=== design 1 ===
Figure 1. Metal 3 (design 1).
(8 px per um)
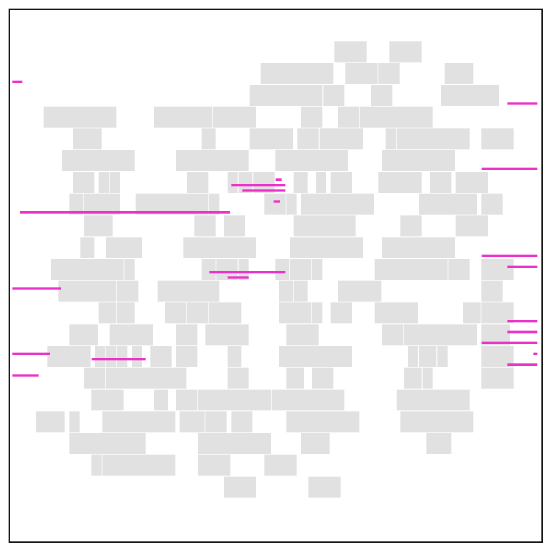

File: src/rtl/pokey_serin_rx_if.sv
// SERIN receiver bus: line/tick/CPU-control inputs and received-frame status.
interface pokey_serin_rx_if #(
    parameter int DATA_BITS = 8
);
    logic                 en;
    logic                 sin;
    logic                 bit_tick;
    logic                 rx_ack;
    logic                 skres;
    logic                 sync_rst;
    logic [DATA_BITS-1:0] rx_data;
    logic                 rx_full;
    logic                 rx_done;
    logic                 frame_err;
    logic                 overrun;
    logic                 busy;

    modport master (
        output en, sin, bit_tick, rx_ack, skres,
        input  sync_rst, rx_data, rx_full, rx_done, frame_err, overrun, busy
    );

    modport slave (
        input  en, sin, bit_tick, rx_ack, skres,
        output sync_rst, rx_data, rx_full, rx_done, frame_err, overrun, busy
    );
endinterface

File: src/rtl/pokey_serin_rx.sv
// POKEY SERIN receiver: start/data/stop deserialiser clocked on the falling edge.
// Optional macro POKEY_SERIN_SYNC2_EN adds a synchroniser stage ahead of s_sin.
module pokey_serin_rx #(
    parameter int DATA_BITS = 8
) (
    input  logic             clk,
    input  logic             resn,
    pokey_serin_rx_if.slave  bus
);
    localparam int CW = (DATA_BITS > 1) ? $clog2(DATA_BITS) : 1;

    typedef enum logic [1:0] {IDLE, START, DATA, STOP} state_e;

    state_e               state_q, state_d;
    logic [DATA_BITS-1:0] shift_q, shift_d, shift_next;
    logic [DATA_BITS-1:0] data_q, data_d;
    logic [CW-1:0]        cnt_q, cnt_d;
    logic                 full_q, full_d;
    logic                 done_q, done_d;
    logic                 sync_q, sync_d;
    logic                 ferr_q, ferr_d;
    logic                 ovr_q, ovr_d;
    logic                 s_sin_q;

`ifdef POKEY_SERIN_SYNC2_EN
    // meta_q and s_sin_q together form the two-stage synchroniser
    logic meta_q;
    always_ff @(negedge clk or negedge resn) begin
        if (!resn) begin
            meta_q  <= 1'b1;
            s_sin_q <= 1'b1;
        end else begin
            meta_q  <= bus.sin;
            s_sin_q <= meta_q;
        end
    end
`else
    always_ff @(negedge clk or negedge resn) begin
        if (!resn) s_sin_q <= 1'b1;
        else       s_sin_q <= bus.sin;
    end
`endif

    // LSB-first: new bit enters at the MSB and the register shifts right
    if (DATA_BITS == 1) begin : g_one
        assign shift_next = s_sin_q;
    end else begin : g_multi
        assign shift_next = {s_sin_q, shift_q[DATA_BITS-1:1]};
    end

    always_ff @(negedge clk or negedge resn) begin
        if (!resn) begin
            state_q <= IDLE;
            shift_q <= '0;
            data_q  <= '0;
            cnt_q   <= '0;
            full_q  <= 1'b0;
            done_q  <= 1'b0;
            sync_q  <= 1'b0;
            ferr_q  <= 1'b0;
            ovr_q   <= 1'b0;
        end else begin
            state_q <= state_d;
            shift_q <= shift_d;
            data_q  <= data_d;
            cnt_q   <= cnt_d;
            full_q  <= full_d;
            done_q  <= done_d;
            sync_q  <= sync_d;
            ferr_q  <= ferr_d;
            ovr_q   <= ovr_d;
        end
    end

    always_comb begin
        state_d = state_q;
        shift_d = shift_q;
        data_d  = data_q;
        cnt_d   = cnt_q;
        full_d  = full_q;
        done_d  = 1'b0;
        sync_d  = 1'b0;
        ferr_d  = ferr_q;
        ovr_d   = ovr_q;

        // Clears first so that a same-cycle set below takes priority
        if (bus.skres) begin
            ferr_d = 1'b0;
            ovr_d  = 1'b0;
        end
        if (bus.rx_ack) full_d = 1'b0;

        if (!bus.en) begin
            state_d = IDLE;
            shift_d = '0;
            cnt_d   = '0;
        end else begin
            unique case (state_q)
                IDLE: begin
                    if (!s_sin_q) begin
                        sync_d  = 1'b1;
                        state_d = START;
                    end
                end
                START: begin
                    if (bus.bit_tick) begin
                        if (!s_sin_q) begin
                            state_d = DATA;
                            cnt_d   = '0;
                        end else begin
                            state_d = IDLE;
                        end
                    end
                end
                DATA: begin
                    if (bus.bit_tick) begin
                        shift_d = shift_next;
                        if (cnt_q == CW'(DATA_BITS - 1)) state_d = STOP;
                        else                             cnt_d   = cnt_q + 1'b1;
                    end
                end
                STOP: begin
                    if (bus.bit_tick) begin
                        data_d  = shift_q;
                        done_d  = 1'b1;
                        full_d  = 1'b1;
                        if (!s_sin_q)                  ferr_d = 1'b1;
                        if (full_q && !bus.rx_ack)     ovr_d  = 1'b1;
                        state_d = IDLE;
                    end
                end
                default: state_d = IDLE;
            endcase
        end
    end

    assign bus.sync_rst  = sync_q;
    assign bus.rx_data   = data_q;
    assign bus.rx_full   = full_q;
    assign bus.rx_done   = done_q;
    assign bus.frame_err = ferr_q;
    assign bus.overrun   = ovr_q;
    assign bus.busy      = (state_q != IDLE);
endmodule
File: src/flat_wrapper.sv
// flat-port wrapper written by rule: the top's interface ports become plain ports
module pokey_serin_rx_flat 
#(
    parameter int DATA_BITS = 8
)
  (clk, resn, bus_en, bus_sin, bus_bit_tick, bus_rx_ack, bus_skres, bus_sync_rst, bus_rx_data, bus_rx_full, bus_rx_done, bus_frame_err, bus_overrun, bus_busy);
  pokey_serin_rx_if #(.DATA_BITS(DATA_BITS)) bus_i ();
  input  logic clk;
  input  logic resn;
  input wire logic [$bits(bus_i.en)-1:0] bus_en;
  input wire logic [$bits(bus_i.sin)-1:0] bus_sin;
  input wire logic [$bits(bus_i.bit_tick)-1:0] bus_bit_tick;
  input wire logic [$bits(bus_i.rx_ack)-1:0] bus_rx_ack;
  input wire logic [$bits(bus_i.skres)-1:0] bus_skres;
  output wire logic [$bits(bus_i.sync_rst)-1:0] bus_sync_rst;
  output wire logic [$bits(bus_i.rx_data)-1:0] bus_rx_data;
  output wire logic [$bits(bus_i.rx_full)-1:0] bus_rx_full;
  output wire logic [$bits(bus_i.rx_done)-1:0] bus_rx_done;
  output wire logic [$bits(bus_i.frame_err)-1:0] bus_frame_err;
  output wire logic [$bits(bus_i.overrun)-1:0] bus_overrun;
  output wire logic [$bits(bus_i.busy)-1:0] bus_busy;
  assign bus_i.en = bus_en;
  assign bus_i.sin = bus_sin;
  assign bus_i.bit_tick = bus_bit_tick;
  assign bus_i.rx_ack = bus_rx_ack;
  assign bus_i.skres = bus_skres;
  assign bus_sync_rst = bus_i.sync_rst;
  assign bus_rx_data = bus_i.rx_data;
  assign bus_rx_full = bus_i.rx_full;
  assign bus_rx_done = bus_i.rx_done;
  assign bus_frame_err = bus_i.frame_err;
  assign bus_overrun = bus_i.overrun;
  assign bus_busy = bus_i.busy;
  pokey_serin_rx #(.DATA_BITS(DATA_BITS)) u_core (.clk(clk), .resn(resn), .bus(bus_i));
endmodule
File: config.mk
export PLATFORM = sky130hd
export DESIGN_NAME = pokey_serin_rx_flat
export DESIGN_NICKNAME = d
export VERILOG_FILES = /design/src/rtl/pokey_serin_rx_if.sv /design/src/rtl/pokey_serin_rx.sv /design/src/flat_wrapper.sv
export SDC_FILE = /design/constraint.sdc
export NUM_CORES = 1
export LEC_CHECK = 0
export CORE_MARGIN = 3
export CORE_UTILIZATION = 32
export DETAILED_ROUTE_END_ITERATION = 8
export PLACE_DENSITY_LB_ADDON = 0.3
export SETUP_SLACK_MARGIN = 0.2
export SLEW_MARGIN = 5
export SYNTH_ARGS = -nofsm -noshare
export SYNTH_HDL_FRONTEND = slang
export SYNTH_SLANG_ARGS = --single-unit
export TNS_END_PERCENT = 20
File: constraint.sdc
create_clock -name clk -period 1.6 [get_ports clk]
set_input_delay 0.4 -clock clk [delete_from_list [all_inputs] [get_ports clk]]
set_output_delay 0.4 -clock clk [all_outputs]
set_load 0.03 [all_outputs]
=== design 2 ===
==> src/rtl/sw_debounce_sync.sv <==
// ---------------------------------------------------------------------------
// sw_debounce_sync
//   Conditions a raw, bouncing board switch into the clean level `w` that the
//   serial pattern-detector FSM samples every clock. The raw input passes
//   through a SYNC_STAGES-deep synchronizer. A 4-state debounce FSM then
//   accepts a new level only after the synchronized input has held it for
//   DEBOUNCE_CYCLES consecutive cycles.
//
// Parameters
//   SYNC_STAGES      synchronizer depth (>= 2)
//   DEBOUNCE_CYCLES  stable cycles required to accept a new level (>= 1)
//
// Ports
//   clk     in   rising-edge clock
//   rst     in   asynchronous, active-low reset
//   sw_raw  in   raw switch level (asynchronous, may bounce)
//   w       out  debounced, synchronized level
//   rise    out  1-cycle strobe in the cycle w goes 0->1
//   fall    out  1-cycle strobe in the cycle w goes 1->0
//   busy    out  high while a candidate transition is being qualified
//
// All outputs are registered and are cleared as soon as reset is asserted.
// ---------------------------------------------------------------------------
module sw_debounce_sync #(
  parameter int SYNC_STAGES     = 2,
  parameter int DEBOUNCE_CYCLES = 4
) (
  input  logic clk,
  input  logic rst,
  input  logic sw_raw,
  output logic w,
  output logic rise,
  output logic fall,
  output logic busy
);

  localparam int CNT_W = $clog2(DEBOUNCE_CYCLES + 1);
  localparam logic [CNT_W-1:0] CNT_LAST = CNT_W'(DEBOUNCE_CYCLES - 1);
  localparam logic [CNT_W-1:0] CNT_ONE  = CNT_W'(1);

  typedef enum logic [1:0] {
    ST_LO    = 2'd0,
    ST_LO2HI = 2'd1,
    ST_HI    = 2'd2,
    ST_HI2LO = 2'd3
  } state_t;

  logic [SYNC_STAGES-1:0] sync_q;
  logic                   s;
  state_t                 state;
  logic [CNT_W-1:0]       cnt;

  // Synchronizer: bit 0 captures the asynchronous input; only the last
  // stage is allowed to reach the FSM.
  always_ff @(posedge clk or negedge rst) begin
    if (!rst) begin
      sync_q <= '0;
    end else begin
      sync_q <= {sync_q[SYNC_STAGES-2:0], sw_raw};
    end
  end

  assign s = sync_q[SYNC_STAGES-1];

  // Debounce FSM. cnt is the number of consecutive cycles the candidate
  // level has been seen so far. Any bounce back to the current level drops
  // the candidate, so the next excursion starts counting again from 1.
  always_ff @(posedge clk or negedge rst) begin
    if (!rst) begin
      state <= ST_LO;
      cnt   <= '0;
      w     <= 1'b0;
      rise  <= 1'b0;
      fall  <= 1'b0;
      busy  <= 1'b0;
    end else begin
      // Strobes are high for a single cycle unless a transition re-asserts them.
      rise <= 1'b0;
      fall <= 1'b0;
      case (state)
        ST_LO: begin
          w    <= 1'b0;
          busy <= 1'b0;
          if (s) begin
            if (DEBOUNCE_CYCLES == 1) begin
              state <= ST_HI;
              w     <= 1'b1;
              rise  <= 1'b1;
            end else begin
              state <= ST_LO2HI;
              cnt   <= CNT_ONE;
              busy  <= 1'b1;
            end
          end
        end
        ST_LO2HI: begin
          if (!s) begin
            state <= ST_LO;
            cnt   <= '0;
            busy  <= 1'b0;
          end else if (cnt == CNT_LAST) begin
            state <= ST_HI;
            cnt   <= '0;
            w     <= 1'b1;
            rise  <= 1'b1;
            busy  <= 1'b0;
          end else begin
            cnt <= cnt + CNT_ONE;
          end
        end
        ST_HI: begin
          w    <= 1'b1;
          busy <= 1'b0;
          if (!s) begin
            if (DEBOUNCE_CYCLES == 1) begin
              state <= ST_LO;
              w     <= 1'b0;
              fall  <= 1'b1;
            end else begin
              state <= ST_HI2LO;
              cnt   <= CNT_ONE;
              busy  <= 1'b1;
            end
          end
        end
        ST_HI2LO: begin
          if (s) begin
            state <= ST_HI;
            cnt   <= '0;
            busy  <= 1'b0;
          end else if (cnt == CNT_LAST) begin
            state <= ST_LO;
            cnt   <= '0;
            w     <= 1'b0;
            fall  <= 1'b1;
            busy  <= 1'b0;
          end else begin
            cnt <= cnt + CNT_ONE;
          end
        end
        default: begin
          // Unreachable encodings fall back to the reset state.
          state <= ST_LO;
          cnt   <= '0;
          w     <= 1'b0;
          busy  <= 1'b0;
        end
      endcase
    end
  end

endmodule
==> config.mk <==
export PLATFORM = sky130hd
export DESIGN_NAME = sw_debounce_sync
export DESIGN_NICKNAME = d
export VERILOG_FILES = /design/src/rtl/sw_debounce_sync.sv
export SDC_FILE = /design/constraint.sdc
export NUM_CORES = 1
export LEC_CHECK = 0
export CORE_AREA = 8 8 45 47
export CTS_BUF_LIST = sky130_fd_sc_hd__clkbuf_8 sky130_fd_sc_hd__clkbuf_16
export CTS_CLUSTER_DIAMETER = 100
export DETAILED_ROUTE_END_ITERATION = 10
export DIE_AREA = 0 0 53 55
export PLACE_DENSITY = 0.68
export REMOVE_ABC_BUFFERS = 1
export SETUP_SLACK_MARGIN = 0.4
export SLEW_MARGIN = 0
export SYNTH_ARGS = -nofsm -noshare
export SYNTH_HDL_FRONTEND = slang
export SYNTH_SLANG_ARGS = --single-unit
==> constraint.sdc <==
create_clock -name clk -period 4.23 [get_ports clk]
set_clock_uncertainty 0.05 [all_clocks]
set_input_delay 1.0575 -clock clk [delete_from_list [all_inputs] [get_ports clk]]
set_output_delay 1.0575 -clock clk [all_outputs]
set_load 0.03 [all_outputs]
=== design 3 ===
File: src/rtl/stream_mux_arb.sv
// N-input stream multiplexer with sel-directed or round-robin arbitration.
// The chosen word lands in a one-entry output register that runs at full throughput.
module stream_mux_arb #(
   parameter  int WIDTH = 4,
   parameter  int N_IN  = 4,
   localparam int SEL_W = $clog2(N_IN)
) (
   input  logic                  clk,
   input  logic                  rst,
   input  logic [N_IN*WIDTH-1:0] in_data,
   input  logic [N_IN-1:0]       in_valid,
   output logic [N_IN-1:0]       in_ready,
   input  logic                  mode,
   input  logic [SEL_W-1:0]      sel,
   output logic [WIDTH-1:0]      out_data,
   output logic                  out_valid,
   input  logic                  out_ready,
   output logic [SEL_W-1:0]      out_src
);

   typedef enum logic {EMPTY, FULL} state_t;

   state_t           state;
   state_t           state_nxt;
   logic [SEL_W-1:0] rr_ptr;
   logic [SEL_W-1:0] grant;
   logic             grant_vld;
   logic             load_en;
   logic             xfer;
   logic [WIDTH-1:0] sel_data;

   assign out_valid = (state == FULL);
   assign load_en   = (state == EMPTY) || out_ready;

   always_comb begin
      logic [SEL_W-1:0] idx;
      int               t;
      grant     = '0;
      grant_vld = 1'b0;
      idx       = '0;
      t         = 0;
      if (!mode) begin
         if (int'(sel) < N_IN) begin
            if (in_valid[sel]) begin
               grant     = sel;
               grant_vld = 1'b1;
            end
         end
      end else begin
         // Walk forward from the channel after the last winner.
         for (int k = 1; k <= N_IN; k++) begin
            t = int'(rr_ptr) + k;
            if (t >= N_IN) t = t - N_IN;
            idx = SEL_W'(t);
            if (!grant_vld && in_valid[idx]) begin
               grant     = idx;
               grant_vld = 1'b1;
            end
         end
      end
   end

   always_comb begin
      in_ready = '0;
      for (int i = 0; i < N_IN; i++) begin
         in_ready[i] = load_en && grant_vld && (grant == SEL_W'(i));
      end
   end

   assign xfer     = |in_ready;
   assign sel_data = in_data[int'(grant)*WIDTH +: WIDTH];

   always_comb begin
      state_nxt = state;
      if (xfer) begin
         state_nxt = FULL;
      end else if (state == FULL && out_ready) begin
         state_nxt = EMPTY;
      end
   end

   always_ff @(posedge clk or posedge rst) begin
      if (rst) begin
         state <= EMPTY;
      end else begin
         state <= state_nxt;
      end
   end

   always_ff @(posedge clk or posedge rst) begin
      if (rst) begin
         out_data <= '0;
         out_src  <= '0;
         rr_ptr   <= SEL_W'(N_IN - 1);
      end else if (xfer) begin
         out_data <= sel_data;
         out_src  <= grant;
         if (mode) rr_ptr <= grant;
      end
   end

endmodule

File: config.mk
export PLATFORM = sky130hd
export DESIGN_NAME = stream_mux_arb
export DESIGN_NICKNAME = d
export VERILOG_FILES = /design/src/rtl/stream_mux_arb.sv
export SDC_FILE = /design/constraint.sdc
export NUM_CORES = 1
export LEC_CHECK = 0
export ABC_AREA = 1
export CELL_PAD_IN_SITES_DETAIL_PLACEMENT = 0
export CELL_PAD_IN_SITES_GLOBAL_PLACEMENT = 1
export CORE_MARGIN = 2
export CORE_UTILIZATION = 29
export DETAILED_ROUTE_END_ITERATION = 7
export PLACE_DENSITY_LB_ADDON = 0.12
export SYNTH_ARGS = -nofsm -noshare
export SYNTH_HDL_FRONTEND = slang
export SYNTH_SLANG_ARGS = --single-unit
File: constraint.sdc
create_clock -name clk -period 2.8 [get_ports clk]
set_clock_uncertainty 0.2 [all_clocks]
set_input_delay 0.7 -clock clk [delete_from_list [all_inputs] [get_ports clk]]
set_output_delay 0.7 -clock clk [all_outputs]
set_load 0.05 [all_outputs]
=== design 4 ===
`config.mk`:
```
export PLATFORM = sky130hd
export DESIGN_NAME = riscv_regfile_wb_scheduler
export DESIGN_NICKNAME = d
export VERILOG_FILES = /design/src/rtl/riscv_regfile_wb_scheduler.sv
export SDC_FILE = /design/constraint.sdc
export NUM_CORES = 1
export LEC_CHECK = 0
export ABC_AREA = 1
export CORE_UTILIZATION = 45
export DETAILED_ROUTE_END_ITERATION = 7
export GPL_TIMING_DRIVEN = 0
export PLACE_DENSITY = 0.79
export SKIP_CTS_REPAIR_TIMING = 1
export SLEW_MARGIN = 20
export SYNTH_ARGS = -nofsm -noshare
export SYNTH_HDL_FRONTEND = slang
export SYNTH_SLANG_ARGS = --single-unit
```
`constraint.sdc`:
```
create_clock -name i_clk -period 4.4 [get_ports i_clk]
set_input_delay 0.88 -clock i_clk [delete_from_list [all_inputs] [get_ports i_clk]]
set_output_delay 0.88 -clock i_clk [all_outputs]
set_load 0.1 [all_outputs]
```
`src/rtl/riscv_regfile_wb_scheduler.sv`:
```
// Writeback scheduler for the integer register file write port.
// Arbitrates ALU and LSU writebacks and tracks outstanding loads for issue stalls.
module riscv_regfile_wb_scheduler #(
    parameter int unsigned XLEN     = 32,
    parameter int unsigned MAX_WAIT = 4
) (
    input  logic            i_clk,
    input  logic            i_rstn,

    input  logic            i_alu_wb_valid,
    input  logic [4:0]      i_alu_wb_rd_addr,
    input  logic [XLEN-1:0] i_alu_wb_data,
    output logic            o_alu_wb_ready,

    input  logic            i_lsu_wb_valid,
    input  logic [4:0]      i_lsu_wb_rd_addr,
    input  logic [XLEN-1:0] i_lsu_wb_data,
    output logic            o_lsu_wb_ready,

    input  logic            i_issue_valid,
    input  logic            i_issue_is_load,
    input  logic [4:0]      i_issue_rd_addr,
    input  logic [4:0]      i_issue_rs1_addr,
    input  logic [4:0]      i_issue_rs2_addr,
    output logic            o_issue_stall,

    input  logic            i_flush,

    output logic            o_regfile_rd_wen,
    output logic [4:0]      o_regfile_rd_addr,
    output logic [XLEN-1:0] o_regfile_rd_data,
    output logic [31:0]     o_busy_mask
);

    localparam int unsigned WaitW = 4;
    localparam logic [WaitW-1:0] WaitMax = WaitW'(MAX_WAIT);

    logic [WaitW-1:0] wait_q, wait_d;
    logic [31:0]      busy_q, busy_d;
    logic             wen_q, wen_d;
    logic [4:0]       addr_q, addr_d;
    logic [XLEN-1:0]  data_q, data_d;
    logic             from_lsu_q, from_lsu_d;

    logic             alu_grant;
    logic             lsu_grant;
    logic             issue_set;

    // ALU only beats a pending LSU request once it has been starved MAX_WAIT cycles.
    always_comb begin
        alu_grant = i_alu_wb_valid && (!i_lsu_wb_valid || (wait_q == WaitMax));
        lsu_grant = i_lsu_wb_valid && !alu_grant;
    end

    assign o_alu_wb_ready = alu_grant;
    assign o_lsu_wb_ready = lsu_grant;

    always_comb begin
        wait_d = wait_q;
        if (!i_alu_wb_valid || alu_grant) begin
            wait_d = '0;
        end else if (wait_q != WaitMax) begin
            wait_d = wait_q + 1'b1;
        end
    end

    always_comb begin
        wen_d      = 1'b0;
        addr_d     = addr_q;
        data_d     = data_q;
        from_lsu_d = 1'b0;
        if (alu_grant) begin
            wen_d  = (i_alu_wb_rd_addr != 5'd0);
            addr_d = i_alu_wb_rd_addr;
            data_d = i_alu_wb_data;
        end else if (lsu_grant) begin
            wen_d      = (i_lsu_wb_rd_addr != 5'd0);
            addr_d     = i_lsu_wb_rd_addr;
            data_d     = i_lsu_wb_data;
            from_lsu_d = 1'b1;
        end
    end

    assign o_issue_stall = i_issue_valid &&
                           (busy_q[i_issue_rs1_addr] || busy_q[i_issue_rs2_addr] ||
                            busy_q[i_issue_rd_addr]);

    assign issue_set = i_issue_valid && !o_issue_stall && i_issue_is_load &&
                       (i_issue_rd_addr != 5'd0);

    // Ordering gives set priority over clear and flush priority over both.
    always_comb begin
        busy_d = busy_q;
        if (wen_q && from_lsu_q) begin
            busy_d[addr_q] = 1'b0;
        end
        if (issue_set) begin
            busy_d[i_issue_rd_addr] = 1'b1;
        end
        if (i_flush) begin
            busy_d = '0;
        end
        busy_d[0] = 1'b0;
    end

    always_ff @(posedge i_clk or negedge i_rstn) begin
        if (!i_rstn) begin
            wait_q     <= '0;
            busy_q     <= '0;
            wen_q      <= 1'b0;
            addr_q     <= '0;
            data_q     <= '0;
            from_lsu_q <= 1'b0;
        end else begin
            wait_q     <= wait_d;
            busy_q     <= busy_d;
            wen_q      <= wen_d;
            addr_q     <= addr_d;
            data_q     <= data_d;
            from_lsu_q <= from_lsu_d;
        end
    end

    assign o_regfile_rd_wen  = wen_q;
    assign o_regfile_rd_addr = addr_q;
    assign o_regfile_rd_data = data_q;
    assign o_busy_mask       = busy_q;

endmodule

```

==> layout pictures side by side <==
Routed metal per tile.
(a)
(4 px per um) The die is cut into 11 by 11 equal tiles; dark purple is low, yellow is high, scaled to the fullest tile. Values are wire area over tile area, all layers added.
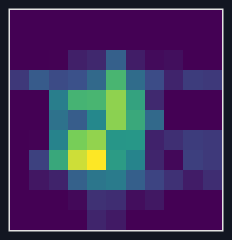
(b)
(4 px per um) The die is cut into 12 by 12 equal tiles; dark purple is low, yellow is high, scaled to the fullest tile. Values are wire area over tile area, all layers added.
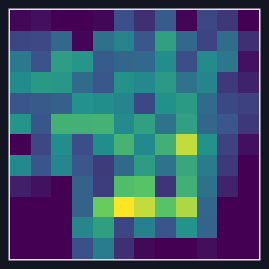
(c)
(4 px per um) The die is cut into 13 by 13 equal tiles; dark purple is low, yellow is high, scaled to the fullest tile. Values are wire area over tile area, all layers added.
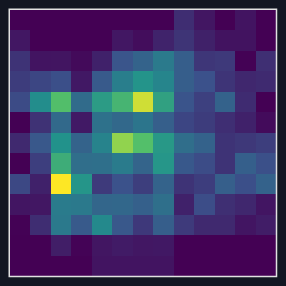
(b) -> design 3
(c) -> design 1
(a) -> design 2
The one with the smallest die is (a).

Key to (a):
- densest ninth of the die: center
- fullest tile: 0.33
- mean over tiles: 0.056

Figure 2. Metal 2 (design 2).
(4 px per um)
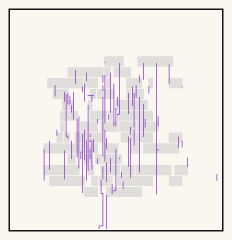
- longest straight run: 32.6 um
- wire length on this layer: 421 um

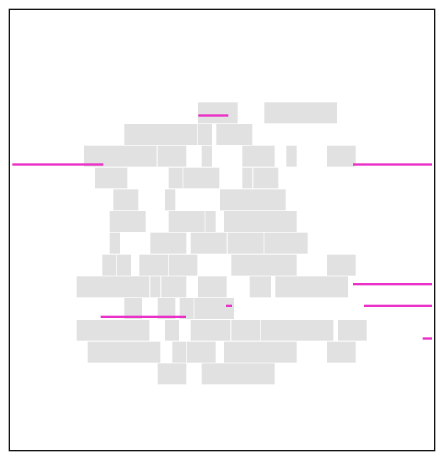
Figure 3: design 2, metal 3.
(8 px per um)
- main direction: horizontal
- longest straight run: 11.0 um
- nets with wire on the layer: 6
- share of all routed wire: 5.3%

==> metrics.csv, design 2 <==
metric;value;unit
status;finished, final reports clean;
Hold Path Depth;0;
GR Util All Layers;8.223;%
Logic pwr share;50.4;%
WHS;0.3026;ns
top post-synthesis cells by area;dfrtp_1 (45%), ha_1 (12%), mux2i_4 (7.3%);
worst hold-check path type;flip-flop to flip-flop;
Non-CTS buffers;6;
Non-clock buffers, area share;8.290;%
Top Ports;7;
post-CTS sizing;0;
stages on the worst setup path;1;
FILL cells;130;
P_leak;0.3394;nW
Signal inverters;4;
max FFs per register;3;
area post-placement;678.2;um2
cell count after synthesis;49;
FMAX;416.9;MHz
## design 2: cell usage in the layout, fill, tap and decap left out, types with 3 or more instances in the layout
cell type / n
dfrtp_1: 11
ha_1: 6
clkdlybuf4s50_1: 6
inv_1: 4
nor2_1: 3
mux2i_1: 3
nor3_1: 3
clkbuf_8: 3
## design 2: logic make-up (layout without fill, tap and decap cells)
| group | count (synthesis) | after routing |
|---|---|---|
| and+or+nand+nor | 12 | 12 |
| DFF | 11 | 11 |
| muxes | 8 | 8 |
| adders and majority gates | 6 | 6 |
| AOI/OAI and AO/OA | 6 | 6 |
| buffers and inverters | 6 | 14 |
## design 2: cells in the mapped netlist
cell / count
a21oi_1: 1
and2_1: 1
and3_2: 1
and3b_2: 1
buf_6: 1
clkbuf_2: 1
dfrtp_1: 11
ha_1: 6
inv_1: 4
mux2_2: 2
mux2_4: 1
mux2i_1: 3
mux2i_4: 2
nor2_1: 3
nor2b_1: 1
nor3_1: 3
nor4b_1: 1
o211ai_2: 1
o21ai_0: 2
o32a_1: 1
o32ai_1: 1
or3b_2: 1
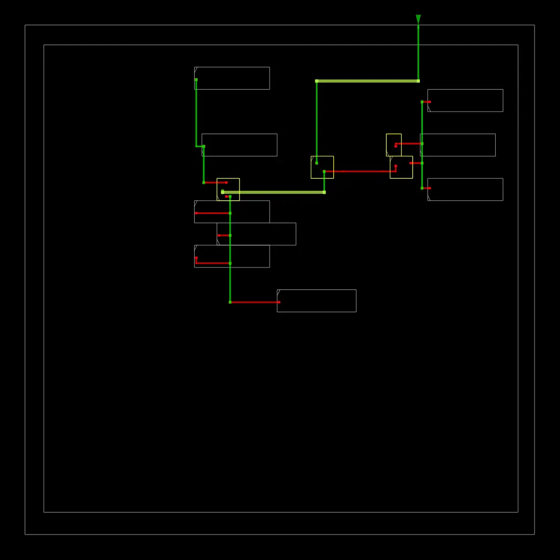
Figure 4: design 3, the clock network.
clock buf count: 3
Flops: 9
worst skew pair latency: 0.26 ns
clock sink count: 9

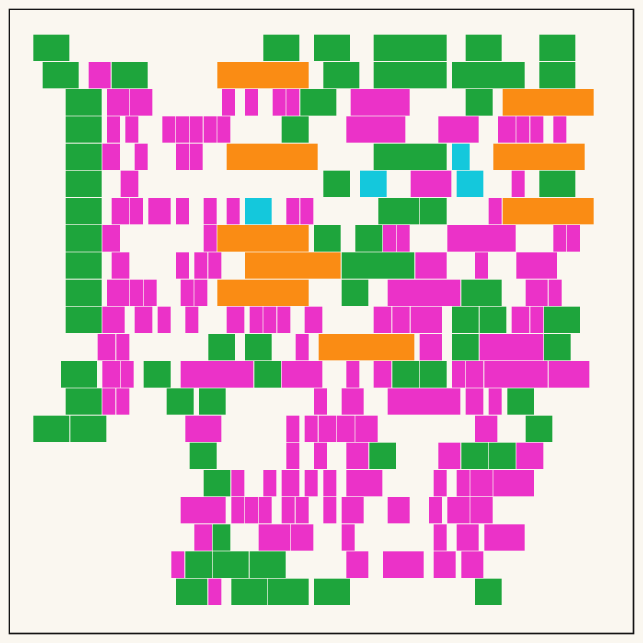
Figure 5: design 3, cells colored by class.
(10 px per um)
- remaining buffers and delay cells: green (cells 67; share of their area 37%)
- sequential cells: orange (cells 9; share of their area 13%)
- combinational and other logic: magenta (cells 142; share of their area 48%)
- clock drivers and dummy loads: cyan (cells 4; share of their area 1.6%)

==> metrics.csv, design 3 <==
metric;value;unit
Max VDD drop;459.5;uV
Tcrit/Tclk final;110.1;%
Post-Synth AOI/OAI Area;8.767;%
Final setup viols;4;
setup TNS;-1.089;ns
failing checks;setup timing;
Floorplan Nets;180;
share of cells above drive strength 1;41.89;%
antenna violations before repair;0;
Seq share, synth;23.13;%
Row Count;21;
yosys stat area;984.7;um2
status;finished with violations;
worst setup margin;-0.2823;ns
post-CTS sizing;24;
Final HPWL DP;2.295;mm
design 3: where the power goes:
part           leakage (nW)  internal (mW)  switching [mW]
logic                 0.776          0.792            1.04
clock network        0.0177         0.0525          0.0453
registers             0.108          0.199          0.0443
total                 0.902           1.04            1.13
design 3: sequential cells by signal, summed over array words and instances, names as in the netlist:
signal / cells
rr_ptr: 2
out_valid: 1
out_data: 4
out_src: 2
design 3: final cells by class:
cell class                      count  area [um2]
Timing Repair Buffer               67       648.1
Inverter                           15       63.81
Tap cell                           46       57.56
Clock buffer                        3       22.52
Fill cell                         361        1516
Multi-Input combinational cell    127       769.5
Sequential cell                     9       227.7
Clock inverter                      1       5.005
design 3: critical path: cells and delay by family, from the launching register on:
family                 cells  cell delay (ns)
and+or+nand+nor            7             0.75
DFF                        1             0.55
buffers and inverters      4             0.47
AOI/OAI and AO/OA          2             0.16
design 3: metal layers:
metal / vias up / part of all wire [%] / wire (um)
li1: 620 / - / -
met1: 541 / 43 / 1167
met2: 29 / 51 / 1389
met3: 2 / 4.7 / 126
met4: 0 / 0.85 / 23
met5: - / 0 / 0
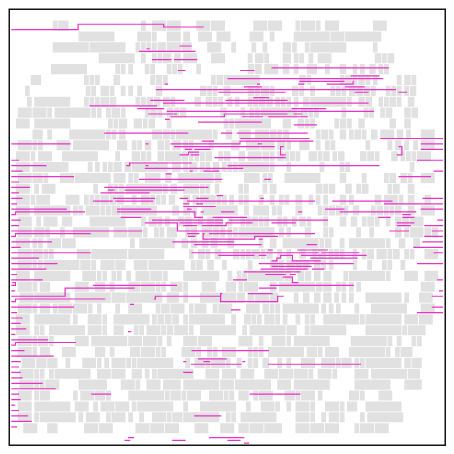
Figure 6: design 4, metal 3.
(4 px per um)
- nets with wire on the layer: 176
- share of all routed wire: 11%

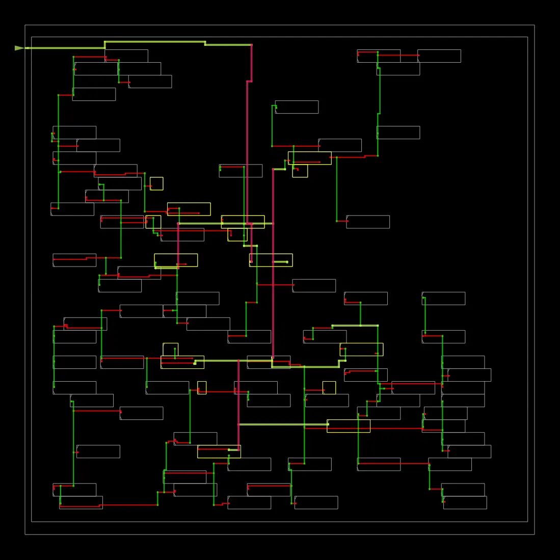
Figure 7: design 4, the clock network.
Fin Clk Skew: 0.008618 ns
worst skew pair latency: 0.34 ns
Clk. pwr: 726 uW
cts bufs inserted: 9

==> metrics.csv, design 4 <==
metric;value;unit
worst slew pin tran;1.178;ns
area post-placement;6945;um2
DR DRC count;0;
GPL Wtd Cong;0.9395;
Post-Synth AOI/OAI Area;12.72;%
min Tclk post-route;4.297;ns
status;finished, final reports clean;
DRT Wirelength;19.29;mm
Synth area leader;dfrtp_1;
GR peak layer;met2;
Overflow after GRT;0;
max_cap viols;0;
WHS;0.4714;ns
pwr dens;352.6;nW/um2
worst setup path startpoint;i_issue_rd_addr[1];
Synth top area share;36.19;%
die width;108.6;um
# Cells Yosys;796;
First-pass DRT Iterations;7;
slowest cell delay on critical path;0.59;ns
Initial Util;46.78;%
top post-synthesis cells by area;dfrtp_1 (36%), nand2_1 (17%), nor2_1 (8.4%);
-- design 4: through the flow --
step	std cells	setup WS, ns
finish	1116	0.1034
global route	1116	0.001838
CTS	1116	-0.7195
detailed placement	1100	-0.7128
global placement	1099	-0.7578
floorplan	796	0.09391
-- design 4: layer usage --
metal | share of wire, % | vias to the layer above
met1 | 42 | 2871
li1 | - | 2933
met2 | 45 | 361
met5 | 0 | -
met4 | 2.3 | 0
met3 | 11 | 44
-- design 4: placed cells by master, fill, tap and decap left out, types with 22 or more instances in the layout --
cell type        instances
nand2_1                228
clkdlybuf4s50_1        159
nor2_1                 113
inv_1                   93
dfrtp_1                 74
nand3_1                 68
a21oi_1                 56
o31ai_1                 33
nand4_1                 32
clkbuf_1                22
-- design 4: sequential cells by signal, indices dropped and copies added (netlist names) --
name,count
from_lsu_q,1
o_regfile_rd_wen,1
o_regfile_rd_addr,5
o_busy_mask,31
o_regfile_rd_data,32
wait_q,4
-- design 4: logic make-up after synthesis --
| family | Yosys count |
|---|---|
| buffers and inverters | 139 |
| AND/OR/NAND/NOR | 469 |
| XOR/XNOR | 2 |
| flip-flops | 74 |
| AND-OR/OR-AND | 109 |
| adder cells (fa/ha/maj) | 2 |
| other | 1 |
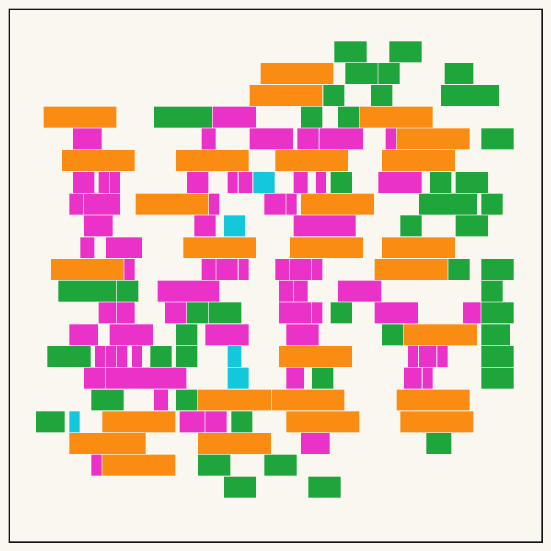
Figure 8: design 1, cells colored by class.
(8 px per um)
- combinational and other logic: magenta (cells 65; share of their area 31%)
- sequential cells: orange (cells 27; share of their area 40%)
- remaining buffers and delay cells: green (cells 46; share of their area 28%)
- clock drivers and dummy loads: cyan (cells 5; share of their area 1.8%)

## Picture notes: Figure 1
- longest straight run: 26.0 um
- main direction: horizontal
- nets with wire on the layer: 18
- share of all routed wire: 4.3%
- wire length on this layer: 107 um
DRT Wirelength: 2.505 mm
Via Count: 901
M3 GR Usage: 1.531%

==> metrics.csv, design 1 <==
metric;value;unit
diode count;0;
Net Sw Power;280.7;uW
worst skew pair latency;0.36;ns
status;finished with violations;
Clock buf/inv share;1.779;%
worst setup margin;-0.6468;ns
Tool Warnings;30;
met2 routed WL;1.278;mm
failing checks;setup timing;
drt wl/cell;13.25;um
worst slew pin tran;0.3357;ns
pwr dens;652.9;nW/um2
#MultiIn Comb;62;
delay-heaviest family, CP;flip-flops;
Final setup viols;28;
R2R Path Start;u_core.cnt_q[0];
First-pass DRT Iterations;4;
Max VDD drop;366.4;uV
tapcells inserted;46;
comb pwr;154;uW
share of cells above drive strength 1;42.66;%
Initial Util;34.21;%
Slew Limit Fails;0;
Floorplan Nets;106;
Overflow after GRT;0;
clock buf count;3;
Synth area leader;dfrtn_1;
Yosys reg bits;27;
P&R area growth vs syn;50.43;%
Top FF cell, synth;dfrtn_1;
==> design 1: through the flow <==
stage               area (um2)  util [%]  setup WS (ns)  power [mW]  hold slack (ns)
floorplan                 1194         -        -0.4185      0.7727           0.3866
global placement          1558     45.60        -0.9620      0.8467           0.4107
detailed placement        1558     45.60        -0.9858      0.8502           0.4183
CTS                       1724     50.48        -0.6631       1.165           0.4613
global route              1758     51.47        -0.7052       1.211           0.4886
finish                    1758     51.47        -0.6468       1.148           0.4557
==> design 1: state kept, by name, indices dropped and copies added (netlist names) <==
signal	count
u_core.s_sin_q	1
u_core.bus.sync_rst	1
u_core.cnt_q	3
u_core.bus.rx_data	8
u_core.bus.frame_err	1
u_core.shift_q	8
u_core.bus.rx_full	1
u_core.bus.rx_done	1
u_core.bus.overrun	1
u_core.state_q	2
==> design 1: final timing paths <==
path,cells past startpoint,endpoint,slack (ns)
setup / recovery,2,bus_busy,-0.65
max in group asynchronous,2,u_core.s_sin_q,0.23
min in group asynchronous,2,u_core.shift_q[6],1.08
setup reg to reg,5,u_core.cnt_q[2],0.19
hold / removal,1,u_core.bus.frame_err,0.46
hold reg to reg,1,u_core.bus.frame_err,0.46

=== design 5 ===
`src/rtl/kpn_pkg.sv`:
```
// Shared constants and helpers for the KPN channel FIFO.
// Default word/address widths, read-mode codes, count width helper.
package kpn_pkg;

    localparam int KPN_B     = 16;
    localparam int KPN_W     = 5;
    localparam int FIFO_STD  = 0;
    localparam int FIFO_FWFT = 1;

    // Bits needed to hold values 0..depth inclusive.
    function automatic int cnt_width(input int depth);
        int n;
        n = 0;
        while ((1 << n) <= depth) n++;
        return n;
    endfunction

endpackage

```
`src/rtl/kpn_fifo_ram.sv`:
```
// Storage array for the KPN channel FIFO.
// Synchronous write port, asynchronous read by address, no reset.
module kpn_fifo_ram #(
    parameter int B = 16,
    parameter int W = 5
) (
    input  logic         clk,
    input  logic         i_we,
    input  logic [W-1:0] i_waddr,
    input  logic [B-1:0] i_wdata,
    input  logic [W-1:0] i_raddr,
    output logic [B-1:0] o_rdata
);

    logic [B-1:0] r_mem [2**W];

    always_ff @(posedge clk) begin
        if (i_we) r_mem[i_waddr] <= i_wdata;
    end

    assign o_rdata = r_mem[i_raddr];

endmodule

```
`src/rtl/kpn_channel_fifo.sv`:
```
// Producer-to-consumer channel FIFO for the KPN fabric.
// Standard or FWFT read, occupancy flags, flush, sticky error flags.
module kpn_channel_fifo
    import kpn_pkg::*;
#(
    parameter int B        = KPN_B,
    parameter int W        = KPN_W,
    parameter int FWFT     = FIFO_STD,
    parameter int AF_LEVEL = 2**W - 2,
    parameter int AE_LEVEL = 2
) (
    input  logic                            clk,
    input  logic                            rst_n,
    input  logic                            flush,
    input  logic                            wr,
    input  logic [B-1:0]                    entry_1,
    input  logic                            rd,
    output logic [B-1:0]                    output_1,
    output logic                            empty,
    output logic                            full,
    output logic                            almost_full,
    output logic                            almost_empty,
    output logic [cnt_width(2**W)-1:0]      count,
    output logic                            overflow,
    output logic                            underflow
);

    localparam int            CW      = cnt_width(2**W);
    localparam logic [CW-1:0] C_DEPTH = CW'(2**W);

    logic [W-1:0]  r_wptr;
    logic [W-1:0]  r_rptr;
    logic [CW-1:0] r_count;
    logic          r_empty;
    logic          r_full;
    logic          r_af;
    logic          r_ae;
    logic          r_ovf;
    logic          r_unf;
    logic [B-1:0]  r_out;

    logic          w_rd_ok;
    logic          w_wr_ok;
    logic [CW-1:0] w_cnt_nxt;
    logic [B-1:0]  w_rdata;

    // A full FIFO still takes a write when a read frees a slot this cycle.
    assign w_rd_ok = rd & ~flush & ~r_empty;
    assign w_wr_ok = wr & ~flush & (~r_full | w_rd_ok);

    always_comb begin
        w_cnt_nxt = r_count;
        if (flush)
            w_cnt_nxt = '0;
        else if (w_wr_ok && !w_rd_ok)
            w_cnt_nxt = r_count + CW'(1);
        else if (w_rd_ok && !w_wr_ok)
            w_cnt_nxt = r_count - CW'(1);
    end

    kpn_fifo_ram #(
        .B (B),
        .W (W)
    ) u_ram (
        .clk     (clk),
        .i_we    (w_wr_ok),
        .i_waddr (r_wptr),
        .i_wdata (entry_1),
        .i_raddr (r_rptr),
        .o_rdata (w_rdata)
    );

    always_ff @(posedge clk or negedge rst_n) begin
        if (!rst_n) begin
            r_wptr  <= '0;
            r_rptr  <= '0;
            r_count <= '0;
            r_empty <= 1'b1;
            r_full  <= 1'b0;
            r_af    <= 1'b0;
            r_ae    <= 1'b1;
            r_ovf   <= 1'b0;
            r_unf   <= 1'b0;
            r_out   <= '0;
        end else begin
            if (flush) begin
                r_wptr <= '0;
                r_rptr <= '0;
                r_ovf  <= 1'b0;
                r_unf  <= 1'b0;
            end else begin
                if (w_wr_ok) r_wptr <= r_wptr + W'(1);
                if (w_rd_ok) r_rptr <= r_rptr + W'(1);
                if (wr && r_full && !w_rd_ok) r_ovf <= 1'b1;
                if (rd && r_empty) r_unf <= 1'b1;
            end
            r_count <= w_cnt_nxt;
            r_empty <= (w_cnt_nxt == '0);
            r_full  <= (w_cnt_nxt == C_DEPTH);
            r_af    <= (int'(w_cnt_nxt) >= AF_LEVEL);
            r_ae    <= (int'(w_cnt_nxt) <= AE_LEVEL);
            // FWFT keeps a copy of the shown head so output is stable once empty.
            if (FWFT == FIFO_FWFT) begin
                if (!r_empty) r_out <= w_rdata;
            end else if (w_rd_ok) begin
                r_out <= w_rdata;
            end
        end
    end

    assign output_1     = (FWFT == FIFO_FWFT && !r_empty) ? w_rdata : r_out;
    assign empty        = r_empty;
    assign full         = r_full;
    assign almost_full  = r_af;
    assign almost_empty = r_ae;
    assign count        = r_count;
    assign overflow     = r_ovf;
    assign underflow    = r_unf;

endmodule

```
`config.mk`:
```
export PLATFORM = sky130hd
export DESIGN_NAME = kpn_channel_fifo
export DESIGN_NICKNAME = d
export VERILOG_FILES = /design/src/rtl/kpn_pkg.sv /design/src/rtl/kpn_fifo_ram.sv /design/src/rtl/kpn_channel_fifo.sv
export SDC_FILE = /design/constraint.sdc
export NUM_CORES = 1
export LEC_CHECK = 0
export CORE_MARGIN = 2
export CORE_UTILIZATION = 45
export CTS_BUF_LIST = sky130_fd_sc_hd__clkbuf_16
export DETAILED_ROUTE_END_ITERATION = 12
export PLACE_DENSITY_LB_ADDON = 0.1
export SLEW_MARGIN = 20
export SYNTH_ARGS = -nofsm -noshare
export SYNTH_HDL_FRONTEND = slang
export SYNTH_SLANG_ARGS = --single-unit
export TNS_END_PERCENT = 1
```
`constraint.sdc`:
```
create_clock -name clk -period 3.7 [get_ports clk]
set_clock_uncertainty 0.15 [all_clocks]
set_input_delay 0.74 -clock clk [delete_from_list [all_inputs] [get_ports clk]]
set_output_delay 0.74 -clock clk [all_outputs]
set_load 0.01 [all_outputs]
```
=== design 6 ===
==> config.mk <==
export PLATFORM = sky130hd
export DESIGN_NAME = alu_cmd_sequencer_flat
export DESIGN_NICKNAME = d
export VERILOG_FILES = /design/src/rtl/alu_pkg.sv /design/src/rtl/alu_cmd_sequencer_if.sv /design/src/rtl/alu_regfile.sv /design/src/rtl/alu_cmd_sequencer.sv /design/src/flat_wrapper.sv
export SDC_FILE = /design/constraint.sdc
export NUM_CORES = 1
export LEC_CHECK = 0
export CORE_UTILIZATION = 51
export CTS_CLUSTER_SIZE = 25
export DETAILED_ROUTE_END_ITERATION = 10
export PLACE_DENSITY = 0.77
export SETUP_SLACK_MARGIN = 0.2
export SLEW_MARGIN = 0
export SYNTH_ARGS = -nofsm -noshare
export SYNTH_HDL_FRONTEND = slang
export SYNTH_SLANG_ARGS = --single-unit
==> constraint.sdc <==
create_clock -name clk -period 4.2 [get_ports clk]
set_input_delay 0.84 -clock clk [delete_from_list [all_inputs] [get_ports clk]]
set_output_delay 0.84 -clock clk [all_outputs]
set_load 0.05 [all_outputs]
==> src/rtl/alu_pkg.sv <==
// alu_pkg: shared opcodes, error codes and FSM states for the ALU command sequencer
package alu_pkg;
  localparam logic [3:0] OP_ADD  = 4'b0000;
  localparam logic [3:0] OP_SUB  = 4'b0001;
  localparam logic [3:0] OP_MUL  = 4'b0010;
  localparam logic [3:0] OP_DIV  = 4'b0011;
  localparam logic [3:0] OP_AND  = 4'b0100;
  localparam logic [3:0] OP_OR   = 4'b0101;
  localparam logic [3:0] OP_XOR  = 4'b0110;
  localparam logic [3:0] OP_SHL  = 4'b0111;
  localparam logic [3:0] OP_SHR  = 4'b1000;
  localparam logic [3:0] OP_LT   = 4'b1001;
  localparam logic [3:0] OP_EQ   = 4'b1010;
  localparam logic [3:0] OP_LOAD = 4'b1111;
  localparam logic [1:0] ERR_OK      = 2'b00;
  localparam logic [1:0] ERR_ILLEGAL = 2'b01;
  localparam logic [1:0] ERR_DIV0    = 2'b10;
  typedef enum logic [1:0] {S_IDLE, S_EXEC, S_RESP} state_e;
  function automatic logic is_legal_op(input logic [3:0] op);
    return op <= OP_EQ || op == OP_LOAD;
  endfunction
endpackage

==> src/rtl/alu_cmd_sequencer_if.sv <==
// alu_cmd_sequencer_if: command, ALU-drive and response signals of the sequencer
interface alu_cmd_sequencer_if #(
  parameter int DATA_W   = 8,
  parameter int NUM_REGS = 4
);
  localparam int REG_AW = $clog2(NUM_REGS);
  logic              cmd_valid;
  logic              cmd_ready;
  logic [3:0]        cmd_op;
  logic [REG_AW-1:0] cmd_dst;
  logic [REG_AW-1:0] cmd_src_a;
  logic [REG_AW-1:0] cmd_src_b;
  logic              cmd_use_imm;
  logic [DATA_W-1:0] cmd_imm;
  logic [DATA_W-1:0] alu_a;
  logic [DATA_W-1:0] alu_b;
  logic [3:0]        alu_op;
  logic [DATA_W-1:0] alu_result;
  logic              rsp_valid;
  logic              rsp_ready;
  logic [DATA_W-1:0] rsp_data;
  logic [REG_AW-1:0] rsp_dst;
  logic [1:0]        rsp_err;
  logic              rsp_zero;
  modport slave (
    input  cmd_valid, cmd_op, cmd_dst, cmd_src_a, cmd_src_b, cmd_use_imm, cmd_imm,
    input  alu_result, rsp_ready,
    output cmd_ready, alu_a, alu_b, alu_op,
    output rsp_valid, rsp_data, rsp_dst, rsp_err, rsp_zero
  );
  modport master (
    output cmd_valid, cmd_op, cmd_dst, cmd_src_a, cmd_src_b, cmd_use_imm, cmd_imm,
    output alu_result, rsp_ready,
    input  cmd_ready, alu_a, alu_b, alu_op,
    input  rsp_valid, rsp_data, rsp_dst, rsp_err, rsp_zero
  );
endinterface

==> src/rtl/alu_regfile.sv <==
// alu_regfile: NUM_REGS x DATA_W registers, two async read ports, one sync write port
module alu_regfile #(
  parameter  int DATA_W   = 8,
  parameter  int NUM_REGS = 4,
  localparam int REG_AW   = $clog2(NUM_REGS)
) (
  input  logic              clk,
  input  logic              rst,
  input  logic              i_we,
  input  logic [REG_AW-1:0] i_waddr,
  input  logic [DATA_W-1:0] i_wdata,
  input  logic [REG_AW-1:0] i_raddr_a,
  input  logic [REG_AW-1:0] i_raddr_b,
  output logic [DATA_W-1:0] o_rdata_a,
  output logic [DATA_W-1:0] o_rdata_b
);
  logic [DATA_W-1:0] r_regs [NUM_REGS];
  assign o_rdata_a = r_regs[i_raddr_a];
  assign o_rdata_b = r_regs[i_raddr_b];
  // clear on reset, otherwise write the selected register when enabled
  always_ff @(posedge clk)
    if (rst) r_regs <= '{default: '0};
    else if (i_we) r_regs[i_waddr] <= i_wdata;
endmodule

==> src/rtl/alu_cmd_sequencer.sv <==
// alu_cmd_sequencer: accepts register/immediate commands, drives the ALU, writes back and responds
module alu_cmd_sequencer
  import alu_pkg::*;
#(
  parameter  int DATA_W   = 8,
  parameter  int NUM_REGS = 4,
  localparam int REG_AW   = $clog2(NUM_REGS)
) (
  input logic clk,
  input logic rst,
  alu_cmd_sequencer_if.slave bus
);
  state_e            r_state;
  logic [3:0]        r_op;
  logic [REG_AW-1:0] r_dst;
  logic [1:0]        r_err;
  logic [DATA_W-1:0] r_imm;
  logic [DATA_W-1:0] r_alu_a;
  logic [DATA_W-1:0] r_alu_b;
  logic [3:0]        r_alu_op;
  logic              r_rsp_valid;
  logic [DATA_W-1:0] r_rsp_data;
  logic [REG_AW-1:0] r_rsp_dst;
  logic [1:0]        r_rsp_err;
  logic              r_rsp_zero;
  logic [DATA_W-1:0] w_rd_a;
  logic [DATA_W-1:0] w_rd_b;
  logic [DATA_W-1:0] w_opnd_b;
  logic [1:0]        w_err;
  logic [DATA_W-1:0] w_result;
  logic              w_we;
  alu_regfile #(.DATA_W(DATA_W), .NUM_REGS(NUM_REGS)) u_regfile (
    .clk       (clk),
    .rst       (rst),
    .i_we      (w_we),
    .i_waddr   (r_dst),
    .i_wdata   (w_result),
    .i_raddr_a (bus.cmd_src_a),
    .i_raddr_b (bus.cmd_src_b),
    .o_rdata_a (w_rd_a),
    .o_rdata_b (w_rd_b)
  );
  // operand B selection, error classification at accept, and the write-back value in EXEC
  always_comb begin
    w_opnd_b = bus.cmd_use_imm ? bus.cmd_imm : w_rd_b;
    w_err    = !is_legal_op(bus.cmd_op) ? ERR_ILLEGAL :
               (bus.cmd_op == OP_DIV && w_opnd_b == '0) ? ERR_DIV0 : ERR_OK;
    w_result = r_op == OP_LOAD ? r_imm : r_err != ERR_OK ? '0 : bus.alu_result;
    w_we     = r_state == S_EXEC && r_err == ERR_OK;
  end
  // IDLE -> EXEC -> RESP sequencer; ALU inputs and response fields are all registered
  always_ff @(posedge clk)
    if (rst) begin
      r_state     <= S_IDLE;
      r_op        <= '0;
      r_dst       <= '0;
      r_err       <= ERR_OK;
      r_imm       <= '0;
      r_alu_a     <= '0;
      r_alu_b     <= '0;
      r_alu_op    <= '0;
      r_rsp_valid <= 1'b0;
      r_rsp_data  <= '0;
      r_rsp_dst   <= '0;
      r_rsp_err   <= ERR_OK;
      r_rsp_zero  <= 1'b0;
    end else
      case (r_state)
        S_IDLE:
          if (bus.cmd_valid) begin
            r_alu_a  <= w_rd_a;
            r_alu_b  <= w_opnd_b;
            r_alu_op <= (w_err != ERR_OK || bus.cmd_op == OP_LOAD) ? OP_ADD : bus.cmd_op;
            r_op     <= bus.cmd_op;
            r_dst    <= bus.cmd_dst;
            r_err    <= w_err;
            r_imm    <= bus.cmd_imm;
            r_state  <= S_EXEC;
          end
        S_EXEC: begin
          r_rsp_data  <= w_result;
          r_rsp_dst   <= r_dst;
          r_rsp_err   <= r_err;
          r_rsp_zero  <= w_result == '0 && r_err == ERR_OK;
          r_rsp_valid <= 1'b1;
          r_state     <= S_RESP;
        end
        S_RESP:
          if (bus.rsp_ready) begin
            r_rsp_valid <= 1'b0;
            r_state     <= S_IDLE;
          end
        default: r_state <= S_IDLE;
      endcase
  assign bus.cmd_ready = r_state == S_IDLE && !rst;
  assign bus.alu_a     = r_alu_a;
  assign bus.alu_b     = r_alu_b;
  assign bus.alu_op    = r_alu_op;
  assign bus.rsp_valid = r_rsp_valid;
  assign bus.rsp_data  = r_rsp_data;
  assign bus.rsp_dst   = r_rsp_dst;
  assign bus.rsp_err   = r_rsp_err;
  assign bus.rsp_zero  = r_rsp_zero;
endmodule

==> src/flat_wrapper.sv <==
// flat-port wrapper written by rule: the top's interface ports become plain ports
module alu_cmd_sequencer_flat import alu_pkg::*;
#(
  parameter  int DATA_W   = 8,
  parameter  int NUM_REGS = 4,
  localparam int REG_AW   = $clog2(NUM_REGS)
)
  (clk, rst, bus_cmd_valid, bus_cmd_op, bus_cmd_dst, bus_cmd_src_a, bus_cmd_src_b, bus_cmd_use_imm, bus_cmd_imm, bus_alu_result, bus_rsp_ready, bus_cmd_ready, bus_alu_a, bus_alu_b, bus_alu_op, bus_rsp_valid, bus_rsp_data, bus_rsp_dst, bus_rsp_err, bus_rsp_zero);
  alu_cmd_sequencer_if #(.DATA_W(DATA_W), .NUM_REGS(NUM_REGS)) bus_i ();
  input logic clk;
  input logic rst;
  input wire logic [$bits(bus_i.cmd_valid)-1:0] bus_cmd_valid;
  input wire logic [$bits(bus_i.cmd_op)-1:0] bus_cmd_op;
  input wire logic [$bits(bus_i.cmd_dst)-1:0] bus_cmd_dst;
  input wire logic [$bits(bus_i.cmd_src_a)-1:0] bus_cmd_src_a;
  input wire logic [$bits(bus_i.cmd_src_b)-1:0] bus_cmd_src_b;
  input wire logic [$bits(bus_i.cmd_use_imm)-1:0] bus_cmd_use_imm;
  input wire logic [$bits(bus_i.cmd_imm)-1:0] bus_cmd_imm;
  input wire logic [$bits(bus_i.alu_result)-1:0] bus_alu_result;
  input wire logic [$bits(bus_i.rsp_ready)-1:0] bus_rsp_ready;
  output wire logic [$bits(bus_i.cmd_ready)-1:0] bus_cmd_ready;
  output wire logic [$bits(bus_i.alu_a)-1:0] bus_alu_a;
  output wire logic [$bits(bus_i.alu_b)-1:0] bus_alu_b;
  output wire logic [$bits(bus_i.alu_op)-1:0] bus_alu_op;
  output wire logic [$bits(bus_i.rsp_valid)-1:0] bus_rsp_valid;
  output wire logic [$bits(bus_i.rsp_data)-1:0] bus_rsp_data;
  output wire logic [$bits(bus_i.rsp_dst)-1:0] bus_rsp_dst;
  output wire logic [$bits(bus_i.rsp_err)-1:0] bus_rsp_err;
  output wire logic [$bits(bus_i.rsp_zero)-1:0] bus_rsp_zero;
  assign bus_i.cmd_valid = bus_cmd_valid;
  assign bus_i.cmd_op = bus_cmd_op;
  assign bus_i.cmd_dst = bus_cmd_dst;
  assign bus_i.cmd_src_a = bus_cmd_src_a;
  assign bus_i.cmd_src_b = bus_cmd_src_b;
  assign bus_i.cmd_use_imm = bus_cmd_use_imm;
  assign bus_i.cmd_imm = bus_cmd_imm;
  assign bus_i.alu_result = bus_alu_result;
  assign bus_i.rsp_ready = bus_rsp_ready;
  assign bus_cmd_ready = bus_i.cmd_ready;
  assign bus_alu_a = bus_i.alu_a;
  assign bus_alu_b = bus_i.alu_b;
  assign bus_alu_op = bus_i.alu_op;
  assign bus_rsp_valid = bus_i.rsp_valid;
  assign bus_rsp_data = bus_i.rsp_data;
  assign bus_rsp_dst = bus_i.rsp_dst;
  assign bus_rsp_err = bus_i.rsp_err;
  assign bus_rsp_zero = bus_i.rsp_zero;
  alu_cmd_sequencer #(.DATA_W(DATA_W), .NUM_REGS(NUM_REGS)) u_core (.clk(clk), .rst(rst), .bus(bus_i));
endmodule
=== design 7 ===
===== src/rtl/per_rx_buffer.sv =====
// ============================================================================
// per_rx_buffer
// ----------------------------------------------------------------------------
// Receive buffer between an upstream CPU and a downstream consumer. The CPU
// hands over one word per 4-phase send/ack handshake; words are queued in a
// small first-word-fall-through FIFO that the consumer drains with a
// valid/ready handshake.
//
// Ports
//   clkPER      in   1      clock, all state changes on the rising edge
//   rstPER      in   1      synchronous active-high reset
//   inSend      in   2      send request, asserted only when 2'b01
//   inData      in   WIDTH  upstream word, stable while inSend is asserted
//   outAck      out  2      acknowledge to upstream (2'b00 / 2'b01)
//   outValid    out  1      head-of-FIFO word is available
//   inReady     in   1      consumer takes the head word this cycle
//   outWord     out  WIDTH  head-of-FIFO word, 0 when empty
//   outCount    out  log2(DEPTH)+1  FIFO occupancy
//   outStall    out  1      a send is being held off because the FIFO is full
//   outRxTotal  out  16     words accepted since reset, wraps at 16'hFFFF
// ============================================================================
module per_rx_buffer #(
    parameter int WIDTH = 16,
    parameter int DEPTH = 4   // power of two, >= 2
) (
    input  logic                   clkPER,
    input  logic                   rstPER,
    input  logic [1:0]             inSend,
    input  logic [WIDTH-1:0]       inData,
    output logic [1:0]             outAck,
    output logic                   outValid,
    input  logic                   inReady,
    output logic [WIDTH-1:0]       outWord,
    output logic [$clog2(DEPTH):0] outCount,
    output logic                   outStall,
    output logic [15:0]            outRxTotal
);

    localparam int PTR_W = $clog2(DEPTH);
    localparam int CNT_W = PTR_W + 1;
    localparam logic [CNT_W-1:0] FULL_CNT = CNT_W'(DEPTH);

    typedef enum logic {
        ST_IDLE,
        ST_ACK
    } state_e;

    state_e             state_q;
    logic [1:0]         ack_q;
    logic               stall_q;

    logic [PTR_W-1:0]   wr_ptr_q, wr_ptr_d;
    logic [PTR_W-1:0]   rd_ptr_q, rd_ptr_d;
    logic [CNT_W-1:0]   count_q,  count_d;
    logic [15:0]        total_q,  total_d;
    logic [WIDTH-1:0]   mem_q [DEPTH];

    logic send;
    logic full;
    logic push;
    logic pop;

    assign send = (inSend == 2'b01);
    // Full is judged on the occupancy at the start of the cycle, so a pop in
    // the same cycle never frees room for a push.
    assign full = (count_q == FULL_CNT);
    assign push = (state_q == ST_IDLE) && send && !full;
    assign pop  = (count_q != '0) && inReady;

    // ------------------------------------------------------------------------
    // Receive FSM: one word per send pulse, ack and stall registered.
    // ------------------------------------------------------------------------
    // NOTE: state registers use non-blocking assignments so every flop
    // samples pre-edge values regardless of block evaluation order.
    always_ff @(posedge clkPER) begin
        if (rstPER) begin
            state_q <= ST_IDLE;
            ack_q   <= 2'b00;
            stall_q <= 1'b0;
        end else begin
            case (state_q)
                ST_IDLE: begin
                    stall_q <= send && full;
                    if (send && !full) begin
                        state_q <= ST_ACK;
                        ack_q   <= 2'b01;
                    end
                end
                ST_ACK: begin
                    stall_q <= 1'b0;
                    if (!send) begin
                        state_q <= ST_IDLE;
                        ack_q   <= 2'b00;
                    end
                end
                default: begin
                    state_q <= ST_IDLE;
                    ack_q   <= 2'b00;
                    stall_q <= 1'b0;
                end
            endcase
        end
    end

    // ------------------------------------------------------------------------
    // FIFO bookkeeping
    // ------------------------------------------------------------------------
    // NOTE: every next-state value gets a default first so no path through
    // the block leaves it unassigned and infers a latch.
    always_comb begin
        wr_ptr_d = wr_ptr_q;
        rd_ptr_d = rd_ptr_q;
        count_d  = count_q;
        total_d  = total_q;

        // Pointers wrap for free because DEPTH is a power of two.
        if (push) begin
            wr_ptr_d = wr_ptr_q + 1'b1;
            total_d  = total_q + 16'd1;
        end
        if (pop) begin
            rd_ptr_d = rd_ptr_q + 1'b1;
        end

        case ({push, pop})
            2'b10:   count_d = count_q + 1'b1;
            2'b01:   count_d = count_q - 1'b1;
            default: count_d = count_q;
        endcase
    end

    always_ff @(posedge clkPER) begin
        if (rstPER) begin
            wr_ptr_q <= '0;
            rd_ptr_q <= '0;
            count_q  <= '0;
            total_q  <= '0;
        end else begin
            wr_ptr_q <= wr_ptr_d;
            rd_ptr_q <= rd_ptr_d;
            count_q  <= count_d;
            total_q  <= total_d;
        end
    end

    // NOTE: storage is not reset; occupancy is, and outWord is masked while
    // empty, so stale contents are never observable.
    always_ff @(posedge clkPER) begin
        if (!rstPER && push) begin
            mem_q[wr_ptr_q] <= inData;
        end
    end

    // ------------------------------------------------------------------------
    // Outputs, all derived from registers
    // ------------------------------------------------------------------------
    assign outAck     = ack_q;
    assign outStall   = stall_q;
    assign outCount   = count_q;
    assign outValid   = (count_q != '0);
    assign outWord    = (count_q != '0) ? mem_q[rd_ptr_q] : '0;
    assign outRxTotal = total_q;

endmodule


===== config.mk =====
export PLATFORM = sky130hd
export DESIGN_NAME = per_rx_buffer
export DESIGN_NICKNAME = d
export VERILOG_FILES = /design/src/rtl/per_rx_buffer.sv
export SDC_FILE = /design/constraint.sdc
export NUM_CORES = 1
export LEC_CHECK = 0
export CORE_UTILIZATION = 32
export CTS_CLUSTER_SIZE = 8
export DETAILED_ROUTE_END_ITERATION = 10
export GPL_TIMING_DRIVEN = 0
export HOLD_SLACK_MARGIN = 0.06
export SLEW_MARGIN = 5
export SYNTH_ARGS = -nofsm -noshare
export SYNTH_HDL_FRONTEND = slang
export SYNTH_SLANG_ARGS = --single-unit

===== constraint.sdc =====
create_clock -name clkPER -period 3.15 [get_ports clkPER]
set_clock_uncertainty 0.1 [all_clocks]
set_input_delay 0.7875 -clock clkPER [delete_from_list [all_inputs] [get_ports clkPER]]
set_output_delay 0.7875 -clock clkPER [all_outputs]
set_load 0.05 [all_outputs]

=== design 8 ===
### src/rtl/uart_tx_arbiter.sv
// Round-robin, packet-locked arbiter that shares one UART transmitter among NUM_REQ byte streams.
// Optional build macro UART_ARB_PREFIX_EN prepends an ASCII requester id byte ('0'+g) to each packet.
module uart_tx_arbiter #(
    parameter int NUM_REQ        = 4,
    parameter int TIMEOUT_CYCLES = 1024
) (
    input  logic                 clk,
    input  logic                 rst,
    input  logic [NUM_REQ-1:0]   req,
    input  logic [8*NUM_REQ-1:0] req_data,
    input  logic [NUM_REQ-1:0]   req_last,
    output logic [NUM_REQ-1:0]   ack,
    output logic [NUM_REQ-1:0]   grant,
    output logic [7:0]           tx_data,
    output logic                 tx_wr,
    input  logic                 tx_busy,
    output logic                 timeout_err
);

    localparam int IDX_W = $clog2(NUM_REQ);
    localparam int CNT_W = $clog2(TIMEOUT_CYCLES);
    localparam logic [CNT_W-1:0]   CNT_LIMIT = CNT_W'(TIMEOUT_CYCLES - 1);
    localparam logic [NUM_REQ-1:0] ONE       = NUM_REQ'(1);

    localparam logic [2:0] ST_ARB   = 3'd0;
    localparam logic [2:0] ST_SEND  = 3'd2;
    localparam logic [2:0] ST_GAP   = 3'd3;
    localparam logic [2:0] ST_DRAIN = 3'd4;
`ifdef UART_ARB_PREFIX_EN
    localparam logic [2:0] ST_HDR   = 3'd1;
    localparam logic [2:0] ST_FIRST = ST_HDR;
`else
    localparam logic [2:0] ST_FIRST = ST_SEND;
`endif

    logic [2:0]       state;
    logic [IDX_W-1:0] rr_ptr;
    logic [IDX_W-1:0] owner;
    logic             last_flag;
    logic [CNT_W-1:0] idle_cnt;

    logic             pick_valid;
    logic [IDX_W-1:0] pick_idx;
    logic [IDX_W-1:0] next_rr;
    logic             owner_req;
    logic             owner_last;
    logic [7:0]       owner_byte;

    function automatic logic [IDX_W-1:0] wrap_add(input logic [IDX_W-1:0] base, input int off);
        int sum;
        sum = int'(base) + off;
        if (sum >= NUM_REQ) begin
            sum = sum - NUM_REQ;
        end
        return IDX_W'(sum);
    endfunction

    // Scan from the highest offset down so the requester closest to rr_ptr wins.
    always_comb begin
        pick_valid = 1'b0;
        pick_idx   = '0;
        for (int k = NUM_REQ - 1; k >= 0; k--) begin
            if (req[wrap_add(rr_ptr, k)]) begin
                pick_valid = 1'b1;
                pick_idx   = wrap_add(rr_ptr, k);
            end
        end
    end

    always_comb begin
        owner_req  = 1'b0;
        owner_last = 1'b0;
        owner_byte = '0;
        for (int k = 0; k < NUM_REQ; k++) begin
            if (owner == IDX_W'(k)) begin
                owner_req  = req[k];
                owner_last = req_last[k];
                owner_byte = req_data[8*k +: 8];
            end
        end
    end

    assign next_rr = wrap_add(owner, 1);

    always_ff @(posedge clk or posedge rst) begin
        if (rst) begin
            state       <= ST_ARB;
            rr_ptr      <= '0;
            owner       <= '0;
            last_flag   <= 1'b0;
            idle_cnt    <= '0;
            ack         <= '0;
            grant       <= '0;
            tx_data     <= '0;
            tx_wr       <= 1'b0;
            timeout_err <= 1'b0;
        end else begin
            ack         <= '0;
            tx_wr       <= 1'b0;
            timeout_err <= 1'b0;
            case (state)
                ST_ARB: begin
                    // The UART may still be shifting a byte abandoned by a reset.
                    if (pick_valid && !tx_busy) begin
                        owner     <= pick_idx;
                        grant     <= ONE << pick_idx;
                        last_flag <= 1'b0;
                        idle_cnt  <= '0;
                        state     <= ST_FIRST;
                    end
                end
`ifdef UART_ARB_PREFIX_EN
                ST_HDR: begin
                    if (!tx_busy) begin
                        tx_wr     <= 1'b1;
                        tx_data   <= 8'h30 + 8'(owner);
                        last_flag <= 1'b0;
                        state     <= ST_GAP;
                    end
                end
`endif
                ST_SEND: begin
                    // A byte ready in the same cycle as the timeout wins over the timeout.
                    if (owner_req && !tx_busy) begin
                        tx_wr     <= 1'b1;
                        ack       <= grant;
                        tx_data   <= owner_byte;
                        last_flag <= owner_last;
                        idle_cnt  <= '0;
                        state     <= ST_GAP;
                    end else if (!owner_req) begin
                        if (idle_cnt == CNT_LIMIT) begin
                            grant       <= '0;
                            timeout_err <= 1'b1;
                            rr_ptr      <= next_rr;
                            idle_cnt    <= '0;
                            state       <= ST_ARB;
                        end else begin
                            idle_cnt <= idle_cnt + 1'b1;
                        end
                    end
                end
                ST_GAP: begin
                    state <= ST_DRAIN;
                end
                ST_DRAIN: begin
                    if (!tx_busy) begin
                        if (last_flag) begin
                            grant  <= '0;
                            rr_ptr <= next_rr;
                            state  <= ST_ARB;
                        end else begin
                            state <= ST_SEND;
                        end
                    end
                end
                default: begin
                    grant <= '0;
                    state <= ST_ARB;
                end
            endcase
        end
    end

endmodule
### config.mk
export PLATFORM = sky130hd
export DESIGN_NAME = uart_tx_arbiter
export DESIGN_NICKNAME = d
export VERILOG_FILES = /design/src/rtl/uart_tx_arbiter.sv
export SDC_FILE = /design/constraint.sdc
export NUM_CORES = 1
export LEC_CHECK = 0
export ABC_AREA = 1
export CAP_MARGIN = 20
export CORE_MARGIN = 1
export CORE_UTILIZATION = 50
export CTS_BUF_LIST = sky130_fd_sc_hd__clkbuf_8 sky130_fd_sc_hd__clkbuf_16
export CTS_CLUSTER_DIAMETER = 100
export DETAILED_ROUTE_END_ITERATION = 16
export GPL_TIMING_DRIVEN = 1
export PLACE_DENSITY = 0.8
export SETUP_SLACK_MARGIN = 0.4
export SYNTH_ARGS = -nofsm -noshare
export SYNTH_HDL_FRONTEND = slang
export SYNTH_SLANG_ARGS = --single-unit
### constraint.sdc
create_clock -name clk -period 2.5 [get_ports clk]
set_clock_uncertainty 0.2 [all_clocks]
set_input_delay 0.625 -clock clk [delete_from_list [all_inputs] [get_ports clk]]
set_output_delay 0.625 -clock clk [all_outputs]
set_load 0.01 [all_outputs]
Figure 9. Signal wires on met4 (design 6).
(4 px per um) Supply wires on this layer in gray.
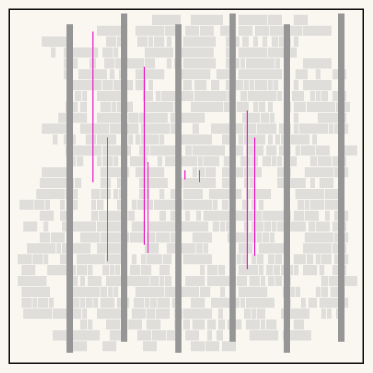
- main direction: vertical
- share of all routed wire: 2.2%
- nets with wire on the layer: 7
DRT Wirelength: 9.283 mm
Via Count: 3,297

==> metrics.csv, design 6 <==
metric;value;unit
global-route wire length before repair;14.84;mm
die width;88.15;um
max FFs per register;32;
placed insts;562;
Tool Warnings;26;
status;finished, final reports clean;
WHS;0.4569;ns
Flops;84;
top post-synthesis cells by area;dfxtp_1 (44%), mux4_2 (8.3%), nand2_1 (7.5%);
delay-heaviest family, CP;buffers and inverters;
die area;7770;um2
stages on the worst setup path;6;
Mux area share;11.90;%
post-CTS setup buffer count;0;
Tcrit/Tclk final;69.47;%
==> design 6: cells in the mapped netlist (2+ instances only) <==
| master | n |
|---|---|
| nand4_1 | 2 |
| nor3_1 | 6 |
| a211o_1 | 2 |
| o22ai_2 | 2 |
| nor3b_1 | 7 |
| dfxtp_1 | 84 |
| mux4_2 | 14 |
| a21oi_1 | 43 |
| o21ai_1 | 2 |
| nor2_2 | 2 |
| clkbuf_1 | 21 |
| a211oi_1 | 33 |
| a311oi_1 | 6 |
| nor2b_1 | 3 |
| nand3_1 | 5 |
| buf_4 | 4 |
| mux2i_2 | 2 |
| a211oi_2 | 2 |
| buf_2 | 5 |
| nand2b_1 | 2 |
| nor4_1 | 5 |
| nand2_1 | 76 |
| mux2i_1 | 7 |
| nor2_1 | 65 |
| o21ai_0 | 3 |
==> design 6: power by group <==
part	leakage [nW]	switching, mW	internal [mW]	total (mW)
registers	0.684	0.0309	0.832	0.863
clock network	0.105	0.281	0.336	0.618
logic	0.790	0.183	0.114	0.297
==> design 6: routing by layer <==
layer	part of all wire (%)	track usage, %	vias to the layer above
met1	48	37.95	1558
met3	6.2	4.336	19
li1	-	-	1616
met5	0	0	-
met4	2.2	10.26	0
met2	43	35.66	104
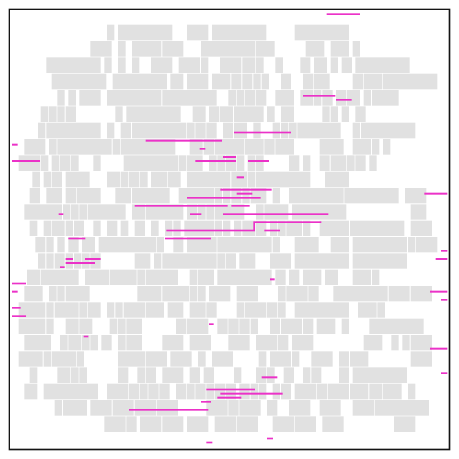
Figure 10: design 8, metal 3.
(6 px per um)
- main direction: horizontal
- wire length on this layer: 218 um
- share of all routed wire: 3.5%
- nets with wire on the layer: 43
- longest straight run: 17.2 um

==> metrics.csv, design 8 <==
metric;value;unit
FILL cells;386;
Top FF cell, synth;dfrtp_1;
post-route ant nets;0;
Worst R2R Path Depth;8;
sw frac;49.03;%
status;finished, final reports clean;
DR iter-0 viols;130;
critical path cell sequence;clkdlybuf4s50_1;
stages on the worst setup path;1;
Tcrit/Tclk final;81.51;%
Synth area leader;dfrtp_1;
worst hold-check path type;flip-flop to flip-flop;
total power;3.787;mW
R2R Setup Slk;0.52;ns
Internal Pwr Total;1.930;mW
vias in the first global route;2350;
cell count after synthesis;336;
Slew Limit Fails;0;
post-cts hold buffer count;0;
worst setup path startpoint;tx_data[7];
Final HPWL DP;4.722;mm
-- design 8: Yosys cell counts (6+ instances only) --
| cell | count |
|---|---|
| o21ai_2 | 16 |
| nand3_2 | 6 |
| nand3_1 | 33 |
| inv_1 | 28 |
| nand2_2 | 17 |
| dfrtp_1 | 36 |
| a21oi_1 | 12 |
| o21ai_0 | 20 |
| nor2_4 | 6 |
| inv_2 | 8 |
| nand2_1 | 87 |
| nor2_1 | 19 |
| nor3_1 | 7 |
-- design 8: logic make-up after synthesis --
| family | synth area share (%) |
|---|---|
| simple gates | 38.20 |
| compound gates | 14.55 |
| buf+inv | 8.461 |
| flops | 35.63 |
| fa+ha+maj | 2.474 |
| xor+xnor | 0.6929 |
-- design 8: area by class of cell --
cell class | instances | area, um2 | share of cell area [%]
inverters | 37 | 155.1 | 4.545
multi-input cells | 255 | 1486 | 43.55
repair buffers | 71 | 689.4 | 20.20
flip-flops and latches | 36 | 902.1 | 26.43
well taps | 67 | 83.83 | 2.456
clock buffers | 7 | 96.34 | 2.823
-- design 8: flip-flops by register name, summed over array words and instances (netlist names) --
signal       cells
state            3
owner            2
last_flag        1
ack              4
rr_ptr           2
grant            4
idle_cnt        10
tx_data          8
tx_wr            1
timeout_err      1
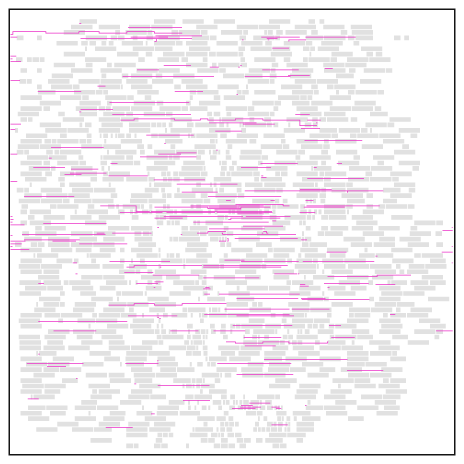
Figure 11: design 5, metal 3.
(2 px per um)
- wire length on this layer: 3,400 um
- main direction: horizontal
- longest straight run: 69.0 um
- nets with wire on the layer: 133
Via Count: 11,140
DRT Wirelength: 53.35 mm
M3 GR Usage: 4.241%

==> metrics.csv, design 5 <==
metric;value;unit
worst setup path startpoint;r_rptr[0];
diode count;0;
status;finished, final reports clean;
worst skew pair latency;0.61;ns
Adders+Majority by Area;0.4095;%
Util after Layout;53.38;%
FILL cells;3701;
First-pass DRT Iterations;7;
top post-synthesis cells by area;edfxtp_1 (72%), mux4_2 (6.7%), mux2i_1 (6.0%);
Final setup viols;0;
final instance area;24960;um2
Post-Syn Area;21390;um2
Worst Setup Path Type;flip-flop to flip-flop;
R2R Path End;output_1[10];
worst setup margin;0.7890;ns
largest net degree at the start of global routing;44;
[design 5: power breakdown]
group | switching (mW) | internal, mW | leakage [nW]
sequential | 0.255 | 6.96 | 5.10
clock | 2.35 | 3.21 | 0.941
combinational | 1.00 | 0.885 | 1.96
total | 3.61 | 11.1 | 7.99
[design 5: logic make-up (layout without fill, tap and decap cells)]
| group | count (synthesis) | after routing |
|---|---|---|
| DFF | 550 | 550 |
| muxes | 193 | 193 |
| buffers and inverters | 73 | 249 |
| AOI/OAI and AO/OA | 145 | 145 |
| xor gates and xnor gates | 11 | 11 |
| adders and majority gates | 7 | 7 |
| and+or+nand+nor | 159 | 159 |
[design 5: flip-flops by register name (all words and copies together) (netlist names)]
register	count
count	6
almost_empty	1
r_wptr	5
empty	1
underflow	1
overflow	1
r_rptr	5
almost_full	1
output_1	16
full	1
u_ram.r_mem	512
[design 5: routing by layer]
metal	vias to the layer above	part of all wire, %	global-route usage (%)
met4	2	2.4	5.798
li1	4854	-	-
met5	-	0.024	0
met2	361	46	33.20
met3	76	6.4	4.241
met1	5849	45	32.87
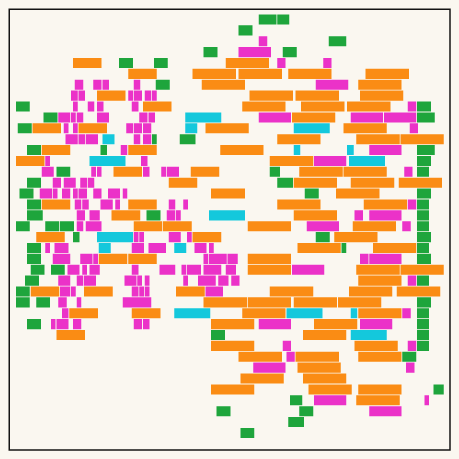
Figure 12: design 7, cells colored by class.
(4 px per um)
- combinational and other logic: magenta (cells 146; share of their area 26%)
- clock drivers and dummy loads: cyan (cells 16; share of their area 6.0%)
- sequential cells: orange (cells 92; share of their area 54%)
- remaining buffers and delay cells: green (cells 66; share of their area 14%)
Row Count: 39
core area: 11,370 um2

==> metrics.csv, design 7 <==
metric;value;unit
# Cells Yosys;250;
min Tclk post-route;2.997;ns
Final setup viols;0;
Slew Limit Fails;0;
CTS tree;yes;
share of cells above drive strength 1;14.69;%
status;finished, final reports clean;
unique cell type count in the Yosys netlist;35;
FILL cells;1067;
Commonest Layout Cell;edfxtp_1;
clock buf count;9;
post-route ant nets;0;
synth cell count leaders;edfxtp_1 (64), dfxtp_1 (28), and2_1 (21);
Non-CTS buffers;66;
Max VDD drop;514.4;uV
final net count;343;
Overflow after GRT;0;
==> design 7: sequential cells by signal, indices dropped and copies added (netlist names), named ones only <==
register and count:
mem_q 64, outAck 1, outCount 3, outRxTotal 16, outStall 1, rd_ptr_q 2
state_q 1, wr_ptr_q 2
==> design 7: per-layer routing <==
metal / share of wire, % / up-vias / GRT usage, %
met5: 0 / - / 0
met4: 1.3 / 0 / 4.762
met3: 5.8 / 8 / 5.157
met2: 47 / 66 / 21.47
met1: 46 / 1074 / 16.33
li1: - / 1056 / -
==> design 7: stage by stage <==
step	TNS (ns)	utilization (%)	std cells	instance area, um2
4_1_cts	0	41.65	463	4736
6_report	0	41.80	463	4752
5_1_grt	0	41.80	463	4752
2_1_floorplan	0	-	250	3720
3_5_place_dp	-14.10	39.31	450	4469
3_3_place_gp	-13.61	39.31	450	4469
==> design 7: kinds of logic after synthesis <==
logic type,share of synthesized area (%)
compound gates,2.522
xor+xnor,3.061
fa+ha+maj,2.556
buf+inv,2.724
flops,66.73
mux,10.23
other cells,0.1008
simple gates,12.08


==> screenshots <==
Close-up of the layout.
panel A
Window x 57 to 107, y 57 to 107 um. Cells in gray, sequential cells in the stronger gray; small squares are vias.
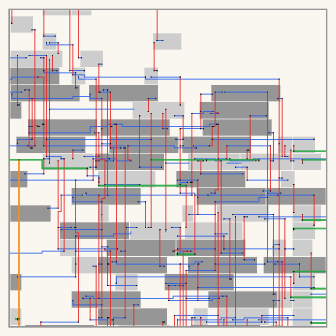
panel B
Window x 142 to 192, y 142 to 192 um. Cells in gray, sequential cells in the stronger gray; small squares are vias.
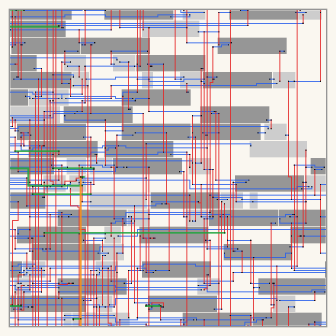
panel C
Window x 56 to 106, y 56 to 106 um. Cells in gray, sequential cells in the stronger gray; small squares are vias.
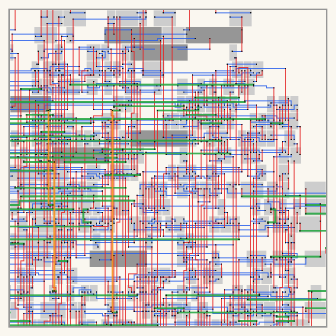
panel D
Window x 38 to 88, y 38 to 88 um. Cells in gray, sequential cells in the stronger gray; small squares are vias.
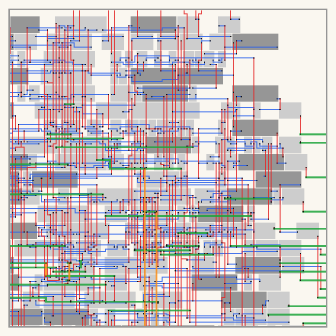
panel B -> design 5
panel D -> design 6
panel C -> design 4
panel A -> design 7

Key to panel B:
- metal 2: red
- metal 3: green
- metal 1: blue
- metal 4: orange
- cells with their middle in the window: 73
- netlist names of flops here include: u_ram.r_mem (38)
- sequential cells in the window: 38
- most frequent: edfxtp_1 (38), mux2i_1 (20), a22oi_1 (6)


==> screenshots <==
Metal 3.
Plate I
(4 px per um)
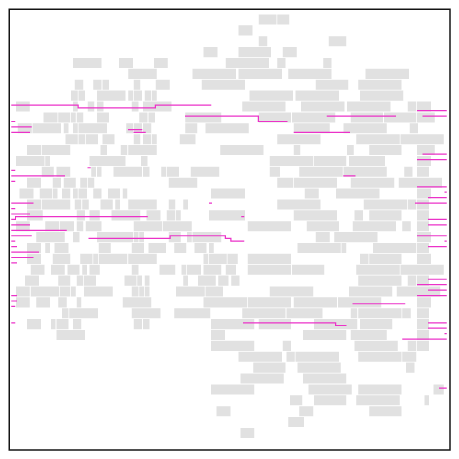
Plate II
(6 px per um)
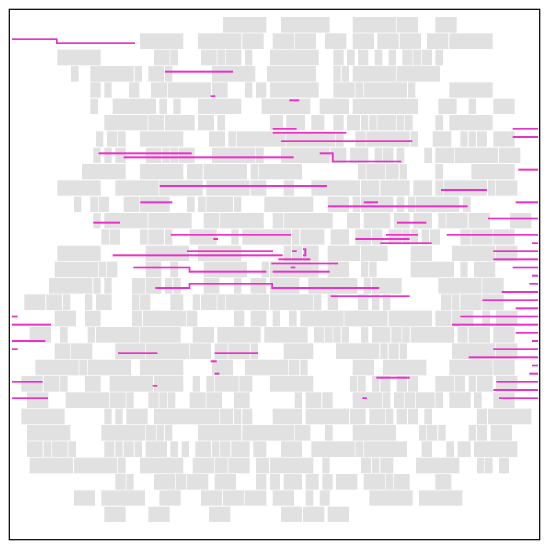
Plate III
(8 px per um)
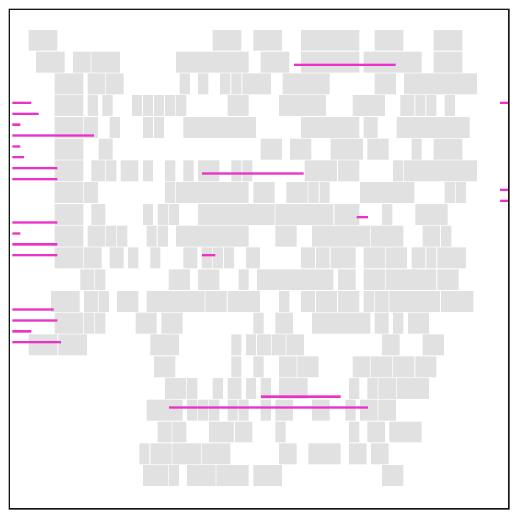
Plate III -> design 3
Plate I -> design 7
Plate II -> design 6
The one with the largest die is Plate I.

Power is estimated from default activity; no workload was simulated.
